==================== gpio_irq_detect_flat
Figure 1. The metal 2 layer (gpio_irq_detect_flat).
Scale: 2 px per um.
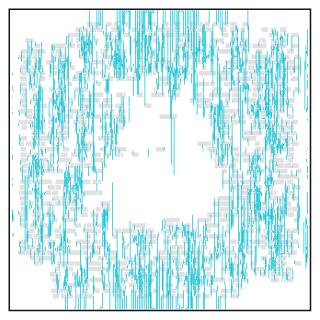

$ cat config.mk
export PLATFORM = sky130hd
export DESIGN_NAME = gpio_irq_detect_flat
export DESIGN_NICKNAME = d
export VERILOG_FILES = /design/src/rtl/gpio_irq_detect_if.sv /design/src/rtl/gpio_irq_detect.sv /design/src/flat_wrapper.sv
export SDC_FILE = /design/constraint.sdc
export NUM_CORES = 1
export LEC_CHECK = 0
export CAP_MARGIN = 20
export CORE_MARGIN = 4
export CORE_UTILIZATION = 30
export CTS_BUF_LIST = sky130_fd_sc_hd__clkbuf_8
export DETAILED_ROUTE_END_ITERATION = 10
export HOLD_SLACK_MARGIN = 0.03
export PLACE_DENSITY = 0.63
export SLEW_MARGIN = 20
export SYNTH_ARGS = -nofsm -noshare
export SYNTH_HDL_FRONTEND = slang
export SYNTH_SLANG_ARGS = --single-unit
export TNS_END_PERCENT = 20
$ cat constraint.sdc
create_clock -name sys_clk -period 1.4 [get_ports sys_clk]
set_input_delay 0.14 -clock sys_clk [delete_from_list [all_inputs] [get_ports sys_clk]]
set_output_delay 0.14 -clock sys_clk [all_outputs]
set_load 0.01 [all_outputs]
$ cat src/rtl/gpio_irq_detect_if.sv
// gpio_irq_detect_if: GPIO interrupt configuration, input and status bundle
interface gpio_irq_detect_if #(parameter int WIDTH = 32);
  logic [WIDTH-1:0] aux_i;
  logic [WIDTH-1:0] irq_en;
  logic [WIDTH-1:0] irq_type;
  logic [WIDTH-1:0] irq_pol;
  logic [WIDTH-1:0] irq_both;
  logic [WIDTH-1:0] irq_clr;
  logic [WIDTH-1:0] irq_status;
  logic [WIDTH-1:0] irq_ovf;
  logic             irq;
  modport master (output aux_i, irq_en, irq_type, irq_pol, irq_both, irq_clr, input irq_status, irq_ovf, irq);
  modport slave  (input aux_i, irq_en, irq_type, irq_pol, irq_both, irq_clr, output irq_status, irq_ovf, irq);
endinterface

$ cat src/rtl/gpio_irq_detect.sv
// gpio_irq_detect: per-bit edge/level GPIO interrupt detection with sticky status and overflow
module gpio_irq_detect #(parameter int WIDTH = 32) (
  input logic         sys_clk,
  input logic         sys_rst,
  gpio_irq_detect_if.slave bus
);
  logic [WIDTH-1:0] prev_q, status_q, ovf_q, edge_ev, level_ev, event_w;
  logic             valid_q;
  always_comb begin
    edge_ev  = bus.irq_both & (bus.aux_i ^ prev_q)
             | ~bus.irq_both & (bus.irq_pol & bus.aux_i & ~prev_q | ~bus.irq_pol & ~bus.aux_i & prev_q);
    level_ev = ~(bus.aux_i ^ bus.irq_pol);
    event_w  = bus.irq_en & (bus.irq_type & edge_ev & {WIDTH{valid_q}} | ~bus.irq_type & level_ev);
  end
  always_ff @(posedge sys_clk) begin
    if (sys_rst) begin
      prev_q   <= '0;
      valid_q  <= 1'b0;
      status_q <= '0;
      ovf_q    <= '0;
    end else begin
      prev_q   <= bus.aux_i;
      valid_q  <= 1'b1;
      status_q <= event_w | (status_q & ~bus.irq_clr);
      // overflow is an edge-mode notion: a held level re-sets status every cycle
      ovf_q    <= (event_w & bus.irq_type & status_q & ~bus.irq_clr) | (ovf_q & ~bus.irq_clr);
    end
  end
  assign bus.irq_status = status_q;
  assign bus.irq_ovf    = ovf_q;
  assign bus.irq        = |status_q;
endmodule

$ cat src/flat_wrapper.sv
// flat-port wrapper written by rule: the top's interface ports become plain ports
module gpio_irq_detect_flat 
#(parameter int WIDTH = 32)
  (sys_clk, sys_rst, bus_aux_i, bus_irq_en, bus_irq_type, bus_irq_pol, bus_irq_both, bus_irq_clr, bus_irq_status, bus_irq_ovf, bus_irq);
  gpio_irq_detect_if #(.WIDTH(WIDTH)) bus_i ();
  input logic sys_clk;
  input logic sys_rst;
  input wire logic [$bits(bus_i.aux_i)-1:0] bus_aux_i;
  input wire logic [$bits(bus_i.irq_en)-1:0] bus_irq_en;
  input wire logic [$bits(bus_i.irq_type)-1:0] bus_irq_type;
  input wire logic [$bits(bus_i.irq_pol)-1:0] bus_irq_pol;
  input wire logic [$bits(bus_i.irq_both)-1:0] bus_irq_both;
  input wire logic [$bits(bus_i.irq_clr)-1:0] bus_irq_clr;
  output wire logic [$bits(bus_i.irq_status)-1:0] bus_irq_status;
  output wire logic [$bits(bus_i.irq_ovf)-1:0] bus_irq_ovf;
  output wire logic [$bits(bus_i.irq)-1:0] bus_irq;
  assign bus_i.aux_i = bus_aux_i;
  assign bus_i.irq_en = bus_irq_en;
  assign bus_i.irq_type = bus_irq_type;
  assign bus_i.irq_pol = bus_irq_pol;
  assign bus_i.irq_both = bus_irq_both;
  assign bus_i.irq_clr = bus_irq_clr;
  assign bus_irq_status = bus_i.irq_status;
  assign bus_irq_ovf = bus_i.irq_ovf;
  assign bus_irq = bus_i.irq;
  gpio_irq_detect #(.WIDTH(WIDTH)) u_core (.sys_clk(sys_clk), .sys_rst(sys_rst), .bus(bus_i));
endmodule
==================== clint_rtc_tick
### config.mk
export PLATFORM = sky130hd
export DESIGN_NAME = clint_rtc_tick
export DESIGN_NICKNAME = d
export VERILOG_FILES = /design/src/rtl/clint_rtc_tick_pkg.sv /design/src/rtl/clint_sync_filter.sv /design/src/rtl/clint_rtc_tick.sv
export SDC_FILE = /design/constraint.sdc
export NUM_CORES = 1
export LEC_CHECK = 0
export CORE_ASPECT_RATIO = 2
export CORE_UTILIZATION = 47
export CTS_CLUSTER_DIAMETER = 80
export CTS_CLUSTER_SIZE = 20
export DETAILED_ROUTE_END_ITERATION = 12
export PLACE_DENSITY = 0.73
export SKIP_CTS_REPAIR_TIMING = 1
export SYNTH_ARGS = -nofsm -noshare
export SYNTH_HDL_FRONTEND = slang
export SYNTH_HIERARCHICAL = 1
export SYNTH_SLANG_ARGS = --single-unit
### constraint.sdc
create_clock -name clk_i -period 2.6 [get_ports clk_i]
set_input_delay 0.52 -clock clk_i [delete_from_list [all_inputs] [get_ports clk_i]]
set_output_delay 0.52 -clock clk_i [all_outputs]
set_load 0.01 [all_outputs]
### src/rtl/clint_rtc_tick_pkg.sv
// Shared widths and source-select encoding for the CLINT real-time tick generator.
package clint_rtc_tick_pkg;

  localparam int CLINT_RTC_DIV_WIDTH  = 16;
  localparam int CLINT_RTC_TMO_WIDTH  = 16;
  localparam int CLINT_RTC_PSCR_WIDTH = 8;

  typedef enum logic {
    SRC_EXT = 1'b0,
    SRC_INT = 1'b1
  } rtc_src_e;

endpackage

### src/rtl/clint_sync_filter.sv
// Synchronizes an asynchronous level, accepts a new level only after it persists
// FILT_LEN cycles, and emits a one-cycle pulse on each accepted rising edge.
module clint_sync_filter
  import clint_rtc_tick_pkg::*;
#(
  parameter int SYNC_STAGES = 2,
  parameter int FILT_LEN    = 3
) (
  input  logic clk_i,
  input  logic rst_i,
  input  logic async_i,
  output logic rise_o
);

  localparam int CNT_W = $clog2(FILT_LEN + 1);

  logic [SYNC_STAGES-1:0] sync_q, sync_d;
  logic [CNT_W-1:0]       cnt_q, cnt_d;
  logic                   filt_q, filt_d;
  logic                   filt_prev_q, filt_prev_d;
  logic                   sync_lvl;

  always_comb begin
    sync_d      = {sync_q[SYNC_STAGES-2:0], async_i};
    sync_lvl    = sync_q[SYNC_STAGES-1];
    filt_d      = filt_q;
    filt_prev_d = filt_q;
    cnt_d       = '0;
    // The counter only survives while the level keeps disagreeing; any agreeing sample restarts it.
    if (sync_lvl != filt_q) begin
      if (cnt_q == CNT_W'(FILT_LEN - 1)) begin
        filt_d = sync_lvl;
      end else begin
        cnt_d = cnt_q + 1'b1;
      end
    end
  end

  always_ff @(posedge clk_i) begin
    if (rst_i) begin
      sync_q      <= '0;
      cnt_q       <= '0;
      filt_q      <= 1'b0;
      filt_prev_q <= 1'b0;
    end else begin
      sync_q      <= sync_d;
      cnt_q       <= cnt_d;
      filt_q      <= filt_d;
      filt_prev_q <= filt_prev_d;
    end
  end

  assign rise_o = filt_q & ~filt_prev_q;

endmodule

### src/rtl/clint_rtc_tick.sv
// Real-time tick generator for the CLINT mtime increment: qualifies the low-speed clock
// (or an internal divider), prescales it, and flags a stalled low-speed clock.
module clint_rtc_tick
  import clint_rtc_tick_pkg::*;
#(
  parameter int SYNC_STAGES = 2,
  parameter int FILT_LEN    = 3,
  parameter int DIV_WIDTH   = CLINT_RTC_DIV_WIDTH,
  parameter int TMO_WIDTH   = CLINT_RTC_TMO_WIDTH
) (
  input  logic                            clk_i,
  input  logic                            rst_i,
  input  logic                            en_i,
  input  logic                            sel_int_i,
  input  logic [DIV_WIDTH-1:0]            div_i,
  input  logic [CLINT_RTC_PSCR_WIDTH-1:0] pscr_i,
  input  logic [TMO_WIDTH-1:0]            tmo_i,
  input  logic                            low_clk_i,
  input  logic                            lost_clr_i,
  output logic                            tick_o,
  output logic                            lost_o
);

  rtc_src_e                        src_sel;
  logic                            rise, int_edge, src, sel_change, wd_active, lost_set;
  logic                            sel_q;
  logic [DIV_WIDTH-1:0]            dcnt_q, dcnt_d;
  logic [CLINT_RTC_PSCR_WIDTH-1:0] pcnt_q, pcnt_d;
  logic [TMO_WIDTH-1:0]            tcnt_q, tcnt_d;
  logic                            tick_q, tick_d;
  logic                            lost_q, lost_d;

  clint_sync_filter #(
    .SYNC_STAGES(SYNC_STAGES),
    .FILT_LEN   (FILT_LEN)
  ) u_sync_filter (
    .clk_i  (clk_i),
    .rst_i  (rst_i),
    .async_i(low_clk_i),
    .rise_o (rise)
  );

  always_comb begin
    src_sel    = rtc_src_e'(sel_int_i);
    sel_change = (sel_int_i != sel_q);
    int_edge   = en_i && (dcnt_q >= div_i);
    src        = (src_sel == SRC_INT) ? int_edge : rise;
    wd_active  = en_i && (src_sel == SRC_EXT) && (tmo_i != '0);
    lost_set   = wd_active && (tcnt_q == tmo_i);
    dcnt_d     = '0;
    pcnt_d     = '0;
    tcnt_d     = '0;
    tick_d     = 1'b0;
    // A source switch restarts every count so a half-finished period of one source never leaks into the other.
    if (en_i && !sel_change) begin
      dcnt_d = int_edge ? '0 : dcnt_q + 1'b1;
      pcnt_d = pcnt_q;
      if (src) begin
        if (pcnt_q >= pscr_i) begin
          pcnt_d = '0;
          tick_d = 1'b1;
        end else begin
          pcnt_d = pcnt_q + 1'b1;
        end
      end
      if (wd_active && !rise) begin
        tcnt_d = (tcnt_q == '1) ? tcnt_q : tcnt_q + 1'b1;
      end
    end
    lost_d = lost_set ? 1'b1 : (lost_clr_i ? 1'b0 : lost_q);
  end

  always_ff @(posedge clk_i) begin
    if (rst_i) begin
      dcnt_q <= '0;
      pcnt_q <= '0;
      tcnt_q <= '0;
      tick_q <= 1'b0;
      lost_q <= 1'b0;
    end else begin
      dcnt_q <= dcnt_d;
      pcnt_q <= pcnt_d;
      tcnt_q <= tcnt_d;
      tick_q <= tick_d;
      lost_q <= lost_d;
    end
  end

  // Follows the select even through reset, so leaving reset is never mistaken for a source switch.
  always_ff @(posedge clk_i) begin
    sel_q <= sel_int_i;
  end

  assign tick_o = tick_q;
  assign lost_o = lost_q;

endmodule
Figure 2. Met1 routing (gpio_irq_detect_flat).
Scale: 2 px per um. Supply wires on this layer in grey.
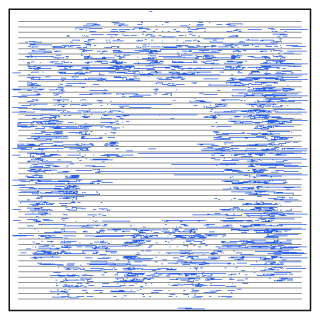
main direction = horizontal
wire length on this layer = 8340 um
share of all routed wire = 41%
final WL: 20.12 mm
via count: 6466
met1 usage: 18.71%

Notes on Figure 1 above:
share of all routed wire = 47%
main direction = vertical
grt met2 use: 29.06%

==> impl_metrics.toml, gpio_irq_detect_flat <==
# synthesis and place-and-route metrics
[layout]
num-clock-buffers = 9
buf_share_pct = 35.18
finalNonFillerCells = 1379
syn_to_final_growth_pct = 72.07
drive_gt1_share_pct = 22.26
comb_area_share_pct = 37.41
final_cell_mix = "clkdlybuf4s50_1, buf_4, inv_1, nor2_1, dfxtp_1"
n_fill_cell = 1930
final_core_util_pct = 52.88
layout.nets = 1369
comb_area_um2 = 3887

[global_routing]
grt-ovfl-total = 0

[run_status]
violations = "setup timing"
status = "finished with violations"

[synthesis]
yosys.area_share.xor_xnor_pct = 0
yosys.area_share.adder_pct = 13.26
synthCells = 719
synthAoiAreaFrac_pct = 20.30
synth-simple-area-share_pct = 20.70
synth-edff-count = 0
top_cell_area_share_pct = 32.15

[setup_path]
cp_max_fo = 2
worstRegToRegCells = 6
startpoint_type = "register"
path_buffers = 1
reg2reg_from = "u_core.valid_q$_DFF_P_"
cp.depth = 4
crit_path_start = "u_core.bus.irq_status[22]$_SDFF_PP0_"

[cts]
root_buffer = "clkbuf_8"

[detailed_routing]
wl_met3_mm = 1.995
met2RoutedLength_mm = 9.550
drt-met1-wl_mm = 8.340

[flow_run]
warnings = 60

[timing]
slew_viol_final = 0
slew_headroom_pct = 73.86
setup_ws_ns = -0.3576
timing.final.hold_violations = 0
setup_violations = 9

[min_path]
holdPathStages = 3

[pwr]
p_int_w = 0.004967
-- gpio_irq_detect_flat: repair_timing --
action / CTS / global route
buffers inserted: 0 / 4
gates cloned: 0 / 3
resized: 81 / 51
pin swaps: 3 / 29
setup endpoints to repair: 72 / 33
-- gpio_irq_detect_flat: logic make-up (layout without fill, tap and decap cells) --
logic type / after synthesis / after routing
simple gates: 251 / 251
compound gates: 160 / 160
buf+inv: 115 / 510
flops: 97 / 97
fa+ha+maj: 64 / 64
mux: 32 / 32
Figure 3. Metal 4 (clint_rtc_tick).
Scale: 4 px per um. Supply wires on this layer in grey.
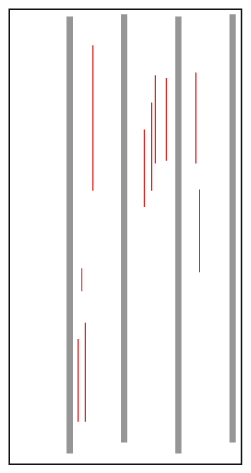
wire length on this layer = 212 um
nets with wire on the layer = 10
main direction = vertical
longest straight run = 36.0 um
share of all routed wire = 2.9%
final WL: 7.217 mm
via count: 2679

==> impl_metrics.toml, clint_rtc_tick <==
# synthesis and place-and-route metrics
[run_status]
status = "finished with violations"
violations = "DRC"

[timing]
max_slew.worst_pin.slew_ns = 0.5446
timing.final.hold_violations = 0
period_used_pct = 97.00

[layout]
syn_to_final_growth_pct = 36.93
buf_share_pct = 15.46

[synthesis]
ff_type = "dfxtp_1"
top_cells_by_area = "dfxtp_1, ha_1, xnor2_1"
synth-seq-cells = 49
ys_types = 44
top_cell_area_share_pct = 33.66
ys_area_um2 = 2914

[setup_path]
crit_chain = "clkdlybuf4s50_1, inv_1, ha_4, nand3_1, a311oi_4, a31oi_4, a21o_1, or4_4, a221oi_2"
critPathMaxStageDelay_ns = 0.45
worstRegToRegCells = 7
reg2reg_from = "dcnt_q[13]$_SDFF_PP0_"
ff2ff_setup_slack_ns = 0.34

[pwr]
p_comb_w = 0.000193
p_comb_share_pct = 11.4
power_w = 0.001694

[cts]
cts_tree = "built"
clock_sinks = 49
clkTransAtPathRegs_ns = 0.07

[detailed_routing]
avgViaCountPerCell = 5.786
drc = 1

[place]
port_buffers = 47

[min_path]
hold_path_class = "register to register"
==> clint_rtc_tick: kinds of logic (layout without fill, tap and decap cells) <==
kind of cell / count (synthesis) / count (layout) / synth area share, %
mux: 2 / 2 / 0.6870
fa+ha+maj: 28 / 28 / 12.02
simple gates: 123 / 123 / 23.10
xor+xnor: 42 / 42 / 12.62
buf+inv: 36 / 102 / 4.895
flops: 49 / 49 / 33.66
compound gates: 54 / 54 / 13.01

==================== jtag_tap_core
Figure 4. Placed standard cells (jtag_tap_core).
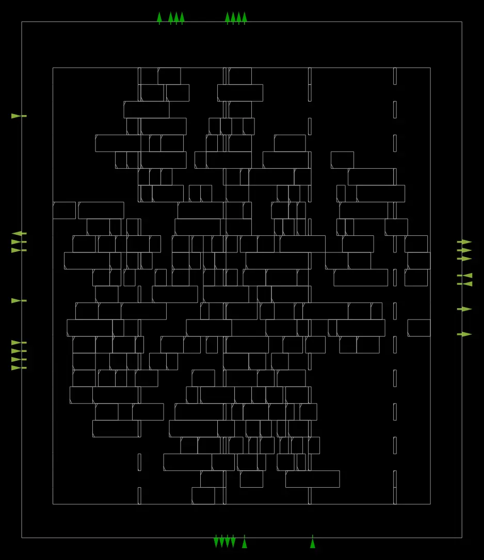

### src/rtl/jtag_tap_core.sv
// -----------------------------------------------------------------------------
// jtag_tap_core
//
// IEEE 1149.1 Test Access Port controller. It contains the 16-state TAP FSM,
// an instruction register, and three data registers: BYPASS (1 bit),
// IDCODE (32 bits, optional) and a USER register (DR_WIDTH bits) with
// parallel capture and update.
//
// Build option:
//   JTAG_TAP_IDCODE_EN  - when defined, the IDCODE instruction (opcode 1) and
//                         its 32-bit register are present, and IDCODE is the
//                         reset instruction. When undefined, opcode 1 decodes
//                         as BYPASS and the reset instruction is all ones.
//
// Ports:
//   TCK     in   sole clock; every state change happens on its rising edge
//   rst     in   synchronous active-high reset
//   TMS     in   test mode select
//   TDI     in   serial data in
//   TDO     out  serial data out (combinational from the shift registers)
//   state   out  current TAP state code
//   ir_o    out  active (updated) instruction
//   dr_i    in   parallel value captured into the USER register
//   dr_o    out  USER register value latched at Update-DR
//   dr_upd  out  one-cycle pulse while dr_o is being written
// -----------------------------------------------------------------------------
module jtag_tap_core #(
    parameter int          IR_WIDTH   = 4,
    parameter int          DR_WIDTH   = 8,
    parameter logic [31:0] IDCODE_VAL = 32'h1AB0_0001,
    parameter int          USER_OP    = 2
) (
    input  logic                TCK,
    input  logic                rst,
    input  logic                TMS,
    input  logic                TDI,
    output logic                TDO,
    output logic [3:0]          state,
    output logic [IR_WIDTH-1:0] ir_o,
    input  logic [DR_WIDTH-1:0] dr_i,
    output logic [DR_WIDTH-1:0] dr_o,
    output logic                dr_upd
);

    localparam logic [3:0] S_TLR   = 4'hF;
    localparam logic [3:0] S_RTI   = 4'hC;
    localparam logic [3:0] S_SELDR = 4'h7;
    localparam logic [3:0] S_CAPDR = 4'h6;
    localparam logic [3:0] S_SHDR  = 4'h2;
    localparam logic [3:0] S_EX1DR = 4'h1;
    localparam logic [3:0] S_PAUDR = 4'h3;
    localparam logic [3:0] S_EX2DR = 4'h0;
    localparam logic [3:0] S_UPDDR = 4'h5;
    localparam logic [3:0] S_SELIR = 4'h4;
    localparam logic [3:0] S_CAPIR = 4'hE;
    localparam logic [3:0] S_SHIR  = 4'hA;
    localparam logic [3:0] S_EX1IR = 4'h9;
    localparam logic [3:0] S_PAUIR = 4'hB;
    localparam logic [3:0] S_EX2IR = 4'h8;
    localparam logic [3:0] S_UPDIR = 4'hD;

    // Fixed capture pattern: bit0=1, bit1=0 lets a host verify chain length.
    localparam logic [IR_WIDTH-1:0] IR_CAPTURE = IR_WIDTH'(1);
`ifdef JTAG_TAP_IDCODE_EN
    localparam logic [IR_WIDTH-1:0] IR_DEFAULT = IR_WIDTH'(1);
`else
    localparam logic [IR_WIDTH-1:0] IR_DEFAULT = '1;
`endif

    logic [3:0]          state_q, state_d;
    logic [IR_WIDTH-1:0] ir_sr_q;
    logic [IR_WIDTH-1:0] ir_q;
    logic                bypass_q;
    logic [DR_WIDTH-1:0] user_sr_q;
    logic [DR_WIDTH-1:0] dr_q;
    logic                sel_user;
    logic                sel_bypass;
`ifdef JTAG_TAP_IDCODE_EN
    logic [31:0]         idcode_sr_q;
    logic                sel_idcode;
`endif

    // Instruction decode. All ones always means BYPASS, as do unknown opcodes.
    always_comb begin
        sel_user   = 1'b0;
`ifdef JTAG_TAP_IDCODE_EN
        sel_idcode = 1'b0;
`endif
        if (ir_q == '1) begin
            sel_user = 1'b0;
`ifdef JTAG_TAP_IDCODE_EN
        end else if (ir_q == IR_WIDTH'(1)) begin
            sel_idcode = 1'b1;
`endif
        end else if (ir_q == IR_WIDTH'(USER_OP)) begin
            sel_user = 1'b1;
        end
`ifdef JTAG_TAP_IDCODE_EN
        sel_bypass = ~sel_user & ~sel_idcode;
`else
        sel_bypass = ~sel_user;
`endif
    end

    // TAP state register
    always_ff @(posedge TCK) begin
        if (rst) begin
            state_q <= S_TLR;
        end else begin
            state_q <= state_d;
        end
    end

    // TAP next-state logic (IEEE 1149.1 TMS graph)
    always_comb begin
        state_d = S_TLR;
        case (state_q)
            S_TLR:   state_d = TMS ? S_TLR   : S_RTI;
            S_RTI:   state_d = TMS ? S_SELDR : S_RTI;
            S_SELDR: state_d = TMS ? S_SELIR : S_CAPDR;
            S_CAPDR: state_d = TMS ? S_EX1DR : S_SHDR;
            S_SHDR:  state_d = TMS ? S_EX1DR : S_SHDR;
            S_EX1DR: state_d = TMS ? S_UPDDR : S_PAUDR;
            S_PAUDR: state_d = TMS ? S_EX2DR : S_PAUDR;
            S_EX2DR: state_d = TMS ? S_UPDDR : S_SHDR;
            S_UPDDR: state_d = TMS ? S_SELDR : S_RTI;
            S_SELIR: state_d = TMS ? S_TLR   : S_CAPIR;
            S_CAPIR: state_d = TMS ? S_EX1IR : S_SHIR;
            S_SHIR:  state_d = TMS ? S_EX1IR : S_SHIR;
            S_EX1IR: state_d = TMS ? S_UPDIR : S_PAUIR;
            S_PAUIR: state_d = TMS ? S_EX2IR : S_PAUIR;
            S_EX2IR: state_d = TMS ? S_UPDIR : S_SHIR;
            S_UPDIR: state_d = TMS ? S_SELDR : S_RTI;
            default: state_d = S_TLR;
        endcase
    end

    // TAP outputs
    always_comb begin
        state  = state_q;
        dr_upd = (state_q == S_UPDDR) && sel_user && !rst;
        TDO    = 1'b0;
        if (state_q == S_SHIR) begin
            TDO = ir_sr_q[0];
        end else if (state_q == S_SHDR) begin
            if (sel_user) begin
                TDO = user_sr_q[0];
`ifdef JTAG_TAP_IDCODE_EN
            end else if (sel_idcode) begin
                TDO = idcode_sr_q[0];
`endif
            end else begin
                TDO = bypass_q;
            end
        end
    end

    // Shift registers: capture, shift right with TDI into the MSB, hold otherwise
    always_ff @(posedge TCK) begin
        if (rst) begin
            ir_sr_q     <= '0;
            bypass_q    <= 1'b0;
            user_sr_q   <= '0;
`ifdef JTAG_TAP_IDCODE_EN
            idcode_sr_q <= '0;
`endif
        end else begin
            case (state_q)
                S_CAPIR: ir_sr_q <= IR_CAPTURE;
                S_SHIR:  ir_sr_q <= {TDI, ir_sr_q[IR_WIDTH-1:1]};
                S_CAPDR: begin
                    if (sel_bypass) bypass_q <= 1'b0;
                    if (sel_user)   user_sr_q <= dr_i;
`ifdef JTAG_TAP_IDCODE_EN
                    if (sel_idcode) idcode_sr_q <= IDCODE_VAL;
`endif
                end
                S_SHDR: begin
                    if (sel_bypass) bypass_q <= TDI;
                    // Cast form keeps this legal for a 1-bit user register.
                    if (sel_user)   user_sr_q <= DR_WIDTH'({TDI, user_sr_q} >> 1);
`ifdef JTAG_TAP_IDCODE_EN
                    if (sel_idcode) idcode_sr_q <= {TDI, idcode_sr_q[31:1]};
`endif
                end
                default: ;
            endcase
        end
    end

    // Update registers. Entering TLR by any path restores the default
    // instruction, so it is already valid in the first TLR cycle.
    always_ff @(posedge TCK) begin
        if (rst) begin
            ir_q <= IR_DEFAULT;
            dr_q <= '0;
        end else begin
            if (state_d == S_TLR) begin
                ir_q <= IR_DEFAULT;
            end else if (state_q == S_UPDIR) begin
                ir_q <= ir_sr_q;
            end
            if (state_q == S_UPDDR && sel_user) begin
                dr_q <= user_sr_q;
            end
        end
    end

    assign ir_o = ir_q;
    assign dr_o = dr_q;

endmodule
### config.mk
export PLATFORM = sky130hd
export DESIGN_NAME = jtag_tap_core
export DESIGN_NICKNAME = d
export VERILOG_FILES = /design/src/rtl/jtag_tap_core.sv
export SDC_FILE = /design/constraint.sdc
export NUM_CORES = 1
export LEC_CHECK = 0
export CORE_ASPECT_RATIO = 1.2
export CORE_MARGIN = 5
export CORE_UTILIZATION = 30
export CTS_CLUSTER_DIAMETER = 200
export DETAILED_ROUTE_END_ITERATION = 10
export GPL_TIMING_DRIVEN = 0
export PLACE_DENSITY_LB_ADDON = 0.25
export SKIP_CTS_REPAIR_TIMING = 1
export SYNTH_ARGS = -nofsm -noshare
export SYNTH_HDL_FRONTEND = slang
export SYNTH_SLANG_ARGS = --single-unit
### constraint.sdc
create_clock -name TCK -period 1.4 [get_ports TCK]
set_input_delay 0.14 -clock TCK [delete_from_list [all_inputs] [get_ports TCK]]
set_output_delay 0.14 -clock TCK [all_outputs]
set_load 0.005 [all_outputs]
==================== data_mem_arbiter
--- src/rtl/data_mem_arb_pkg.sv ---
// Shared types, constants and the round-robin helper for the data-memory arbiter.
package data_mem_arb_pkg;

   localparam int MAX_REQ    = 4;   // largest supported requester count
   localparam int IDX_W      = 2;   // enough bits to index MAX_REQ requesters
   localparam int DEF_ADDR_W = 16;
   localparam int DEF_DATA_W = 16;

   typedef enum logic [1:0] {
      IDLE,
      ACCESS,
      RESP
   } state_t;

   // First asserted index at or after ptr, wrapping modulo num_req.
   // Walking the offsets from largest to smallest lets the closest one win.
   // Returns ptr unchanged when nothing is valid.
   function automatic logic [IDX_W-1:0] next_rr(
      input logic [IDX_W-1:0]   ptr,
      input logic [MAX_REQ-1:0] valid,
      input int                 num_req
   );
      logic [IDX_W-1:0] grant;
      logic [IDX_W-1:0] idx;
      grant = ptr;
      for (int k = MAX_REQ - 1; k >= 0; k--) begin
         if (k < num_req) begin
            idx = IDX_W'((int'(ptr) + k) % num_req);
            if (valid[idx]) grant = idx;
         end
      end
      return grant;
   endfunction

endpackage

--- src/rtl/data_mem_arbiter_rr_picker.sv ---
// Combinational round-robin selector: request vector + pointer -> grant index.
module rr_picker
   import data_mem_arb_pkg::*;
#(
   parameter int NUM_REQ = 2
) (
   input  logic [NUM_REQ-1:0] valid,
   input  logic [IDX_W-1:0]   ptr,
   output logic [IDX_W-1:0]   grant,
   output logic               any
);

   logic [MAX_REQ-1:0] valid_pad;

   // Pad the request vector to the helper's fixed width and pick a winner.
   always_comb begin
      valid_pad                = '0;
      valid_pad[NUM_REQ-1:0]   = valid;
      grant                    = next_rr(ptr, valid_pad, NUM_REQ);
      any                      = |valid;
   end

endmodule

--- src/rtl/data_mem_arbiter.sv ---
// Round-robin arbiter sharing one LC3 data-memory port between NUM_REQ
// requesters. One access at a time: accept, drive memory, wait for
// complete_data (or a watchdog timeout), then pulse the response.
// Every output is a register; nothing flows combinationally from inputs.
module data_mem_arbiter
   import data_mem_arb_pkg::*;
#(
   parameter int NUM_REQ = 2,
   parameter int ADDR_W  = DEF_ADDR_W,
   parameter int DATA_W  = DEF_DATA_W,
   parameter int TIMEOUT = 16
) (
   input  logic                       clock,
   input  logic                       reset,
   input  logic [NUM_REQ-1:0]         req_valid,
   output logic [NUM_REQ-1:0]         req_ready,
   input  logic [NUM_REQ-1:0]         req_rd,
   input  logic [NUM_REQ*ADDR_W-1:0]  req_addr,
   input  logic [NUM_REQ*DATA_W-1:0]  req_wdata,
   output logic [NUM_REQ-1:0]         rsp_valid,
   output logic [DATA_W-1:0]          rsp_rdata,
   output logic                       rsp_err,
   output logic [ADDR_W-1:0]          Data_addr,
   output logic [DATA_W-1:0]          Data_din,
   output logic                       Data_rd,
   input  logic [DATA_W-1:0]          Data_dout,
   input  logic                       complete_data,
   output logic                       busy,
   output logic [7:0]                 err_count
);

   // Watchdog only needs to reach TIMEOUT-1 before ACCESS is left.
   localparam int WD_W = (TIMEOUT > 2) ? $clog2(TIMEOUT) : 1;

   state_t              state, state_nxt;
   logic [IDX_W-1:0]    rr_ptr, rr_ptr_d;
   logic [IDX_W-1:0]    cur_idx, cur_idx_d;
   logic [WD_W-1:0]     watchdog, watchdog_d;
   logic [IDX_W-1:0]    grant;
   logic                any_req;
   logic [NUM_REQ-1:0]  grant_oh;
   logic                timeout_hit;

   logic [NUM_REQ-1:0]  req_ready_d, rsp_valid_d;
   logic [DATA_W-1:0]   rsp_rdata_d, Data_din_d;
   logic                rsp_err_d, Data_rd_d, busy_d;
   logic [ADDR_W-1:0]   Data_addr_d;
   logic [7:0]          err_count_d;

   rr_picker #(.NUM_REQ(NUM_REQ)) u_picker (
      .valid (req_valid),
      .ptr   (rr_ptr),
      .grant (grant),
      .any   (any_req)
   );

   assign grant_oh    = NUM_REQ'(1) << grant;
   assign timeout_hit = (watchdog == WD_W'(TIMEOUT - 1));

   // State register; reset wins over everything, including a live access.
   always_ff @(posedge clock) begin
      // NOTE: sequential state uses non-blocking assignments so every flop
      // samples the pre-edge values regardless of block ordering.
      if (!reset) state <= IDLE;
      else        state <= state_nxt;
   end

   // Next-state decision; completion is checked before the timeout so a
   // same-cycle completion is never reported as an error.
   always_comb begin
      // NOTE: assigning a default first keeps this purely combinational;
      // a path that leaves state_nxt unassigned would infer a latch.
      state_nxt = state;
      unique case (state)
         IDLE:    if (any_req) state_nxt = ACCESS;
         ACCESS:  if (complete_data || timeout_hit) state_nxt = RESP;
         RESP:    state_nxt = IDLE;
         default: state_nxt = IDLE;
      endcase
   end

   // Next values of the registered outputs and internal bookkeeping.
   always_comb begin
      req_ready_d = '0;
      rsp_valid_d = '0;
      rsp_rdata_d = rsp_rdata;
      rsp_err_d   = rsp_err;
      Data_addr_d = Data_addr;
      Data_din_d  = Data_din;
      Data_rd_d   = Data_rd;
      err_count_d = err_count;
      rr_ptr_d    = rr_ptr;
      cur_idx_d   = cur_idx;
      watchdog_d  = watchdog;
      busy_d      = (state_nxt != IDLE);
      unique case (state)
         IDLE: begin
            if (any_req) begin
               req_ready_d = grant_oh;
               Data_addr_d = req_addr[int'(grant)*ADDR_W +: ADDR_W];
               Data_din_d  = req_wdata[int'(grant)*DATA_W +: DATA_W];
               Data_rd_d   = |(req_rd & grant_oh);
               cur_idx_d   = grant;
               watchdog_d  = '0;
            end else begin
               Data_rd_d   = 1'b1;
            end
         end
         ACCESS: begin
            watchdog_d = watchdog + WD_W'(1);
            if (complete_data) begin
               if (Data_rd) rsp_rdata_d = Data_dout;
               rsp_err_d = 1'b0;
               Data_rd_d = 1'b1;
            end else if (timeout_hit) begin
               rsp_err_d   = 1'b1;
               err_count_d = (err_count == 8'hFF) ? err_count : err_count + 8'd1;
               Data_rd_d   = 1'b1;
            end
         end
         RESP: begin
            rsp_valid_d = NUM_REQ'(1) << cur_idx;
            rr_ptr_d    = (cur_idx == IDX_W'(NUM_REQ - 1)) ? '0 : cur_idx + IDX_W'(1);
         end
         default: ;
      endcase
   end

   // Output and bookkeeping registers.
   always_ff @(posedge clock) begin
      if (!reset) begin
         req_ready <= '0;
         rsp_valid <= '0;
         rsp_rdata <= '0;
         rsp_err   <= 1'b0;
         Data_addr <= '0;
         Data_din  <= '0;
         Data_rd   <= 1'b1;
         busy      <= 1'b0;
         err_count <= '0;
         rr_ptr    <= '0;
         cur_idx   <= '0;
         watchdog  <= '0;
      end else begin
         req_ready <= req_ready_d;
         rsp_valid <= rsp_valid_d;
         rsp_rdata <= rsp_rdata_d;
         rsp_err   <= rsp_err_d;
         Data_addr <= Data_addr_d;
         Data_din  <= Data_din_d;
         Data_rd   <= Data_rd_d;
         busy      <= busy_d;
         err_count <= err_count_d;
         rr_ptr    <= rr_ptr_d;
         cur_idx   <= cur_idx_d;
         watchdog  <= watchdog_d;
      end
   end

endmodule

--- config.mk ---
export PLATFORM = sky130hd
export DESIGN_NAME = data_mem_arbiter
export DESIGN_NICKNAME = d
export VERILOG_FILES = /design/src/rtl/data_mem_arb_pkg.sv /design/src/rtl/data_mem_arbiter_rr_picker.sv /design/src/rtl/data_mem_arbiter.sv
export SDC_FILE = /design/constraint.sdc
export NUM_CORES = 1
export LEC_CHECK = 0
export ABC_AREA = 1
export ABC_CLOCK_PERIOD_IN_PS = 1320
export CAP_MARGIN = 20
export CELL_PAD_IN_SITES_DETAIL_PLACEMENT = 1
export CELL_PAD_IN_SITES_GLOBAL_PLACEMENT = 1
export CORE_ASPECT_RATIO = 0.7
export CORE_MARGIN = 2
export CORE_UTILIZATION = 26
export CTS_BUF_LIST = sky130_fd_sc_hd__clkbuf_16
export DETAILED_ROUTE_END_ITERATION = 10
export PLACE_DENSITY = 0.86
export SYNTH_ARGS = -nofsm -noshare
export SYNTH_HDL_FRONTEND = slang
export SYNTH_SLANG_ARGS = --single-unit
--- constraint.sdc ---
create_clock -name clock -period 1.32 [get_ports clock]
set_input_delay 0.264 -clock clock [delete_from_list [all_inputs] [get_ports clock]]
set_output_delay 0.264 -clock clock [all_outputs]
set_load 0.02 [all_outputs]
==================== dpram_fifo_ctrl
==> config.mk <==
export PLATFORM = sky130hd
export DESIGN_NAME = dpram_fifo_ctrl
export DESIGN_NICKNAME = d
export VERILOG_FILES = /design/src/rtl/dpram_fifo_pkg.sv /design/src/rtl/dpram_fifo_ctrl_rr_arb2.sv /design/src/rtl/dpram_fifo_ctrl.sv
export SDC_FILE = /design/constraint.sdc
export NUM_CORES = 1
export LEC_CHECK = 0
export ABC_CLOCK_PERIOD_IN_PS = 3300
export CAP_MARGIN = 10
export CORE_UTILIZATION = 34
export CTS_BUF_LIST = sky130_fd_sc_hd__clkbuf_8 sky130_fd_sc_hd__clkbuf_16
export DETAILED_ROUTE_END_ITERATION = 8
export GPL_ROUTABILITY_DRIVEN = 0
export HOLD_SLACK_MARGIN = 0.06
export PLACE_DENSITY = 0.68
export SLEW_MARGIN = 20
export SYNTH_ARGS = -nofsm -noshare
export SYNTH_HDL_FRONTEND = slang
export SYNTH_HIERARCHICAL = 1
export SYNTH_SLANG_ARGS = --single-unit
==> constraint.sdc <==
create_clock -name ck -period 3.3 [get_ports ck]
set_input_delay 0.33 -clock ck [delete_from_list [all_inputs] [get_ports ck]]
set_output_delay 0.33 -clock ck [all_outputs]
set_load 0.005 [all_outputs]
==> src/rtl/dpram_fifo_pkg.sv <==
// Shared constants for the two-channel DPRAM FIFO controller.
// Address layout is {channel, buffer index}.
package dpram_fifo_pkg;

  localparam int NCH   = 2;
  localparam int IDX_W = 7;
  localparam int DEPTH = 128;
  localparam int LVL_W = 8;

  function automatic logic [IDX_W:0] addr_of(
    input logic             chan,
    input logic [IDX_W-1:0] idx
  );
    return {chan, idx};
  endfunction

endpackage

==> src/rtl/dpram_fifo_ctrl_rr_arb2.sv <==
// Two-requester round-robin arbiter.
// The priority pointer flips to the loser after every grant.
module rr_arb2 (
  input  logic       ck,
  input  logic       rst_n,
  input  logic [1:0] req,
  output logic [1:0] gnt,
  output logic       gnt_v
);

  logic ptr;

  always_comb begin
    gnt = '0;
    unique case (req)
      2'b11:   gnt = ptr ? 2'b10 : 2'b01;
      2'b01:   gnt = 2'b01;
      2'b10:   gnt = 2'b10;
      default: gnt = '0;
    endcase
    gnt_v = |req;
  end

  always_ff @(posedge ck) begin
    if (!rst_n) begin
      ptr <= 1'b0;
    end else if (gnt_v) begin
      ptr <= gnt[0];
    end
  end

endmodule

==> src/rtl/dpram_fifo_ctrl.sv <==
// Write scheduler and circular-buffer manager in front of a
// 256x16 dual-port RAM, one 128-word buffer per producer.
module dpram_fifo_ctrl
  import dpram_fifo_pkg::*;
#(
  parameter int DW = 16,
  parameter int AW = 8
) (
  input  logic          ck,
  input  logic          rst_n,
  input  logic [1:0]    req,
  input  logic [DW-1:0] data0,
  input  logic [DW-1:0] data1,
  output logic [1:0]    ack,
  input  logic          rd_req,
  input  logic          rd_chan,
  output logic          rd_valid,
  output logic [DW-1:0] rd_data,
  output logic          rd_vchan,
  output logic [AW-1:0] level0,
  output logic [AW-1:0] level1,
  output logic [1:0]    empty,
  output logic [1:0]    full,
  output logic [1:0]    overflow,
  input  logic [1:0]    clr_ovf,
  output logic          we,
  output logic [AW-1:0] waddr,
  output logic [DW-1:0] wdata,
  output logic          re,
  output logic [AW-1:0] raddr,
  input  logic [DW-1:0] rdata
);

  logic [IDX_W-1:0] wptr [NCH];
  logic [IDX_W-1:0] rptr [NCH];
  logic [LVL_W-1:0] lvl  [NCH];

  logic [1:0] elig;
  logic [1:0] gnt;
  logic       gnt_v;
  logic       gch;
  logic [1:0] wr_acc;
  logic [1:0] rd_acc;
  logic [1:0] drop;

  // a channel acked last cycle is still holding the consumed sample
  assign elig = req & ~ack;

  rr_arb2 u_arb (
    .ck    (ck),
    .rst_n (rst_n),
    .req   (elig),
    .gnt   (gnt),
    .gnt_v (gnt_v)
  );

  assign gch     = gnt[1];
  assign level0  = lvl[0];
  assign level1  = lvl[1];
  assign rd_data = rdata;

  always_comb begin
    for (int c = 0; c < NCH; c++) begin
      empty[c] = (lvl[c] == '0);
      full[c]  = (lvl[c] == LVL_W'(DEPTH));
    end
    wr_acc = gnt & ~full;
    drop   = gnt & full;
    rd_acc = '0;
    if (rd_req) begin
      rd_acc[rd_chan] = !empty[rd_chan];
    end
  end

  always_ff @(posedge ck) begin
    if (!rst_n) begin
      ack      <= '0;
      we       <= 1'b0;
      waddr    <= '0;
      wdata    <= '0;
      re       <= 1'b0;
      raddr    <= '0;
      rd_valid <= 1'b0;
      rd_vchan <= 1'b0;
      overflow <= '0;
      for (int c = 0; c < NCH; c++) begin
        wptr[c] <= '0;
        rptr[c] <= '0;
        lvl[c]  <= '0;
      end
    end else begin
      ack <= gnt;
      we  <= gnt_v && !full[gch];
      if (|wr_acc) begin
        waddr <= addr_of(gch, wptr[gch]);
        wdata <= gch ? data1 : data0;
      end
      re <= |rd_acc;
      if (|rd_acc) begin
        raddr <= addr_of(rd_chan, rptr[rd_chan]);
      end
      rd_valid <= re;
      if (re) begin
        rd_vchan <= raddr[AW-1];
      end
      overflow <= drop | (overflow & ~clr_ovf);
      for (int c = 0; c < NCH; c++) begin
        if (wr_acc[c]) begin
          wptr[c] <= wptr[c] + IDX_W'(1);
        end
        if (rd_acc[c]) begin
          rptr[c] <= rptr[c] + IDX_W'(1);
        end
        unique case ({wr_acc[c], rd_acc[c]})
          2'b10:   lvl[c] <= lvl[c] + LVL_W'(1);
          2'b01:   lvl[c] <= lvl[c] - LVL_W'(1);
          default: lvl[c] <= lvl[c];
        endcase
      end
    end
  end

endmodule

Figure 5. Metal 4 (dpram_fifo_ctrl).
Scale: 3 px per um. Supply wires on this layer in grey.
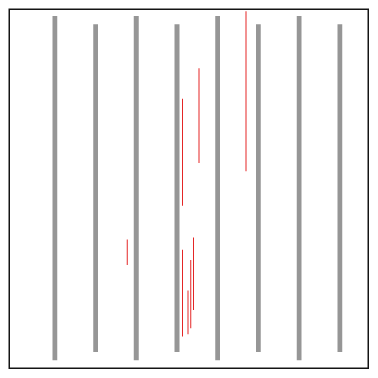
share of all routed wire = 2.0%
wire length on this layer = 217 um
longest straight run = 53.0 um
main direction = vertical
via count: 3763
final WL: 11.10 mm

==> impl_metrics.toml, dpram_fifo_ctrl <==
# synthesis and place-and-route metrics
[pwr]
powerClk_w = 0.00101
power_w = 0.003136
p_seq_share_pct = 43.7
p_per_area_nw_per_um2 = 512.8
swShare_pct = 28.26

[global_routing]
grt_pass1_vias = 3764
antenna_found_initial = 0

[synthesis]
synth_top_cell_by_count = "edfxtp_1"
synth-edff-count = 44
syn_nets = 524
top_cell_area_share_pct = 28.30
async_reset_ff_share_pct = 0
top_area_cell = "edfxtp_1"
yosys.area_share.adder_pct = 4.716
synth.top_cells.by_count = "edfxtp_1, dfxtp_1, nor2_1, o21ai_0, mux2i_1"
yosys.area_share.xor_xnor_pct = 3.939

[layout]
lay_top_count = "clkdlybuf4s50_1"
comb_cells = 309
inverters = 15
clk_share_pct = 4.930

[cts]
cts_tree = "built"
hold_buffers = 0
clockBufferDepth = 2
cts_resized = 0

[flow_run]
cap_violations = 0
warnings = 29

[timing]
timing.final.hold_violations = 0
period_used_pct = 93.22
max_slew.worst_pin.slew_ns = 0.8700
setup_violations = 0

[setup_path]
crit_end = "lvl[0][6]$_SDFFCE_PN0P_"
arrival_ns = 3.16
reg2reg_from = "lvl[0][0]$_SDFFCE_PN0P_"
crit_required_ns = 3.38

[detailed_routing]
drt-met1-wl_mm = 4.978
drt-initial-drc-count = 184
wl_met3_um = 786
dr.pass1.iters = 4

[run_status]
status = "completed"

[place]
place_ws_ns = 0.1398
==> dpram_fifo_ctrl: critical path, stage by stage, from the launching register on <==
cell	delay, ns
edfxtp_1	0.39
buf_4	0.18
nor4b_1	0.33
nand2_1	0.18
nand2_1	0.19
ha_1	0.25
nand2_1	0.11
buf_4	0.19
fa_1	0.38
nor2b_1	0.21
o31a_1	0.18
o22ai_1	0.10
mux2i_1	0.13
==> dpram_fifo_ctrl: sequential cells by signal (all words and copies together) (netlist names), 2 cells and up <==
register  cells
waddr         8
lvl          16
wdata        16
overflow      2
raddr         8
wptr         14
rptr         14
ack           2
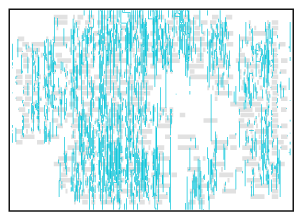
Figure 6: data_mem_arbiter, the metal 2 layer.
Scale: 2 px per um.
nets with wire on the layer = 702
wire length on this layer = 6570 um
grt met2 use: 31.48%
final WL: 13.88 mm

==> impl_metrics.toml, data_mem_arbiter <==
# synthesis and place-and-route metrics
[run_status]
status = "finished with violations"
violations = "setup timing"

[cts]
numCtsBuffers = 9
cts_resized = 79
cts_tree = "built"

[flow_run]
cap_violations = 0

[synthesis]
top_cell_area_share_pct = 42.60
mux_share_pct = 0

[timing]
setup_ws_ns = -0.03180
slew_viol_final = 0
skew_ns = 0.006725
setup_violations = 3

[detailed_routing]
dr.pass1.iters = 4
drc = 0
drt-met1-wl_mm = 6.249

[layout]
regArea_um2 = 1475

[setup_path]
crit_required_ns = 1.55
## data_mem_arbiter: power by group
group	total (W)	internal, W	switching, W
registers	0.00252	0.00241	0.000113
clock network	0.00286	0.00185	0.00102
logic	0.00193	0.000915	0.00102
total	0.00732	0.00517	0.00215
## data_mem_arbiter: through the flow
step	setup WS (ns)	power, W
final	-0.03180	0.007321
after global routing	-0.09245	0.007672
after CTS	-0.01497	0.007153
after detailed placement	-0.4142	0.004360
after global placement	-0.3598	0.004290
after floorplan	0.03929	0.003431
Figure 7. The metal 2 layer (jtag_tap_core).
Scale: 3 px per um.
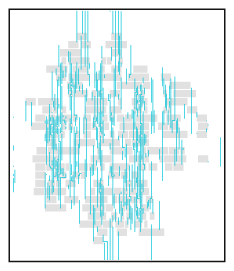
longest straight run = 28.4 um
main direction = vertical
wire length on this layer = 1830 um
grt met2 use: 20.57%
via count: 1291
final WL: 3.638 mm

## Picture notes: Figure 4
flop count: 29
core area: 4327 um^2
n_taps: 56
fillers: 431
Final Non-Filler Cells: 245

==> impl_metrics.toml, jtag_tap_core <==
# synthesis and place-and-route metrics
[run_status]
status = "finished with violations"
violations = "setup timing"

[floorplanning]
fp_util_pct = 31.32
die-area_um2 = 5966

[layout]
seq_area_share_pct = 31.26

[timing]
setup_ws_ns = -0.4792
setup_violations = 17

[setup_path]
path_class = "register to output pin"
cp.depth = 4

[place]
place_hpwl_mm = 2.626
placed_cells = 233

[cts]
clock_sinks = 29
clockBufferDepth = 2

[pwr]
p_int_w = 0.001443
p_per_area_nw_per_um2 = 1036

[synthesis]
synth_top_cell_by_count = "dfxtp_1"
## jtag_tap_core: layer usage
metal / routed length, um / track usage (%) / share of wire (%) / vias up
li1: - / - / - / 628
met1: 1528 / 14.21 / 42 / 619
met2: 1832 / 20.57 / 50 / 37
met3: 180 / 3.614 / 4.9 / 7
met4: 97 / 6.325 / 2.7 / 0
met5: 0 / 0 / 0 / -
## jtag_tap_core: registers in the layout, summed over array words and instances (netlist names)
name,flops
ir_sr_q,4
user_sr_q,8
bypass_q,1
ir_o,4
state,4
dr_o,8

==================== kf8259_inta_sequencer
Figure 8. Placed standard cells (kf8259_inta_sequencer).
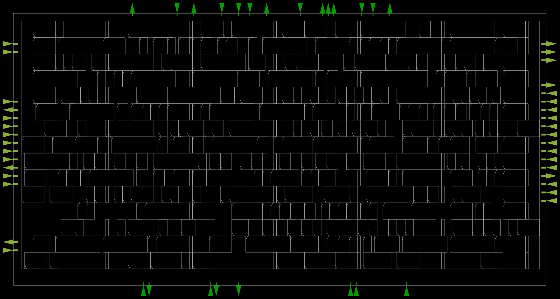

### src/rtl/kf8259_common_package.sv
// kf8259_common_package: shared INTA sequencer state encoding, CALL opcode and one-hot index helper.
package kf8259_common_package;
   typedef enum logic [1:0] {IDLE, ACK1, ACK2, ACK3} state_t;
   localparam logic [7:0] CALL_OPCODE = 8'hCD;
   function automatic logic [2:0] one_hot_to_index(input logic [7:0] one_hot);
      logic [2:0] index;
      index = 3'd0;
      for (int i = 0; i < 8; i++)
         if (one_hot[i]) index = 3'(i);
      return index;
   endfunction
endpackage

### src/rtl/kf8259_edge_detector.sv
// kf8259_edge_detector: registered sample of a 1-bit signal with combinational rise/fall pulses.
module kf8259_edge_detector (
   input  logic clock,
   input  logic reset,
   input  logic signal,
   output logic rise,
   output logic fall
);
   logic previous;
   always_ff @(posedge clock)
      if (reset) previous <= 1'b1;
      else previous <= signal;
   assign rise = ~previous & signal;
   assign fall = previous & ~signal;
endmodule

### src/rtl/kf8259_inta_sequencer.sv
// kf8259_inta_sequencer: drives INT, runs the 8080/8086 INTA pulse sequence and maintains the ISR.
module kf8259_inta_sequencer
   import kf8259_common_package::*;
(
   input  logic       clock,
   input  logic       reset,
   input  logic [7:0] interrupt,
   input  logic       interrupt_acknowledge_n,
   input  logic [7:0] end_of_interrupt,
   input  logic       auto_eoi_config,
   input  logic       u8086_mode,
   input  logic [4:0] vector_base,
   input  logic [2:0] call_address_low,
   input  logic [7:0] call_address_high,
   output logic       interrupt_to_cpu,
   output logic [7:0] in_service_register,
   output logic [7:0] data_bus_out,
   output logic       data_bus_out_enable
);
   logic       inta_rise, inta_fall;
   state_t     state;
   logic       mode_8086;
   logic [2:0] level;
   logic [7:0] acked;
   logic       last_rise;
   logic [7:0] isr_set, isr_auto_clear;

   kf8259_edge_detector u_inta_edge (
      .clock (clock),
      .reset (reset),
      .signal(interrupt_acknowledge_n),
      .rise  (inta_rise),
      .fall  (inta_fall)
   );

   assign last_rise      = inta_rise & ((state == ACK2 & mode_8086) | state == ACK3);
   assign isr_set        = (state == IDLE & inta_fall) ? interrupt : 8'h00;
   // acked is zero for a spurious request, so auto-EOI never clears a bit it did not set
   assign isr_auto_clear = (last_rise & auto_eoi_config) ? acked : 8'h00;

   always_ff @(posedge clock) begin
      if (reset) begin
         state               <= IDLE;
         interrupt_to_cpu    <= 1'b0;
         in_service_register <= 8'h00;
         data_bus_out        <= 8'h00;
         data_bus_out_enable <= 1'b0;
         level               <= 3'd0;
         acked               <= 8'h00;
         mode_8086           <= 1'b0;
      end else begin
         in_service_register <= (in_service_register & ~end_of_interrupt & ~isr_auto_clear) | isr_set;
         case (state)
            IDLE:
               if (inta_fall) begin
                  state               <= ACK1;
                  interrupt_to_cpu    <= 1'b0;
                  mode_8086           <= u8086_mode;
                  level               <= (|interrupt) ? one_hot_to_index(interrupt) : 3'd7;
                  acked               <= interrupt;
                  data_bus_out        <= u8086_mode ? 8'h00 : CALL_OPCODE;
                  data_bus_out_enable <= ~u8086_mode;
               end else begin
                  interrupt_to_cpu <= interrupt_to_cpu | (|interrupt);
               end
            ACK1:
               if (inta_rise) begin
                  data_bus_out        <= 8'h00;
                  data_bus_out_enable <= 1'b0;
               end else if (inta_fall) begin
                  state               <= ACK2;
                  data_bus_out        <= mode_8086 ? {vector_base, level} : {call_address_low, level, 2'b00};
                  data_bus_out_enable <= 1'b1;
               end
            ACK2:
               if (inta_rise) begin
                  data_bus_out        <= 8'h00;
                  data_bus_out_enable <= 1'b0;
                  if (mode_8086) state <= IDLE;
               end else if (inta_fall & ~mode_8086) begin
                  state               <= ACK3;
                  data_bus_out        <= call_address_high;
                  data_bus_out_enable <= 1'b1;
               end
            ACK3:
               if (inta_rise) begin
                  state               <= IDLE;
                  data_bus_out        <= 8'h00;
                  data_bus_out_enable <= 1'b0;
               end
            default: state <= IDLE;
         endcase
      end
   end
endmodule

### config.mk
export PLATFORM = sky130hd
export DESIGN_NAME = kf8259_inta_sequencer
export DESIGN_NICKNAME = d
export VERILOG_FILES = /design/src/rtl/kf8259_common_package.sv /design/src/rtl/kf8259_edge_detector.sv /design/src/rtl/kf8259_inta_sequencer.sv
export SDC_FILE = /design/constraint.sdc
export NUM_CORES = 1
export LEC_CHECK = 0
export ABC_AREA = 1
export ABC_CLOCK_PERIOD_IN_PS = 2600
export CORE_ASPECT_RATIO = 0.5
export CORE_MARGIN = 1
export CORE_UTILIZATION = 50
export CTS_BUF_LIST = sky130_fd_sc_hd__clkbuf_4 sky130_fd_sc_hd__clkbuf_8 sky130_fd_sc_hd__clkbuf_16
export DETAILED_ROUTE_END_ITERATION = 6
export PLACE_DENSITY_LB_ADDON = 0.12
export SLEW_MARGIN = 10
export SYNTH_ARGS = -nofsm -noshare
export SYNTH_HDL_FRONTEND = slang
export SYNTH_SLANG_ARGS = --single-unit
### constraint.sdc
create_clock -name clock -period 2.6 [get_ports clock]
set_input_delay 0.52 -clock clock [delete_from_list [all_inputs] [get_ports clock]]
set_output_delay 0.52 -clock clock [all_outputs]
set_load 0.02 [all_outputs]
==================== i2s_tx_sequencer
### src/rtl/i2s_tx_sequencer.sv
// I2S transmit sequencer: BCLK/WCLK generation, one-deep stereo-pair buffer,
// I2S serializer (MSB one BCLK after the WCLK edge) with start/stop and underrun.
module i2s_tx_sequencer #(
  parameter int CLK_DIV     = 128,
  parameter int SAMPLE_SIZE = 24,
  parameter int SLOT_BITS   = 32
) (
  input  logic                   adc_clk,
  input  logic                   rst_n,
  input  logic                   enable,
  input  logic [SAMPLE_SIZE-1:0] s_left,
  input  logic [SAMPLE_SIZE-1:0] s_right,
  input  logic                   s_valid,
  output logic                   s_ready,
  output logic                   i2s_bclk,
  output logic                   i2s_wclk,
  output logic                   i2s_sdata,
  output logic                   frame_start,
  output logic                   underrun,
  output logic                   running
);

  localparam int CW = $clog2(CLK_DIV) + 1;
  localparam int BW = $clog2(SLOT_BITS) + 1;
  localparam logic [CW-1:0] CNT_LAST = CW'(CLK_DIV - 1);
  localparam logic [BW-1:0] B_LAST   = BW'(SLOT_BITS - 1);

  typedef enum logic {
    ST_IDLE = 1'b0,
    ST_RUN  = 1'b1
  } state_t;

  state_t                 state_q;
  logic [CW-1:0]          clk_cnt_q;
  logic [BW-1:0]          b_q;
  logic                   bclk_q;
  logic                   wclk_q;
  logic                   sdata_q;
  logic                   frame_start_q;
  logic                   underrun_q;
  logic                   running_q;
  logic                   buf_full_q;
  logic [SAMPLE_SIZE-1:0] buf_l_q;
  logic [SAMPLE_SIZE-1:0] buf_r_q;
  logic [SAMPLE_SIZE-1:0] shift_l_q;
  logic [SAMPLE_SIZE-1:0] shift_r_q;

  logic [CW-1:0]          clk_cnt_d;
  logic [BW-1:0]          b_d;
  logic                   tick_s;
  logic                   fall_s;
  logic                   boundary_s;
  logic                   accept_s;
  logic                   load_s;
  logic [SAMPLE_SIZE-1:0] ch_word_s;

  // Bit b_new of the slot carries sample bit [SAMPLE_SIZE-b_new]; anything else is padding.
  function automatic logic pick_bit(input logic [SAMPLE_SIZE-1:0] w, input logic [BW-1:0] bn);
    logic bit_v;
    bit_v = 1'b0;
    for (int i = 0; i < SAMPLE_SIZE; i++) begin
      if (bn == BW'(SAMPLE_SIZE - i)) begin
        bit_v = w[i];
      end
    end
    return bit_v;
  endfunction

  assign clk_cnt_d  = clk_cnt_q + CW'(1);
  assign b_d        = b_q + BW'(1);
  assign tick_s     = (clk_cnt_q == CNT_LAST);
  assign fall_s     = tick_s & bclk_q;
  assign boundary_s = (state_q == ST_RUN) & fall_s & (b_q == B_LAST) & wclk_q;
  assign accept_s   = s_valid & ~buf_full_q;
  assign ch_word_s  = wclk_q ? shift_r_q : shift_l_q;
  // A boundary that finds the buffer empty uses the pre-accept state, so a same-cycle accept waits a frame.
  assign load_s     = enable & buf_full_q & (((state_q == ST_IDLE)) | boundary_s);

  assign s_ready     = ~buf_full_q;
  assign i2s_bclk    = bclk_q;
  assign i2s_wclk    = wclk_q;
  assign i2s_sdata   = sdata_q;
  assign frame_start = frame_start_q;
  assign underrun    = underrun_q;
  assign running     = running_q;

  // Stereo-pair buffer: filled by the handshake, emptied only by a shifter load.
  always_ff @(posedge adc_clk or negedge rst_n) begin
    if (!rst_n) begin
      buf_full_q <= 1'b0;
      buf_l_q    <= '0;
      buf_r_q    <= '0;
    end else if (accept_s) begin
      buf_full_q <= 1'b1;
      buf_l_q    <= s_left;
      buf_r_q    <= s_right;
    end else if (load_s) begin
      buf_full_q <= 1'b0;
    end else begin
      buf_full_q <= buf_full_q;
    end
  end

  // Sequencer FSM with clock divider, slot counter and registered bus outputs.
  always_ff @(posedge adc_clk or negedge rst_n) begin
    if (!rst_n) begin
      state_q       <= ST_IDLE;
      clk_cnt_q     <= '0;
      b_q           <= '0;
      bclk_q        <= 1'b0;
      wclk_q        <= 1'b0;
      sdata_q       <= 1'b0;
      frame_start_q <= 1'b0;
      underrun_q    <= 1'b0;
      running_q     <= 1'b0;
      shift_l_q     <= '0;
      shift_r_q     <= '0;
    end else begin
      frame_start_q <= 1'b0;
      underrun_q    <= 1'b0;
      case (state_q)
        ST_IDLE: begin
          clk_cnt_q <= '0;
          b_q       <= '0;
          bclk_q    <= 1'b0;
          wclk_q    <= 1'b0;
          sdata_q   <= 1'b0;
          if (load_s) begin
            state_q       <= ST_RUN;
            shift_l_q     <= buf_l_q;
            shift_r_q     <= buf_r_q;
            frame_start_q <= 1'b1;
            running_q     <= 1'b1;
          end else begin
            running_q <= 1'b0;
          end
        end
        ST_RUN: begin
          if (tick_s) begin
            clk_cnt_q <= '0;
            bclk_q    <= ~bclk_q;
          end else begin
            clk_cnt_q <= clk_cnt_d;
          end
          if (fall_s) begin
            if (b_q < B_LAST) begin
              b_q     <= b_d;
              sdata_q <= pick_bit(ch_word_s, b_d);
            end else if (!wclk_q) begin
              wclk_q  <= 1'b1;
              b_q     <= '0;
              sdata_q <= 1'b0;
            end else if (!enable) begin
              state_q   <= ST_IDLE;
              clk_cnt_q <= '0;
              wclk_q    <= 1'b0;
              b_q       <= '0;
              sdata_q   <= 1'b0;
              running_q <= 1'b0;
            end else begin
              // Empty buffer at the boundary sends a silent frame and flags the underrun.
              shift_l_q     <= load_s ? buf_l_q : '0;
              shift_r_q     <= load_s ? buf_r_q : '0;
              underrun_q    <= ~load_s;
              frame_start_q <= 1'b1;
              wclk_q        <= 1'b0;
              b_q           <= '0;
              sdata_q       <= 1'b0;
            end
          end else begin
            b_q <= b_q;
          end
        end
        default: begin
          state_q   <= ST_IDLE;
          running_q <= 1'b0;
        end
      endcase
    end
  end

endmodule

### config.mk
export PLATFORM = sky130hd
export DESIGN_NAME = i2s_tx_sequencer
export DESIGN_NICKNAME = d
export VERILOG_FILES = /design/src/rtl/i2s_tx_sequencer.sv
export SDC_FILE = /design/constraint.sdc
export NUM_CORES = 1
export LEC_CHECK = 0
export ABC_AREA = 0
export CORE_MARGIN = 1.5
export CORE_UTILIZATION = 49
export DETAILED_ROUTE_END_ITERATION = 10
export PLACE_DENSITY = 0.76
export REMOVE_ABC_BUFFERS = 1
export SYNTH_ARGS = -nofsm -noshare
export SYNTH_HDL_FRONTEND = slang
export SYNTH_SLANG_ARGS = --single-unit
export TNS_END_PERCENT = 100
### constraint.sdc
create_clock -name adc_clk -period 3.1 [get_ports adc_clk]
set_clock_uncertainty 0.1 [all_clocks]
set_input_delay 0.775 -clock adc_clk [delete_from_list [all_inputs] [get_ports adc_clk]]
set_output_delay 0.775 -clock adc_clk [all_outputs]
set_load 0.005 [all_outputs]
==================== quad_encoder_decoder
--- config.mk ---
export PLATFORM = sky130hd
export DESIGN_NAME = quad_encoder_decoder
export DESIGN_NICKNAME = d
export VERILOG_FILES = /design/src/rtl/quad_pkg.sv /design/src/rtl/quad_input_filter.sv /design/src/rtl/quad_encoder_decoder.sv
export SDC_FILE = /design/constraint.sdc
export NUM_CORES = 1
export LEC_CHECK = 0
export CAP_MARGIN = 15
export CORE_UTILIZATION = 33
export CTS_BUF_LIST = sky130_fd_sc_hd__clkbuf_4
export CTS_CLUSTER_SIZE = 16
export DETAILED_ROUTE_END_ITERATION = 16
export PLACE_DENSITY = 0.51
export SLEW_MARGIN = 20
export SYNTH_ARGS = -nofsm -noshare
export SYNTH_HDL_FRONTEND = slang
export SYNTH_SLANG_ARGS = --single-unit
--- constraint.sdc ---
create_clock -name clk -period 8.05 [get_ports clk]
set_input_delay 0.805 -clock clk [delete_from_list [all_inputs] [get_ports clk]]
set_output_delay 0.805 -clock clk [all_outputs]
set_load 0.05 [all_outputs]
--- src/rtl/quad_pkg.sv ---
// Shared types and the quadrature step decoder for quad_encoder_decoder.
package quad_pkg;

  localparam int POS_W = 32;

  typedef enum logic {SETTLE, RUN} state_t;

  typedef enum logic [1:0] {STEP_NONE, STEP_UP, STEP_DOWN, STEP_ERR} step_t;

  // Position of an {A,B} code along the forward cycle 00 -> 01 -> 11 -> 10.
  function automatic logic [1:0] gray_index(input logic [1:0] ab);
    logic [1:0] idx;
    idx = 2'd0;
    case (ab)
      2'b00: idx = 2'd0;
      2'b01: idx = 2'd1;
      2'b11: idx = 2'd2;
      2'b10: idx = 2'd3;
      default: idx = 2'd0;
    endcase
    return idx;
  endfunction

  // Distance travelled around the cycle: 1 is forward, 3 is reverse, 2 means
  // both bits flipped, which no legal encoder can produce.
  function automatic step_t decode_step(input logic [1:0] prev_ab, input logic [1:0] curr_ab);
    logic [1:0] delta;
    step_t      step;
    delta = gray_index(curr_ab) - gray_index(prev_ab);
    step  = STEP_NONE;
    case (delta)
      2'd0: step = STEP_NONE;
      2'd1: step = STEP_UP;
      2'd2: step = STEP_ERR;
      2'd3: step = STEP_DOWN;
      default: step = STEP_NONE;
    endcase
    return step;
  endfunction

endpackage

--- src/rtl/quad_input_filter.sv ---
// Two-flop synchroniser plus persistence filter for one raw encoder pin.
// A new level is accepted only after it has been seen FILTER_CYCLES times in a row.
module quad_input_filter #(
  parameter int FILTER_CYCLES = 4
) (
  input  logic clk,
  input  logic reset,
  input  logic raw,
  output logic filtered
);

  logic       sync_1;
  logic       sync_2;
  logic [7:0] run_cnt;

  // Synchronise the pin, then count consecutive disagreements with the accepted level.
  always_ff @(posedge clk) begin
    if (reset) begin
      sync_1   <= 1'b0;
      sync_2   <= 1'b0;
      filtered <= 1'b0;
      run_cnt  <= 8'd0;
    end else begin
      sync_1 <= raw;
      sync_2 <= sync_1;
      if (sync_2 != filtered) begin
        if (run_cnt == 8'(FILTER_CYCLES - 1)) begin
          filtered <= sync_2;
          run_cnt  <= 8'd0;
        end else begin
          run_cnt <= run_cnt + 8'd1;
        end
      end else begin
        run_cnt <= 8'd0;
      end
    end
  end

endmodule

--- src/rtl/quad_encoder_decoder.sv ---
// Quadrature decoder for one motor axis: filtered A/B pins, 4x decode,
// wrapping signed position, sticky illegal-transition flag.
// Optional velocity measurement is built only when QUAD_VELOCITY_EN is defined.
//
// state  | meaning
// SETTLE | filters filling after reset; prev_ab tracks, no counting or errors
// RUN    | decode filt_ab against prev_ab every cycle
module quad_encoder_decoder
  import quad_pkg::*;
#(
  parameter int FILTER_CYCLES = 4,
  parameter bit DIR_INVERT    = 1'b0,
  parameter int VEL_WINDOW    = 50000
) (
  input  logic                    clk,
  input  logic                    reset,
  input  logic                    enc_a,
  input  logic                    enc_b,
  input  logic                    count_clear,
  output logic signed [POS_W-1:0] position,
  output logic                    step_pulse,
  output logic                    step_dir,
  output logic                    quad_err,
  output logic signed [POS_W-1:0] velocity,
  output logic                    vel_valid
);

  if (FILTER_CYCLES < 1 || FILTER_CYCLES > 255) begin : g_bad_filter
    $error("FILTER_CYCLES must be in 1..255");
  end
  if (VEL_WINDOW < 2) begin : g_bad_window
    $error("VEL_WINDOW must be at least 2");
  end

  localparam logic [8:0] SETTLE_LOAD = 9'(FILTER_CYCLES + 2);

  logic       filt_a;
  logic       filt_b;
  logic [1:0] filt_ab;
  logic [1:0] prev_ab;
  logic [8:0] settle_cnt;
  state_t     state;
  state_t     state_next;
  step_t      step;
  logic       count_up;
  logic       count_down;
  logic       err_set;

  quad_input_filter #(.FILTER_CYCLES(FILTER_CYCLES)) u_filter_a (
    .clk      (clk),
    .reset    (reset),
    .raw      (enc_a),
    .filtered (filt_a)
  );

  quad_input_filter #(.FILTER_CYCLES(FILTER_CYCLES)) u_filter_b (
    .clk      (clk),
    .reset    (reset),
    .raw      (enc_b),
    .filtered (filt_b)
  );

  assign filt_ab = {filt_a, filt_b};
  assign step    = decode_step(prev_ab, filt_ab);

  // State register.
  always_ff @(posedge clk) begin
    if (reset) state <= SETTLE;
    else       state <= state_next;
  end

  // Next state and per-cycle count/error decisions.
  always_comb begin
    state_next = state;
    count_up   = 1'b0;
    count_down = 1'b0;
    err_set    = 1'b0;
    case (state)
      SETTLE: if (settle_cnt == 9'd0) state_next = RUN;
      RUN: begin
        count_up   = DIR_INVERT ? (step == STEP_DOWN) : (step == STEP_UP);
        count_down = DIR_INVERT ? (step == STEP_UP)   : (step == STEP_DOWN);
        err_set    = (step == STEP_ERR);
      end
      default: state_next = SETTLE;
    endcase
  end

  // Settle timer, previous-code tracking, position and flags; clear overrides any step.
  always_ff @(posedge clk) begin
    if (reset) begin
      settle_cnt <= SETTLE_LOAD;
      prev_ab    <= 2'b00;
      position   <= '0;
      step_pulse <= 1'b0;
      step_dir   <= 1'b0;
      quad_err   <= 1'b0;
    end else begin
      prev_ab    <= filt_ab;
      step_pulse <= 1'b0;
      if (state == SETTLE && settle_cnt != 9'd0) settle_cnt <= settle_cnt - 9'd1;
      if (count_clear) begin
        position <= '0;
        quad_err <= 1'b0;
      end else begin
        if (err_set) quad_err <= 1'b1;
        if (count_up || count_down) begin
          position   <= count_up ? position + 32'sd1 : position - 32'sd1;
          step_pulse <= 1'b1;
          step_dir   <= count_up;
        end
      end
    end
  end

`ifdef QUAD_VELOCITY_EN
  logic [31:0]             win_cnt;
  logic signed [POS_W-1:0] snapshot;

  // Window timer: at each wrap report the position change since the previous wrap.
  always_ff @(posedge clk) begin
    if (reset) begin
      win_cnt   <= 32'd0;
      snapshot  <= '0;
      velocity  <= '0;
      vel_valid <= 1'b0;
    end else begin
      vel_valid <= 1'b0;
      if (count_clear) begin
        win_cnt  <= 32'd0;
        snapshot <= '0;
      end else if (state == RUN) begin
        if (win_cnt == 32'(VEL_WINDOW - 1)) begin
          win_cnt   <= 32'd0;
          velocity  <= position - snapshot;
          snapshot  <= position;
          vel_valid <= 1'b1;
        end else begin
          win_cnt <= win_cnt + 32'd1;
        end
      end
    end
  end
`else
  assign velocity  = '0;
  assign vel_valid = 1'b0;
`endif

endmodule

==================== lsu_mem_master
File: src/rtl/lsu_pkg.sv
`default_nettype none
// ============================================================================
// Package     : lsu_pkg
// Description : Shared definitions for the RV32I load/store unit:
//               funct3 encodings, DMEM data_type code, FSM state type,
//               DMEM base address and the request legality check.
// Revision    : 1.0 - initial release
// ============================================================================
package lsu_pkg;

   // RV32I funct3 encodings (loads use all five, stores use B/H/W)
   localparam logic [2:0] F3_B  = 3'b000;
   localparam logic [2:0] F3_H  = 3'b001;
   localparam logic [2:0] F3_W  = 3'b010;
   localparam logic [2:0] F3_BU = 3'b100;
   localparam logic [2:0] F3_HU = 3'b101;

   // DMEM is always driven as a full-word access
   localparam logic [2:0] DT_WORD = 3'b010;

   // Base of the DMEM window (informational; addresses pass through unchanged)
   localparam logic [31:0] DMEM_BASE = 32'h8000_0000;

   typedef enum logic [1:0] {
      ST_IDLE = 2'd0,
      ST_RD   = 2'd1,
      ST_WR   = 2'd2,
      ST_RSP  = 2'd3
   } state_t;

   // 1 when the request is misaligned or uses an illegal funct3
   function automatic logic req_error(input logic       we,
                                      input logic [2:0] funct3,
                                      input logic [1:0] addr_lo);
      logic err;
      err = 1'b0;
      case (funct3)
         F3_B:    err = 1'b0;
         F3_H:    err = addr_lo[0];
         F3_W:    err = |addr_lo;
         F3_BU:   err = we;                 // no unsigned stores
         F3_HU:   err = we | addr_lo[0];
         default: err = 1'b1;
      endcase
      return err;
   endfunction

endpackage
`default_nettype wire

File: src/rtl/lsu_lane_align.sv
`default_nettype none
// ============================================================================
// Module      : lsu_lane_align
// Description : Combinational byte-lane logic. Extracts and sign/zero-extends
//               load data from a DMEM word, and merges sub-word store data
//               into a DMEM word for read-modify-write.
// Ports       : addr_lo   - byte offset within the word
//               funct3    - RV32I access type
//               rd_word   - word read from DMEM
//               st_data   - store data from the request
//               load_data - extended load result
//               st_word   - full word to write back
// Revision    : 1.0 - initial release
// ============================================================================
module lsu_lane_align
   import lsu_pkg::*;
(
   input  logic [1:0]  addr_lo,
   input  logic [2:0]  funct3,
   input  logic [31:0] rd_word,
   input  logic [31:0] st_data,
   output logic [31:0] load_data,
   output logic [31:0] st_word
);

   logic [7:0]  byte_v;
   logic [15:0] half_v;

   always_comb begin
      byte_v = 8'h00;
      case (addr_lo)
         2'd0: byte_v = rd_word[7:0];
         2'd1: byte_v = rd_word[15:8];
         2'd2: byte_v = rd_word[23:16];
         2'd3: byte_v = rd_word[31:24];
         default: byte_v = 8'h00;
      endcase
      half_v = addr_lo[1] ? rd_word[31:16] : rd_word[15:0];

      load_data = rd_word;
      case (funct3)
         F3_B:    load_data = {{24{byte_v[7]}}, byte_v};
         F3_BU:   load_data = {24'h0, byte_v};
         F3_H:    load_data = {{16{half_v[15]}}, half_v};
         F3_HU:   load_data = {16'h0, half_v};
         default: load_data = rd_word;
      endcase

      // Only the addressed lanes are replaced; the rest keep the read value
      st_word = rd_word;
      case (funct3)
         F3_B:    st_word[{addr_lo, 3'b000} +: 8]     = st_data[7:0];
         F3_H:    st_word[{addr_lo[1], 4'b0000} +: 16] = st_data[15:0];
         default: st_word = st_data;
      endcase
   end

endmodule
`default_nettype wire

File: src/rtl/lsu_mem_master.sv
`default_nettype none
// ============================================================================
// Module      : lsu_mem_master
// Description : RV32I load/store initiator for a word-wide DMEM port. Accepts
//               one request, performs sub-word extract/extend or
//               read-modify-write, and returns a single held response.
// Ports       : clk, rst_n                    - clock, sync active-low reset
//               req_valid/req_ready/req_*     - request from execute stage
//               rsp_valid/rsp_ready/rsp_*     - response to consumer
//               memread/memwrite/addr/wr_data/
//               data_type/out_data            - DMEM port (word aligned)
// Revision    : 1.0 - initial release
// ============================================================================
module lsu_mem_master
   import lsu_pkg::*;
#(
   parameter int ADDR_W = 32,
   parameter int DATA_W = 32     // RV32I: only 32 is supported
)(
   input  logic              clk,
   input  logic              rst_n,
   input  logic              req_valid,
   output logic              req_ready,
   input  logic              req_we,
   input  logic [2:0]        req_funct3,
   input  logic [ADDR_W-1:0] req_addr,
   input  logic [DATA_W-1:0] req_wdata,
   output logic              rsp_valid,
   input  logic              rsp_ready,
   output logic [DATA_W-1:0] rsp_rdata,
   output logic              rsp_err,
   output logic              memread,
   output logic              memwrite,
   output logic [ADDR_W-1:0] addr,
   output logic [DATA_W-1:0] wr_data,
   output logic [2:0]        data_type,
   input  logic [DATA_W-1:0] out_data
);

   state_t            state;
   logic [ADDR_W-1:0] addr_q;
   logic              we_q;
   logic [2:0]        funct3_q;
   logic [DATA_W-1:0] wr_word_q;   // store data, later replaced by merged word
   logic [DATA_W-1:0] rdata_q;
   logic              err_q;

   logic [DATA_W-1:0] load_data;
   logic [DATA_W-1:0] st_word;

   lsu_lane_align u_lane_align (
      .addr_lo   (addr_q[1:0]),
      .funct3    (funct3_q),
      .rd_word   (out_data),
      .st_data   (wr_word_q),
      .load_data (load_data),
      .st_word   (st_word)
   );

   always_ff @(posedge clk) begin
      if (!rst_n) begin
         state     <= ST_IDLE;
         addr_q    <= '0;
         we_q      <= 1'b0;
         funct3_q  <= 3'b000;
         wr_word_q <= '0;
         rdata_q   <= '0;
         err_q     <= 1'b0;
      end else begin
         case (state)
            ST_IDLE: begin
               if (req_valid) begin
                  addr_q    <= req_addr;
                  we_q      <= req_we;
                  funct3_q  <= req_funct3;
                  wr_word_q <= req_we ? req_wdata : '0;
                  rdata_q   <= '0;
                  if (req_error(req_we, req_funct3, req_addr[1:0])) begin
                     err_q <= 1'b1;
                     state <= ST_RSP;
                  end else begin
                     err_q <= 1'b0;
                     // Full-word stores skip the read; SB/SH need the old word
                     state <= (req_we && req_funct3 == F3_W) ? ST_WR : ST_RD;
                  end
               end
            end
            ST_RD: begin
               if (we_q) begin
                  wr_word_q <= st_word;
                  state     <= ST_WR;
               end else begin
                  rdata_q <= load_data;
                  state   <= ST_RSP;
               end
            end
            ST_WR: begin
               rdata_q <= '0;
               state   <= ST_RSP;
            end
            ST_RSP: begin
               if (rsp_ready) state <= ST_IDLE;
            end
            default: state <= ST_IDLE;
         endcase
      end
   end

   // Strobes depend only on the state register, never on req_* inputs
   assign req_ready = (state == ST_IDLE);
   assign rsp_valid = (state == ST_RSP);
   assign memread   = (state == ST_RD);
   assign memwrite  = (state == ST_WR);
   assign addr      = {addr_q[ADDR_W-1:2], 2'b00};
   assign wr_data   = wr_word_q;
   assign data_type = DT_WORD;
   assign rsp_rdata = rdata_q;
   assign rsp_err   = err_q;

endmodule
`default_nettype wire
File: config.mk
export PLATFORM = sky130hd
export DESIGN_NAME = lsu_mem_master
export DESIGN_NICKNAME = d
export VERILOG_FILES = /design/src/rtl/lsu_pkg.sv /design/src/rtl/lsu_lane_align.sv /design/src/rtl/lsu_mem_master.sv
export SDC_FILE = /design/constraint.sdc
export NUM_CORES = 1
export LEC_CHECK = 0
export CAP_MARGIN = 20
export CELL_PAD_IN_SITES_DETAIL_PLACEMENT = 1
export CELL_PAD_IN_SITES_GLOBAL_PLACEMENT = 1
export CORE_ASPECT_RATIO = 1.25
export CORE_UTILIZATION = 32
export CTS_CLUSTER_SIZE = 40
export DETAILED_ROUTE_END_ITERATION = 12
export PLACE_DENSITY_LB_ADDON = 0.3
export RECOVER_POWER = 50
export SLEW_MARGIN = 30
export SYNTH_ARGS = -nofsm -noshare
export SYNTH_HDL_FRONTEND = slang
export SYNTH_SLANG_ARGS = --single-unit
File: constraint.sdc
create_clock -name clk -period 3.3 [get_ports clk]
set_input_delay 0.825 -clock clk [delete_from_list [all_inputs] [get_ports clk]]
set_output_delay 0.825 -clock clk [all_outputs]
set_load 0.03 [all_outputs]
Figure 9. Placed standard cells (quad_encoder_decoder).
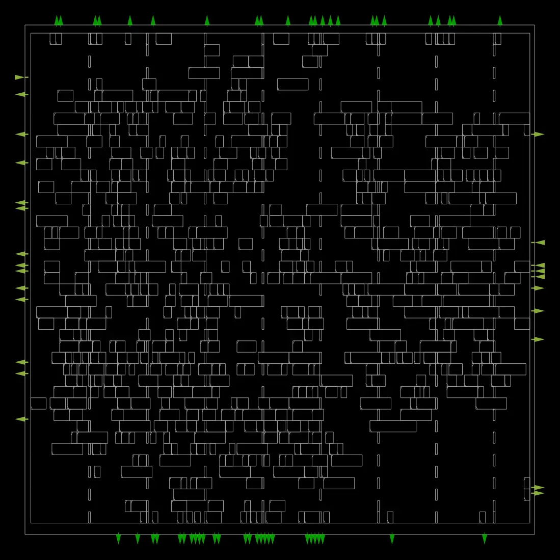
Cell Rows: 43
flop count: 69
sequential cell area share: 25.99%
n_taps: 180

Figure 10. The metal 2 layer (quad_encoder_decoder).
Scale: 2 px per um.
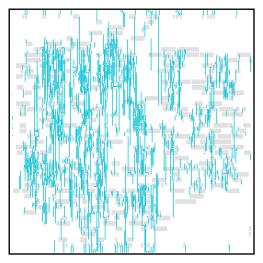
main direction = vertical
share of all routed wire = 46%
wire length on this layer = 5540 um
nets with wire on the layer = 552
grt met2 use: 27.59%
final WL: 12.08 mm

==> impl_metrics.toml, quad_encoder_decoder <==
# synthesis and place-and-route metrics
[run_status]
status = "completed"

[layout]
clk_share_pct = 3.131
syn_to_final_growth_pct = 12.53
comb_area_um2 = 3050

[timing]
fin_hold_ws_ns = 0.4506
setup_violations = 0
setup_ws_ns = 3.347
fmax_mhz = 212.6
max_slew.worst_pin.slew_ns = 0.9181
timing.final.hold_violations = 0
rsz0062_at_grt = "false"

[global_routing]
grt_pass1_vias = 3910

[setup_path]
critPathCaptureType = "register"
crit_path_start = "u_filter_a.filtered$_SDFFE_PP0P_"
cp_top_family = "simple AND/OR/NAND/NOR gates"
r2r-end = "position[31]$_SDFFE_PP0N_"
worstRegToRegCells = 16

[cts]
clock_sinks = 69
hold_buffers = 0
clkTransAtPathRegs_ns = 0.13

[synthesis]
top_area_cell = "dfxtp_1"
synth_warnings = 0
synth_area_per_cell_um2 = 8.060
ff_type = "dfxtp_1"
async_reset_ff_share_pct = 0
synth.top_cells.by_count = "dfxtp_1, nand2_1, nor2_1"
synthCells = 586
synth_seq_share_pct = 29.25
synthesis.area_um2 = 4723
ys_area_um2 = 4723
synth_top_cell_by_count = "dfxtp_1"

[place]
gp_congestion = 0.8498

[floorplanning]
core_area_um2 = 13930

[min_path]
hold_path_class = "register to register"

[pwr]
powerClk_w = 0.000272
p_sw_w = 0.0002183
quad_encoder_decoder: per-layer routing:
| metal | track usage, % | up-vias | wire length [um] |
|---|---|---|---|
| li1 | - | 2085 | - |
| met1 | 21.89 | 1964 | 5958 |
| met2 | 27.59 | 70 | 5536 |
| met3 | 4.354 | 10 | 401 |
| met4 | 4.861 | 0 | 180 |
| met5 | 0 | - | 0 |
quad_encoder_decoder: state kept, by name (all words and copies together), names as in the netlist, 2 cells and up:
register / count
position: 32
settle_cnt: 9
u_filter_a.run_cnt: 8
u_filter_b.run_cnt: 8
prev_ab: 2
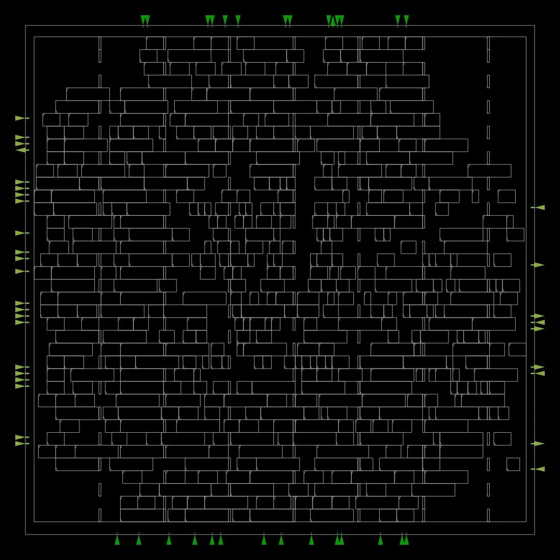
Figure 11: i2s_tx_sequencer, placed standard cells.
n_taps: 140
sequential cell area share: 43.61%
fillers: 839
Post-Route Utilization: 62.45%
Final Non-Filler Cells: 647

==> impl_metrics.toml, i2s_tx_sequencer <==
# synthesis and place-and-route metrics
[detailed_routing]
maxUsedRoutingLayer = "met4"
drc = 0
wl_mm = 11.89
routedWlPerCell_um = 18.37
dr.pass1.iters = 5
drt-met1-wl_mm = 5.309

[synthesis]
top_cells_by_area = "dfrtp_1, mux2_2, a22o_1"
ys_types = 65
top_area_cell = "dfrtp_1"
synthesis.area_um2 = 5454
synth_warnings = 0
synth_top_cell_by_count = "dfrtp_1"

[cts]
cts_resized = 0
clkLatencyLatePin_ns = 0.53
numCtsBuffers = 17
clock_sinks = 118

[timing]
setup_violations = 0
rsz0062_at_grt = "false"
period_used_pct = 92.02
fin_hold_ws_ns = 0.1601

[floorplanning]
die_w_um = 108.5
core_area_um2 = 10840
die-area_um2 = 11770

[layout]
drive_gt1_share_pct = 22.49
final_cell_mix = "dfrtp_1, mux2_2, clkdlybuf4s50_1, a22o_1, nor2_1"
largest_cell_class = "sequential cells"
signal_buffers = 69
fin_area_um2 = 6770
comb_cells = 278
comb_area_um2 = 2327
num-clock-buffers = 22

[place]
place_ws_ns = 0.2480
port_buffers = 58

[setup_path]
critPathCaptureType = "output pin"
ff2ff_setup_slack_ns = 0.28
r2r-end = "shift_r_q[17]$_DFFE_PN0P_"
arrival_ns = 1.98

[pwr]
vdd_drop_max_mv = 0.4698
maxPowerGroup = "sequential cells"
powerClk_w = 0.00194
p_sw_w = 0.001152
pwr-share-clk_pct = 41.0

[global_routing]
grt_pass1_vias = 3882

[run_status]
status = "completed"
-- i2s_tx_sequencer: cells by family after synthesis --
logic type / after synthesis / share of synthesized area [%]
xor+xnor: 9 / 1.445
fa+ha+maj: 5 / 1.147
simple gates: 76 / 7.708
buf+inv: 42 / 3.762
flops: 118 / 54.14
mux: 73 / 14.75
compound gates: 114 / 17.05
-- i2s_tx_sequencer: worst max-delay path, stage by stage, from the launching register on --
cell and delay (ns):
dfrtp_1 0.61, buf_4 0.28, clkdlybuf4s50_1 0.56
Figure 12. Placed standard cells (lsu_mem_master).
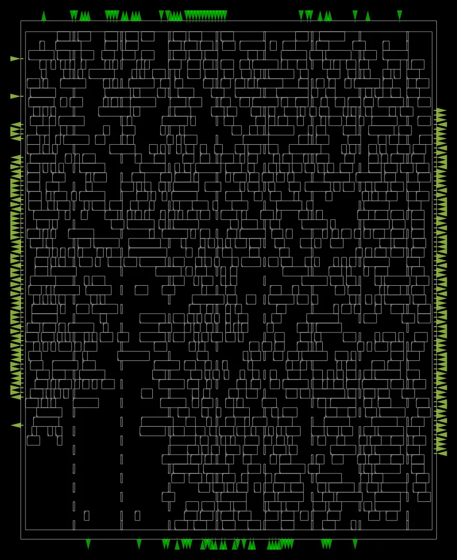
sequential cell area share: 26.18%
Post-Route Utilization: 46.43%
fillers: 2017
Cell Rows: 53

Figure 13. Met3 routing (lsu_mem_master).
Scale: 2 px per um.
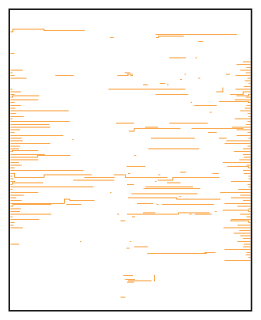
longest straight run = 41.2 um
main direction = horizontal
via count: 5853
routing usage on met3: 5.678%
final WL: 22.08 mm

==> impl_metrics.toml, lsu_mem_master <==
# synthesis and place-and-route metrics
[run_status]
status = "completed"

[layout]
largest_cell_class = "logic gates"
comb_area_um2 = 3018
lay_top_count = "clkdlybuf4s50_1"
finalNonFillerCells = 1065
clk_share_pct = 3.842
fin_area_um2 = 7881

[synthesis]
synthesis.area_um2 = 5610
top_area_cell = "dfxtp_1"
ff_type = "dfxtp_1"
synthAoiAreaFrac_pct = 28.97

[flow_run]
warnings = 33
cap_violations = 0

[cts]
cts_resized = 0
postCtsSetupBuffers = 0
root_buffer = "clkbuf_16"

[place]
gp_congestion = 0.8866
port_buffers = 202
place_ws_ns = 0.4806

[pwr]
p_leak_nw = 2.914

[min_path]
holdPathStages = 2

[setup_path]
reg2reg_from = "state[1]$_SDFFE_PN0P_"
startpoint_type = "register"
cp.depth = 3

[detailed_routing]
wl_met3_mm = 1.796
maxUsedRoutingLayer = "met4"

[floorplanning]
core_area_um2 = 16980
die_y_um = 150.0

[timing]
timing.final.hold_violations = 0

[global_routing]
grt-ovfl-total = 0
lsu_mem_master: power breakdown:
part	switching (W)	leakage (nW)	total [W]	internal (W)
combinational	0.00197	1.92	0.00317	0.00120
sequential	0.000342	0.843	0.00193	0.00159
clock	0.000510	0.147	0.00111	0.000597
lsu_mem_master: flip-flops by register name (all words and copies together) (netlist names):
signal and flops:
addr_q 32, funct3_q 3, rsp_err 1, rsp_rdata 32
state 2, we_q 1, wr_data 32
Figure 14. The metal 2 layer (kf8259_inta_sequencer).
Scale: 4 px per um.
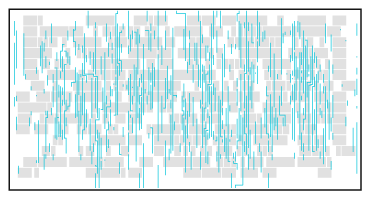
longest straight run = 30.6 um
wire length on this layer = 2080 um
share of all routed wire = 47%
main direction = vertical
nets with wire on the layer = 275
via count: 1801
final WL: 4.469 mm
grt met2 use: 42.34%

Figure 15. Met1 routing (kf8259_inta_sequencer).
Scale: 6 px per um. Supply wires on this layer in grey.
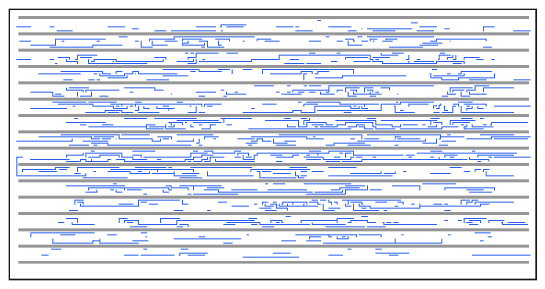
share of all routed wire = 48%
main direction = horizontal
wire length on this layer = 2130 um
met1 usage: 28.31%

## Picture notes: Figure 8
flop count: 33
fillers: 298

==> impl_metrics.toml, kf8259_inta_sequencer <==
# synthesis and place-and-route metrics
[place]
place_hpwl_mm = 3.221
placed_cells = 366

[min_path]
hold_path_class = "register to register"
hp-start = "acked[7]$_SDFFE_PP0N_"

[floorplanning]
die_w_um = 87.57

[detailed_routing]
avgViaCountPerCell = 4.816

[pwr]
p_comb_share_pct = 44.9
p_sw_w = 0.0008668
powerClk_w = 0.000511

[synthesis]
top_cell_area_share_pct = 36.09
syn_nets = 309
ys_types = 31
synth-edff-count = 0
synthCells = 265
synth_top_cell_by_count = "nand2_1"

[setup_path]
cp_top_family = "buffers and inverters"
r2r-end = "interrupt_to_cpu$_SDFFE_PP0N_"
path_buffers = 3

[global_routing]
grt_pass1_wl_mm = 6.865
grt.busiest_layer = "met2"
grt-ovfl-total = 0

[run_status]
status = "completed"

[timing]
slew_viol_final = 0
fin_crit_ns = 2.035

[cts]
clkTransAtPathRegs_ns = 0.07
cts_resized = 0

[layout]
finalNonFillerCells = 374
drive_gt1_share_pct = 9.907
## kf8259_inta_sequencer: worst register-to-register path, delay by kind of cell, from the launching register on
kind,cells,cell delay (ns)
flops,1,0.39
buf+inv,2,0.33
simple gates,2,0.52
fa+ha+maj,1,0.29
compound gates,1,0.18
## kf8259_inta_sequencer: layout make-up
cell class,instances,area [um^2],share of cell area (%)
clock inverter,2,37.54,1.486
timing repair buffer,56,555.5,21.99
multi-input combinational,186,969.7,38.39
tap,51,63.81,2.526
inverter,40,156.4,6.191
sequential,33,660.6,26.15
clock buffer,6,82.58,3.269

==> notes/layouts.md <==
Pictures saved along the way, in no particular order.

Metal 4.
picture 1
Scale: 2 px per um. Supply wires on this layer in grey.
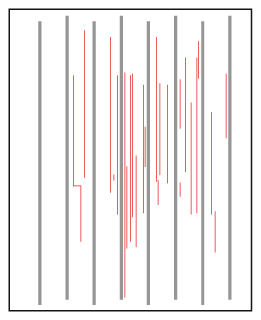
picture 2
Scale: 3 px per um. Supply wires on this layer in grey.
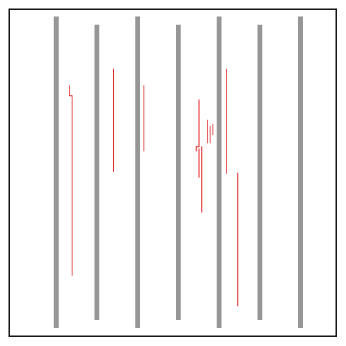
picture 3
Scale: 3 px per um. Supply wires on this layer in grey.
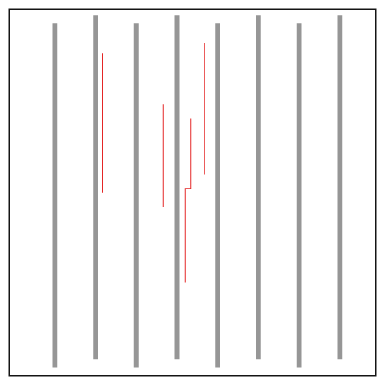
For i2s_tx_sequencer, see picture 2.
For lsu_mem_master, see picture 1.
For quad_encoder_decoder, see picture 3.

Key to picture 2:
wire length on this layer = 264 um
nets with wire on the layer = 9


==================== ll_stream_relay
Figure 16. Met1 routing (ll_stream_relay).
Scale: 4 px per um. Supply wires on this layer in grey.
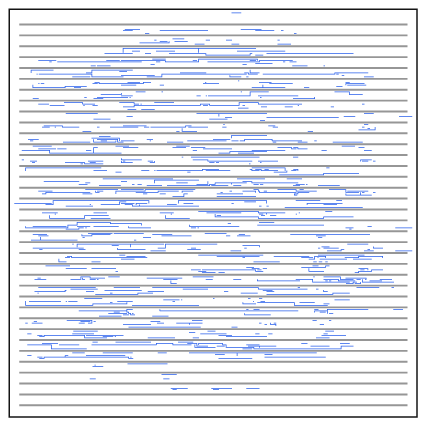

### src/rtl/ll_stream_relay.sv
// ll_stream_relay
//   Subband relay for one pyramid level. Tokens are buffered in a DEPTH-entry
//   FIFO, one of every DECIM tokens is kept, and each kept token is
//   arithmetically shifted right by SHIFT bits before it is stored.
//
//   Optional build macro: LL_STREAM_RELAY_ROUND_EN
//     When defined, kept tokens are rounded (add half an LSB of the result)
//     before the shift and saturated on positive overflow. When undefined, the
//     shift truncates and no rounding adder exists.
//
// Ports
//   CLK        in   clock, rising edge
//   RESET      in   asynchronous reset, active-high
//   In_DATA    in   signed input token, valid while In_SEND=1
//   In_SEND    in   upstream has a token
//   In_COUNT   in   upstream token count (unused)
//   In_ACK     out  consumes the token on In_DATA this cycle
//   Out_DATA   out  FIFO head, first-word fall-through; holds last value when empty
//   Out_SEND   out  one pulse per emitted token
//   Out_COUNT  out  constant 1
//   Out_RDY    in   downstream can take a token this cycle
//   Out_ACK    in   unused
//   FILL       out  FIFO occupancy, 0..DEPTH
module ll_stream_relay #(
    parameter int WIDTH = 16,
    parameter int DEPTH = 4,
    parameter int DECIM = 1,
    parameter int SHIFT = 0
) (
    input  logic                     CLK,
    input  logic                     RESET,
    input  logic [WIDTH-1:0]         In_DATA,
    input  logic                     In_SEND,
    input  logic [15:0]              In_COUNT,
    output logic                     In_ACK,
    output logic [WIDTH-1:0]         Out_DATA,
    output logic                     Out_SEND,
    output logic [15:0]              Out_COUNT,
    input  logic                     Out_RDY,
    input  logic                     Out_ACK,
    output logic [$clog2(DEPTH):0]   FILL
);

    localparam int PTR_W  = $clog2(DEPTH);
    localparam int FILL_W = PTR_W + 1;
    localparam int PH_W   = (DECIM > 1) ? $clog2(DECIM) : 1;

    typedef enum logic {ST_IDLE, ST_RUN} state_t;

    state_t             r_state;
    state_t             w_state_nxt;
    logic [1:0]         r_hold_cnt;
    logic               w_run;

    logic [WIDTH-1:0]   r_mem [DEPTH];
    logic [PTR_W-1:0]   r_wr_ptr;
    logic [PTR_W-1:0]   r_rd_ptr;
    logic [FILL_W-1:0]  r_fill;
    logic [WIDTH-1:0]   r_last;
    logic [PH_W-1:0]    r_phase;

    logic               w_keep;
    logic               w_not_full;
    logic               w_push;
    logic               w_pop;
    logic               w_ack;
    logic [WIDTH-1:0]   w_store;
    logic               w_unused;

    assign w_unused = ^{In_COUNT, Out_ACK};

    // Reset is stretched: stay idle for three edges after RESET falls, then run
    // until the next reset.
    always_ff @(posedge CLK or posedge RESET) begin
        if (RESET) begin
            r_state    <= ST_IDLE;
            r_hold_cnt <= 2'd0;
        end else begin
            r_state <= w_state_nxt;
            if (r_state == ST_IDLE) begin
                r_hold_cnt <= r_hold_cnt + 2'd1;
            end
        end
    end

    // NOTE: every signal written here gets a default first so no latch is inferred.
    always_comb begin
        w_state_nxt = r_state;
        w_run       = 1'b0;
        case (r_state)
            ST_IDLE: if (r_hold_cnt == 2'd2) w_state_nxt = ST_RUN;
            ST_RUN:  w_run = 1'b1;
            default: w_state_nxt = ST_IDLE;
        endcase
    end

    // Handshake. Fullness is judged on the occupancy at the start of the
    // cycle, so a same-cycle pop never makes room for a push. Tokens that are
    // being discarded never wait for space.
    assign w_keep     = (r_phase == '0);
    assign w_not_full = (r_fill < FILL_W'(DEPTH));
    assign w_ack      = w_run & In_SEND & (~w_keep | w_not_full);
    assign w_push     = w_ack & w_keep;
    assign w_pop      = w_run & (r_fill != '0) & Out_RDY;

    assign In_ACK    = w_ack;
    assign Out_SEND  = w_pop;
    assign Out_COUNT = 16'h0001;
    assign FILL      = r_fill;

    // Empty FIFO shows the last popped token (0 after reset).
    assign Out_DATA = (r_fill != '0) ? r_mem[r_rd_ptr] : r_last;

`ifdef LL_STREAM_RELAY_ROUND_EN
    localparam int RND_SH = (SHIFT > 0) ? SHIFT - 1 : 0;
    localparam logic signed [WIDTH:0] RND  = (SHIFT > 0) ? (WIDTH+1)'(1 << RND_SH) : '0;
    localparam logic signed [WIDTH:0] MAXV = $signed({2'b00, {(WIDTH-1){1'b1}}});

    logic signed [WIDTH:0] w_wide;
    logic signed [WIDTH:0] w_wide_shr;

    // One guard bit keeps the rounding add from wrapping before the shift.
    always_comb begin
        w_wide     = $signed({In_DATA[WIDTH-1], In_DATA}) + RND;
        w_wide_shr = w_wide >>> SHIFT;
        w_store    = w_wide_shr[WIDTH-1:0];
        if (w_wide_shr > MAXV) begin
            w_store = MAXV[WIDTH-1:0];
        end
    end
`else
    assign w_store = $signed(In_DATA) >>> SHIFT;
`endif

    // NOTE: storage array has no reset; FILL and the pointers alone define which entries are valid.
    always_ff @(posedge CLK) begin
        if (w_push) begin
            r_mem[r_wr_ptr] <= w_store;
        end
    end

    always_ff @(posedge CLK or posedge RESET) begin
        if (RESET) begin
            r_wr_ptr <= '0;
            r_rd_ptr <= '0;
            r_fill   <= '0;
            r_last   <= '0;
            r_phase  <= '0;
        end else begin
            if (w_push) begin
                r_wr_ptr <= r_wr_ptr + 1'b1;
            end
            if (w_pop) begin
                r_rd_ptr <= r_rd_ptr + 1'b1;
                r_last   <= r_mem[r_rd_ptr];
            end
            case ({w_push, w_pop})
                2'b10:   r_fill <= r_fill + 1'b1;
                2'b01:   r_fill <= r_fill - 1'b1;
                default: r_fill <= r_fill;
            endcase
            if (w_ack) begin
                r_phase <= (r_phase == PH_W'(DECIM - 1)) ? '0 : r_phase + 1'b1;
            end
        end
    end

endmodule
### config.mk
export PLATFORM = sky130hd
export DESIGN_NAME = ll_stream_relay
export DESIGN_NICKNAME = d
export VERILOG_FILES = /design/src/rtl/ll_stream_relay.sv
export SDC_FILE = /design/constraint.sdc
export NUM_CORES = 1
export LEC_CHECK = 0
export CAP_MARGIN = 30
export CORE_MARGIN = 2
export CORE_UTILIZATION = 40
export DETAILED_ROUTE_END_ITERATION = 10
export SLEW_MARGIN = 20
export SYNTH_ARGS = -nofsm -noshare
export SYNTH_HDL_FRONTEND = slang
export SYNTH_SLANG_ARGS = --single-unit
### constraint.sdc
create_clock -name CLK -period 2.3 [get_ports CLK]
set_input_delay 0.46 -clock CLK [delete_from_list [all_inputs] [get_ports CLK]]
set_output_delay 0.46 -clock CLK [all_outputs]
set_load 0.05 [all_outputs]
==================== mgpio_arbiter
## src/rtl/mgpio_pkg.sv

```systemverilog
// mgpio arbiter package: shared FSM state type and bus data width.
package mgpio_pkg;

    localparam int MGPIO_DATA_W = 8;

    typedef enum logic [1:0] {
        IDLE   = 2'b00,
        ACCESS = 2'b01,
        ACK    = 2'b10
    } arb_state_e;

    // Even parity of one bus byte, used when protecting latched data.
    function automatic logic byte_parity(input logic [MGPIO_DATA_W-1:0] value);
        return ^value;
    endfunction

endpackage

```

## src/rtl/mgpio_rr_pick.sv

```systemverilog
// Combinational round-robin picker: returns the first requesting index
// found when searching upward from ptr, wrapping at N-1.
module mgpio_rr_pick #(
    parameter int N     = 2,
    parameter int IDX_W = 1
) (
    input  logic [N-1:0]     req_vec,
    input  logic [IDX_W-1:0] ptr,
    output logic [IDX_W-1:0] idx,
    output logic             valid
);

    localparam logic [IDX_W:0] N_EXT = (IDX_W+1)'(N);

    logic [IDX_W:0] sum_s;
    logic [IDX_W:0] cand_s;

    // Scan offsets from the highest down so the smallest offset from ptr wins.
    always_comb begin
        valid  = 1'b0;
        idx    = {IDX_W{1'b0}};
        sum_s  = {(IDX_W+1){1'b0}};
        cand_s = {(IDX_W+1){1'b0}};
        for (int i = N - 1; i >= 0; i--) begin
            sum_s = {1'b0, ptr} + i[IDX_W:0];
            if (sum_s >= N_EXT) begin
                cand_s = sum_s - N_EXT;
            end else begin
                cand_s = sum_s;
            end
            if (req_vec[cand_s[IDX_W-1:0]]) begin
                valid = 1'b1;
                idx   = cand_s[IDX_W-1:0];
            end else begin
                valid = valid;
            end
        end
    end

endmodule

```

## src/rtl/mgpio_arbiter.sv

```systemverilog
// Round-robin arbiter sharing one mgpio register bus between REQUESTERS
// masters. Each grant runs IDLE -> ACCESS (one bus cycle) -> ACK.
// Optional feature macro: MGPIO_ARB_LOCK_EN enables a hold-grant lock so a
// master can perform an atomic read-modify-write sequence.
module mgpio_arbiter
    import mgpio_pkg::*;
#(
    parameter int REQUESTERS = 2,
    parameter int ADDR_WIDTH = 13
) (
    input  logic                           clk,
    input  logic                           rst,
    input  logic [REQUESTERS-1:0]          req,
    input  logic [REQUESTERS*ADDR_WIDTH-1:0] req_addr,
    input  logic [REQUESTERS*8-1:0]        req_wdata,
    input  logic [REQUESTERS-1:0]          req_write,
    input  logic [REQUESTERS-1:0]          req_lock,
    output logic [REQUESTERS-1:0]          ack,
    output logic [MGPIO_DATA_W-1:0]        rdata,
    output logic                           err,
    output logic [ADDR_WIDTH-1:0]          bus_addr,
    output logic [MGPIO_DATA_W-1:0]        bus_data_in,
    output logic                           bus_write,
    input  logic [MGPIO_DATA_W-1:0]        bus_data_out,
    input  logic                           bus_err
);

    localparam int IDX_W = (REQUESTERS > 1) ? $clog2(REQUESTERS) : 1;
    localparam logic [IDX_W-1:0]      LAST_IDX = IDX_W'(REQUESTERS - 1);
    localparam logic [REQUESTERS-1:0] ACK_BASE = {{(REQUESTERS-1){1'b0}}, 1'b1};

    arb_state_e                state_r;
    arb_state_e                next_state_s;
    logic [IDX_W-1:0]          ptr_r;
    logic [IDX_W-1:0]          grant_idx_r;
    logic [REQUESTERS-1:0]     pick_req_s;
    logic [IDX_W-1:0]          pick_idx_s;
    logic                      pick_valid_s;
    logic                      hold_ptr_s;
    logic [ADDR_WIDTH-1:0]     sel_addr_s;
    logic [MGPIO_DATA_W-1:0]   sel_wdata_s;
    logic                      sel_write_s;

    assign sel_addr_s  = req_addr[pick_idx_s*ADDR_WIDTH +: ADDR_WIDTH];
    assign sel_wdata_s = req_wdata[pick_idx_s*MGPIO_DATA_W +: MGPIO_DATA_W];
    assign sel_write_s = req_write[pick_idx_s];

    mgpio_rr_pick #(
        .N     (REQUESTERS),
        .IDX_W (IDX_W)
    ) u_pick (
        .req_vec (pick_req_s),
        .ptr     (ptr_r),
        .idx     (pick_idx_s),
        .valid   (pick_valid_s)
    );

`ifdef MGPIO_ARB_LOCK_EN
    logic             lock_valid_r;
    logic [IDX_W-1:0] lock_owner_r;

    // While the owner keeps requesting, only its request is visible to the picker.
    always_comb begin
        pick_req_s = req;
        if (lock_valid_r && req[lock_owner_r]) begin
            pick_req_s               = {REQUESTERS{1'b0}};
            pick_req_s[lock_owner_r] = 1'b1;
        end else begin
            pick_req_s = req;
        end
    end

    assign hold_ptr_s = lock_valid_r;

    // Each grant re-evaluates the lock from the winner's req_lock; an idle owner drops it.
    always_ff @(posedge clk or posedge rst) begin
        if (rst) begin
            lock_valid_r <= 1'b0;
            lock_owner_r <= {IDX_W{1'b0}};
        end else if (state_r == IDLE) begin
            if (pick_valid_s) begin
                lock_valid_r <= req_lock[pick_idx_s];
                lock_owner_r <= pick_idx_s;
            end else begin
                lock_valid_r <= 1'b0;
            end
        end else begin
            lock_valid_r <= lock_valid_r;
        end
    end
`else
    logic lock_unused_s;

    assign lock_unused_s = ^req_lock;
    assign pick_req_s    = req;
    assign hold_ptr_s    = 1'b0;
`endif

    // State register.
    always_ff @(posedge clk or posedge rst) begin
        if (rst) begin
            state_r <= IDLE;
        end else begin
            state_r <= next_state_s;
        end
    end

    // Next-state logic: one bus cycle per grant, then a single ack cycle.
    always_comb begin
        next_state_s = state_r;
        case (state_r)
            IDLE: begin
                if (pick_valid_s) begin
                    next_state_s = ACCESS;
                end else begin
                    next_state_s = IDLE;
                end
            end
            ACCESS:  next_state_s = ACK;
            ACK:     next_state_s = IDLE;
            default: next_state_s = IDLE;
        endcase
    end

    // Datapath: latch the winner onto the bus, capture the response, pulse ack.
    always_ff @(posedge clk or posedge rst) begin
        if (rst) begin
            ptr_r       <= {IDX_W{1'b0}};
            grant_idx_r <= {IDX_W{1'b0}};
            ack         <= {REQUESTERS{1'b0}};
            rdata       <= {MGPIO_DATA_W{1'b0}};
            err         <= 1'b0;
            bus_addr    <= {ADDR_WIDTH{1'b0}};
            bus_data_in <= {MGPIO_DATA_W{1'b0}};
            bus_write   <= 1'b0;
        end else begin
            case (state_r)
                IDLE: begin
                    ack <= {REQUESTERS{1'b0}};
                    if (pick_valid_s) begin
                        grant_idx_r <= pick_idx_s;
                        bus_addr    <= sel_addr_s;
                        bus_data_in <= sel_wdata_s;
                        bus_write   <= sel_write_s;
                    end else begin
                        bus_addr    <= {ADDR_WIDTH{1'b0}};
                        bus_data_in <= {MGPIO_DATA_W{1'b0}};
                        bus_write   <= 1'b0;
                    end
                end
                ACCESS: begin
                    rdata       <= bus_data_out;
                    err         <= bus_err;
                    ack         <= ACK_BASE << grant_idx_r;
                    bus_addr    <= {ADDR_WIDTH{1'b0}};
                    bus_data_in <= {MGPIO_DATA_W{1'b0}};
                    bus_write   <= 1'b0;
                end
                ACK: begin
                    ack <= {REQUESTERS{1'b0}};
                    if (!hold_ptr_s) begin
                        ptr_r <= (grant_idx_r == LAST_IDX) ? {IDX_W{1'b0}}
                                                           : grant_idx_r + 1'b1;
                    end else begin
                        ptr_r <= ptr_r;
                    end
                end
                default: begin
                    ack         <= {REQUESTERS{1'b0}};
                    bus_addr    <= {ADDR_WIDTH{1'b0}};
                    bus_data_in <= {MGPIO_DATA_W{1'b0}};
                    bus_write   <= 1'b0;
                end
            endcase
        end
    end

endmodule
```

## config.mk

```make
export PLATFORM = sky130hd
export DESIGN_NAME = mgpio_arbiter
export DESIGN_NICKNAME = d
export VERILOG_FILES = /design/src/rtl/mgpio_pkg.sv /design/src/rtl/mgpio_rr_pick.sv /design/src/rtl/mgpio_arbiter.sv
export SDC_FILE = /design/constraint.sdc
export NUM_CORES = 1
export LEC_CHECK = 0
export ABC_AREA = 1
export CAP_MARGIN = 10
export CORE_MARGIN = 8
export CORE_UTILIZATION = 39
export CTS_CLUSTER_DIAMETER = 150
export DETAILED_ROUTE_END_ITERATION = 10
export PLACE_DENSITY = 0.9
export SLEW_MARGIN = 20
export SYNTH_ARGS = -nofsm -noshare
export SYNTH_HDL_FRONTEND = slang
export SYNTH_HIERARCHICAL = 1
export SYNTH_SLANG_ARGS = --single-unit
```

## constraint.sdc

```tcl
create_clock -name clk -period 1.67 [get_ports clk]
set_input_delay 0.334 -clock clk [delete_from_list [all_inputs] [get_ports clk]]
set_output_delay 0.334 -clock clk [all_outputs]
set_load 0.02 [all_outputs]
```

Figure 17. Met1 routing (mgpio_arbiter).
Scale: 4 px per um. Supply wires on this layer in grey.
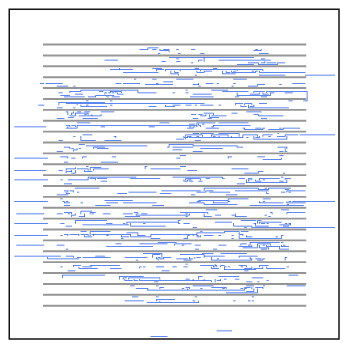
main direction = horizontal
wire length on this layer = 1800 um
longest straight run = 34.5 um
share of all routed wire = 38%
nets with wire on the layer = 317
via count: 1650
met1 usage: 15.12%
final WL: 4.741 mm

==> impl_metrics.toml, mgpio_arbiter <==
# synthesis and place-and-route metrics
[run_status]
status = "completed"

[timing]
fmax_mhz = 624.9
tns_ns = 0
max_slew.worst_pin.slew_ns = 0.5106
rsz0062_at_grt = "false"
setup_violations = 0

[cts]
hold_buffers = 0
numCtsBuffers = 5
clockBufferDepth = 2
clock_sinks = 37
htreeDepth = 2

[layout]
layout.nets = 378
final_cell_mix = "nand2_1, clkdlybuf4s50_1, dfrtp_1, clkbuf_8, inv_1"
largest_cell_class = "buffers"
comb_cells = 175
antenna_cells = 0
syn_to_final_growth_pct = 60.32
n_fill_cell = 368
drive_gt1_share_pct = 6.875

[floorplanning]
die_w_um = 82.08
taps = 52

[synthesis]
synth_seq_share_pct = 54.37
synthesis.area_um2 = 1703
synthCells = 228

[setup_path]
r2r-end = "bus_addr[9]$_DFFE_PP0P_"
reg2reg_from = "state_r[1]$_DFF_PP0_"
critPathMaxStageDelay_ns = 0.63
worstRegToRegCells = 5

[global_routing]
grt_use_total_pct = 14.65
grt_start_max_net_pins = 38

[detailed_routing]
routedWlPerCell_um = 12.74
drt-initial-drc-count = 48

[pwr]
p_per_area_nw_per_um2 = 1540
maxPowerGroup = "combinational cells"
p_sw_w = 0.001726
vdd_drop_max_mv = 0.6602

[place]
place_ws_ns = -0.09775
gp_congestion = 0.7375

[flow_run]
warnings = 28
cap_violations = 0

[min_path]
hold_path_class = "primary input to async pin"
==> mgpio_arbiter: sequential cells by signal, summed over array words and instances (netlist names) <==
name / count
state_r: 2
ptr_r: 1
rdata: 8
bus_write: 1
ack: 2
bus_addr: 13
err: 1
bus_data_in: 8
grant_idx_r: 1
==> mgpio_arbiter: kinds of logic after synthesis <==
logic type,after synthesis,synth area share [%]
and+or+nand+nor,173,39.82
buffers and inverters,16,5.216
DFF,37,54.37
AOI/OAI and AO/OA,2,0.5872
Figure 18. Pin placement (ll_stream_relay).
Scale: 4 px per um. Pins as bars across the die edge, other pins in grey.
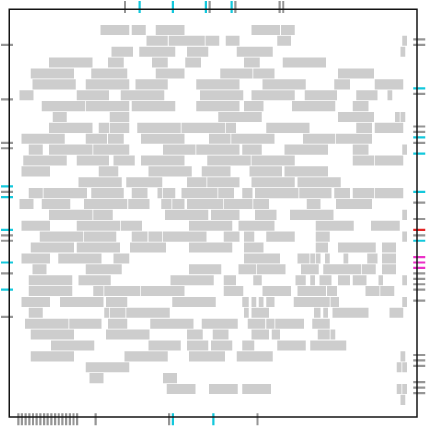
cyan -> Out_DATA  # pins 16, direction output, edge 5 right, 5 left, 4 top, 2 bottom
magenta -> FILL  # pins 3, direction output, edge right
red -> Out_SEND  # pins 1, direction output, edge right
IO buf count: 40
die height: 101.5 um

## Picture notes: Figure 16
main direction = horizontal
wire length on this layer = 3020 um
final WL: 6.611 mm
met1 usage: 18.96%
via count: 1828

==> impl_metrics.toml, ll_stream_relay <==
# synthesis and place-and-route metrics
[pwr]
power_w = 0.007333
p_sw_w = 0.002718
p_per_area_nw_per_um2 = 1518
swShare_pct = 37.06
p_comb_w = 0.00404

[setup_path]
path_buffers = 3
cpMaxStageDelayCell = "mux4_2"
crit_required_ns = 1.84

[cts]
clkTransAtPathRegs_ns = 0.09

[synthesis]
top_area_cell = "edfxtp_1"
synth.top_cells.by_count = "edfxtp_1, mux2_2, dfrtp_1"
ys_area_um2 = 3806
synthesis.area_um2 = 3806
mux_share_pct = 19.99
yosys_cells = 201

[run_status]
status = "finished with violations"
violations = "setup timing"

[timing]
setup_ws_ns = -0.1231
setup_violations = 16

[layout]
comb_cells = 93
comb_area_share_pct = 22.53
n_fill_cell = 763
num-clock-buffers = 11
drive_gt1_share_pct = 38.55

[place]
gp_congestion = 0.6470
place_ws_ns = 0.04882

[detailed_routing]
ant_nets = 0
avgViaCountPerCell = 4.675

[floorplanning]
rows = 35

[global_routing]
grt-ovfl-total = 0
[ll_stream_relay: layer usage]
layer,track usage (%),part of all wire (%),up-vias
li1,-,-,829
met5,0,0,-
met1,18.96,46,934
met2,22.67,48,55
met3,3.313,5.0,10
met4,6.341,1.7,0
[ll_stream_relay: registers in the layout (all words and copies together) (netlist names)]
signal      count
r_mem          64
r_hold_cnt      2
r_rd_ptr        2
r_wr_ptr        2
r_state         1
FILL            3
r_last         16

==> screenshots <==
The metal 2 layer.
Scale: 3 px per um.
image #1
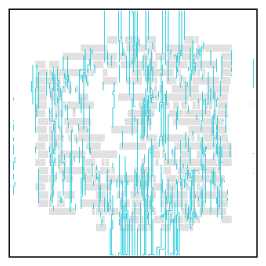
image #2
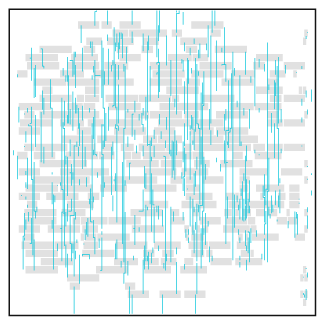
mgpio_arbiter: image #1
ll_stream_relay: image #2
The one with the largest die is image #2.

Key to image #1:
nets with wire on the layer = 278
wire length on this layer = 2360 um
main direction = vertical
longest straight run = 28.2 um


==================== openfire_alu_compare_unit
==> src/rtl/openfire_alu_compare_unit.sv <==
// OpenFire EXECUTE datapath: 32-bit ALU with multicycle multiply,
// plus an independent branch/compare condition evaluator.
//
// Ports:
//   clock, reset (sync, active-high), stall (freezes internal state)
//   a, b, c_in, fns     : ALU operands, carry-in and function select
//   alu_result, c_out   : ALU result and carry/shift-out
//   alu_multicycle_instr(_complete) : MUL in progress / result valid
//   dmem_addr           : a+b for the data-memory port
//   cmp_in0, cmp_in1, cmp_fns, cmp_out : branch condition evaluator
module openfire_alu_compare_unit #(
  parameter int MUL_LATENCY = 3
) (
  input  logic        clock,
  input  logic        reset,
  input  logic        stall,
  input  logic [31:0] a,
  input  logic [31:0] b,
  input  logic        c_in,
  input  logic [3:0]  fns,
  output logic [31:0] alu_result,
  output logic        c_out,
  output logic        alu_multicycle_instr,
  output logic        alu_multicycle_instr_complete,
  output logic [31:0] dmem_addr,
  input  logic [31:0] cmp_in0,
  input  logic [31:0] cmp_in1,
  input  logic [2:0]  cmp_fns,
  output logic        cmp_out
);

  localparam int CW =
    (MUL_LATENCY > 1) ? $clog2(MUL_LATENCY) : 1;
  localparam logic [CW-1:0] TERM =
    CW'(MUL_LATENCY - 1);

  localparam logic [3:0] F_ADD    = 4'd0;
  localparam logic [3:0] F_OR     = 4'd1;
  localparam logic [3:0] F_AND    = 4'd2;
  localparam logic [3:0] F_XOR    = 4'd3;
  localparam logic [3:0] F_SEXT8  = 4'd4;
  localparam logic [3:0] F_SEXT16 = 4'd5;
  localparam logic [3:0] F_SRA    = 4'd6;
  localparam logic [3:0] F_SRL    = 4'd7;
  localparam logic [3:0] F_SRC    = 4'd8;
  localparam logic [3:0] F_MUL    = 4'd11;
  localparam logic [3:0] F_BSRL   = 4'd12;
  localparam logic [3:0] F_BSRA   = 4'd13;
  localparam logic [3:0] F_BSLL   = 4'd14;

  logic [CW-1:0] r_cnt;
  logic [31:0]   r_prod;

  logic          w_is_mul;
  logic          w_term;
  logic          w_cpl;
  logic [31:0]   w_prod;
  logic [31:0]   w_mul_res;
  logic [32:0]   w_sum;
  logic [4:0]    w_sh;
  logic [31:0]   w_bsra;
  logic          w_zero;
  logic          w_neg;

  assign w_is_mul = (fns == F_MUL);
  assign w_term   = (r_cnt == TERM);
  assign w_prod   = a * b;

  // Operands are held stable for the whole MUL, so the product
  // captured on any earlier cycle equals the current one.
  assign w_mul_res =
    (MUL_LATENCY == 1) ? w_prod : r_prod;

  assign w_cpl = w_is_mul & w_term & ~reset;

  always_ff @(posedge clock) begin
    if (reset) begin
      r_cnt  <= '0;
      r_prod <= '0;
    end else if (!stall) begin
      if (w_is_mul) begin
        r_cnt  <= w_term ? '0 : r_cnt + 1'b1;
        r_prod <= w_prod;
      end else begin
        r_cnt  <= '0;
      end
    end
  end

  assign alu_multicycle_instr          = w_is_mul;
  assign alu_multicycle_instr_complete = w_cpl;

  assign w_sum  = {1'b0, a} + {1'b0, b}
                + {32'd0, c_in};
  assign w_sh   = b[4:0];
  assign w_bsra = 32'($signed(a) >>> w_sh);

  assign dmem_addr = a + b;

  always_comb begin
    alu_result = w_sum[31:0];
    c_out      = w_sum[32];
    case (fns)
      F_OR: begin
        alu_result = a | b;
        c_out      = 1'b0;
      end
      F_AND: begin
        alu_result = a & b;
        c_out      = 1'b0;
      end
      F_XOR: begin
        alu_result = a ^ b;
        c_out      = 1'b0;
      end
      F_SEXT8: begin
        alu_result = {{24{a[7]}}, a[7:0]};
        c_out      = 1'b0;
      end
      F_SEXT16: begin
        alu_result = {{16{a[15]}}, a[15:0]};
        c_out      = 1'b0;
      end
      F_SRA: begin
        alu_result = {a[31], a[31:1]};
        c_out      = a[0];
      end
      F_SRL: begin
        alu_result = {1'b0, a[31:1]};
        c_out      = a[0];
      end
      F_SRC: begin
        alu_result = {c_in, a[31:1]};
        c_out      = a[0];
      end
      F_MUL: begin
        alu_result = w_cpl ? w_mul_res : 32'd0;
        c_out      = 1'b0;
      end
      F_BSRL: begin
        alu_result = a >> w_sh;
        c_out      = 1'b0;
      end
      F_BSRA: begin
        alu_result = w_bsra;
        c_out      = 1'b0;
      end
      F_BSLL: begin
        alu_result = a << w_sh;
        c_out      = 1'b0;
      end
      // ADD, CMP, CMPU and the reserved code all use the adder.
      default: begin
        alu_result = w_sum[31:0];
        c_out      = w_sum[32];
      end
    endcase
  end

  assign w_zero = (cmp_in0 == 32'd0);
  assign w_neg  = cmp_in0[31];

  always_comb begin
    cmp_out = 1'b0;
    case (cmp_fns)
      3'd0:    cmp_out = w_zero;
      3'd1:    cmp_out = ~w_zero;
      3'd2:    cmp_out = w_neg;
      3'd3:    cmp_out = w_neg | w_zero;
      3'd4:    cmp_out = ~w_neg & ~w_zero;
      3'd5:    cmp_out = ~w_neg;
      3'd6:    cmp_out = 1'b1;
      default: cmp_out = (cmp_in0 > cmp_in1);
    endcase
  end

endmodule

==> config.mk <==
export PLATFORM = sky130hd
export DESIGN_NAME = openfire_alu_compare_unit
export DESIGN_NICKNAME = d
export VERILOG_FILES = /design/src/rtl/openfire_alu_compare_unit.sv
export SDC_FILE = /design/constraint.sdc
export NUM_CORES = 2
export LEC_CHECK = 0
export ABC_AREA = 1
export CAP_MARGIN = 15
export CORE_MARGIN = 5
export CORE_UTILIZATION = 36
export CTS_BUF_LIST = sky130_fd_sc_hd__clkbuf_16
export DETAILED_ROUTE_END_ITERATION = 16
export PLACE_DENSITY = 0.64
export SETUP_SLACK_MARGIN = 0.15
export SYNTH_ARGS = -nofsm -noshare
export SYNTH_HDL_FRONTEND = slang
export SYNTH_SLANG_ARGS = --single-unit
==> constraint.sdc <==
create_clock -name clock -period 10.9 [get_ports clock]
set_input_delay 1.635 -clock clock [delete_from_list [all_inputs] [get_ports clock]]
set_output_delay 1.635 -clock clock [all_outputs]
set_load 0.05 [all_outputs]
Figure 19. Met1 routing (openfire_alu_compare_unit).
Scale: 1.5 px per um. Supply wires on this layer in grey.
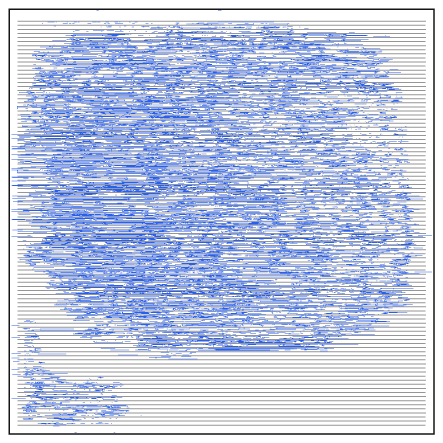
main direction = horizontal
share of all routed wire = 42%
nets with wire on the layer = 4537
final WL: 113.4 mm
met1 usage: 38.34%
via count: 26930

Figure 20. The metal 2 layer (openfire_alu_compare_unit).
Scale: 1 px per um.
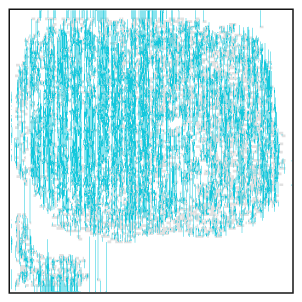
main direction = vertical
wire length on this layer = 48.9 mm
nets with wire on the layer = 3851
share of all routed wire = 43%
grt met2 use: 43.60%

==> impl_metrics.toml <==
# synthesis and place-and-route metrics
[run_status]
status = "completed"

[min_path]
holdPathEnd = "r_cnt[1]$_SDFFE_PP0N_"

[synthesis]
synth_seq_share_pct = 2.552
ys_types = 63
top_cells_by_area = "fa_1, inv_1, nand2_1"

[cts]
clkTransAtPathRegs_ns = 0.06
clkLatencyLatePin_ns = 0.29
clock_sinks = 34

[timing]
fmax_mhz = 111.2
tns_ns = 0

[flow_run]
warnings = 59
cap_violations = 0

[global_routing]
grt.busiest_layer = "met2"
grt-ovfl-total = 0

[setup_path]
crit_chain = "clkdlybuf4s50_1, buf_4, ha_1, fa_1, fa_1, inv_1, fa_1, fa_1, inv_1, fa_1, fa_1, fa_1, fa_1, ha_1, nand2_1, nor4_1, a21oi_1, nand3_1, nand2_1, o221ai_1, inv_1"

[floorplanning]
rows = 99

[layout]
signal_buffers = 266
syn_to_final_growth_pct = 11.11
clk_share_pct = 0.6544
==> tightest hold or removal path: stages (launching register included) <==
cell	delay (ns)
dfxtp_1	0.32
nand2_1	0.06
a21oi_1	0.05
==> sequential cells by signal (all words and copies together), names as in the netlist <==
register,count
r_cnt,2
r_prod,32


==> notes/layouts.md <==
Pictures saved along the way, in no particular order.

Metal 4.
(a)
Scale: 1.5 px per um. Supply wires on this layer in grey.
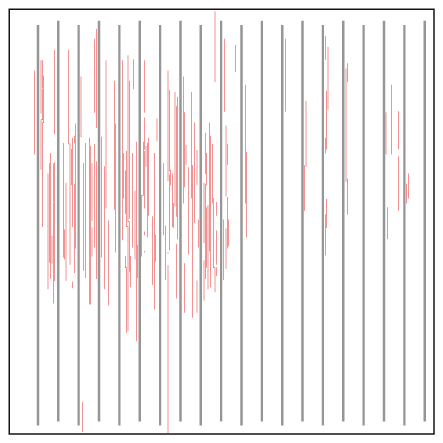
(b)
Scale: 3 px per um. Supply wires on this layer in grey.
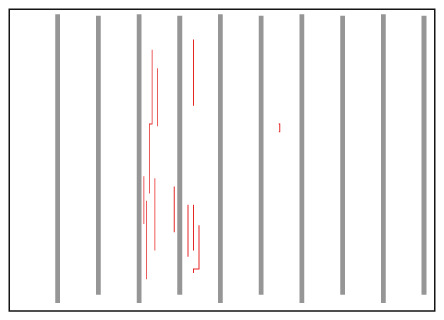
(c)
Scale: 2 px per um. Supply wires on this layer in grey.
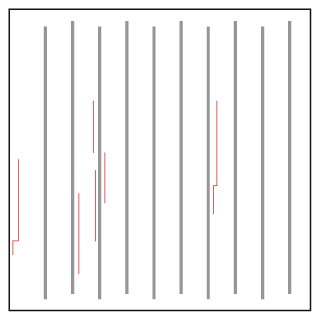
The one with the largest die is (a).
The one with the smallest die is (b).
- (c) = gpio_irq_detect_flat
- (a) = openfire_alu_compare_unit
- (b) = data_mem_arbiter

Key to (a):
share of all routed wire = 5.9%
main direction = vertical
longest straight run = 133 um
wire length on this layer = 6750 um
nets with wire on the layer = 116


==> notes/layouts.md <==
Pictures saved along the way, in no particular order.

The metal 2 layer.
Plate I
Scale: 2 px per um.
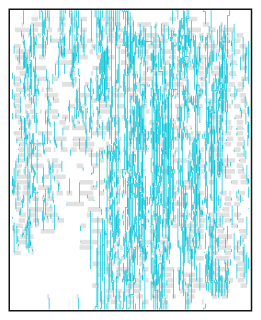
Plate II
Scale: 3 px per um.
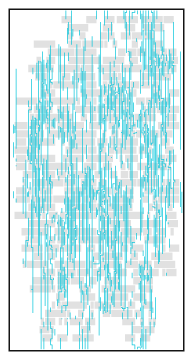
Plate III
Scale: 2 px per um.
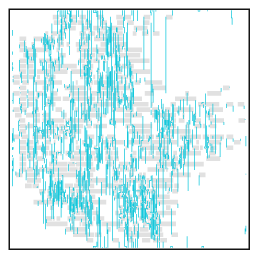
Plate IV
Scale: 2 px per um.
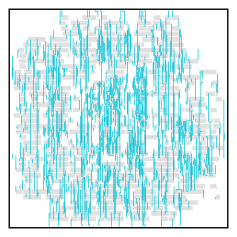
lsu_mem_master is Plate I.
i2s_tx_sequencer is Plate IV.
clint_rtc_tick is Plate II.
dpram_fifo_ctrl is Plate III.
Of these, largest die: Plate I

No activity file was given, so power comes from the tool's default toggle rates.
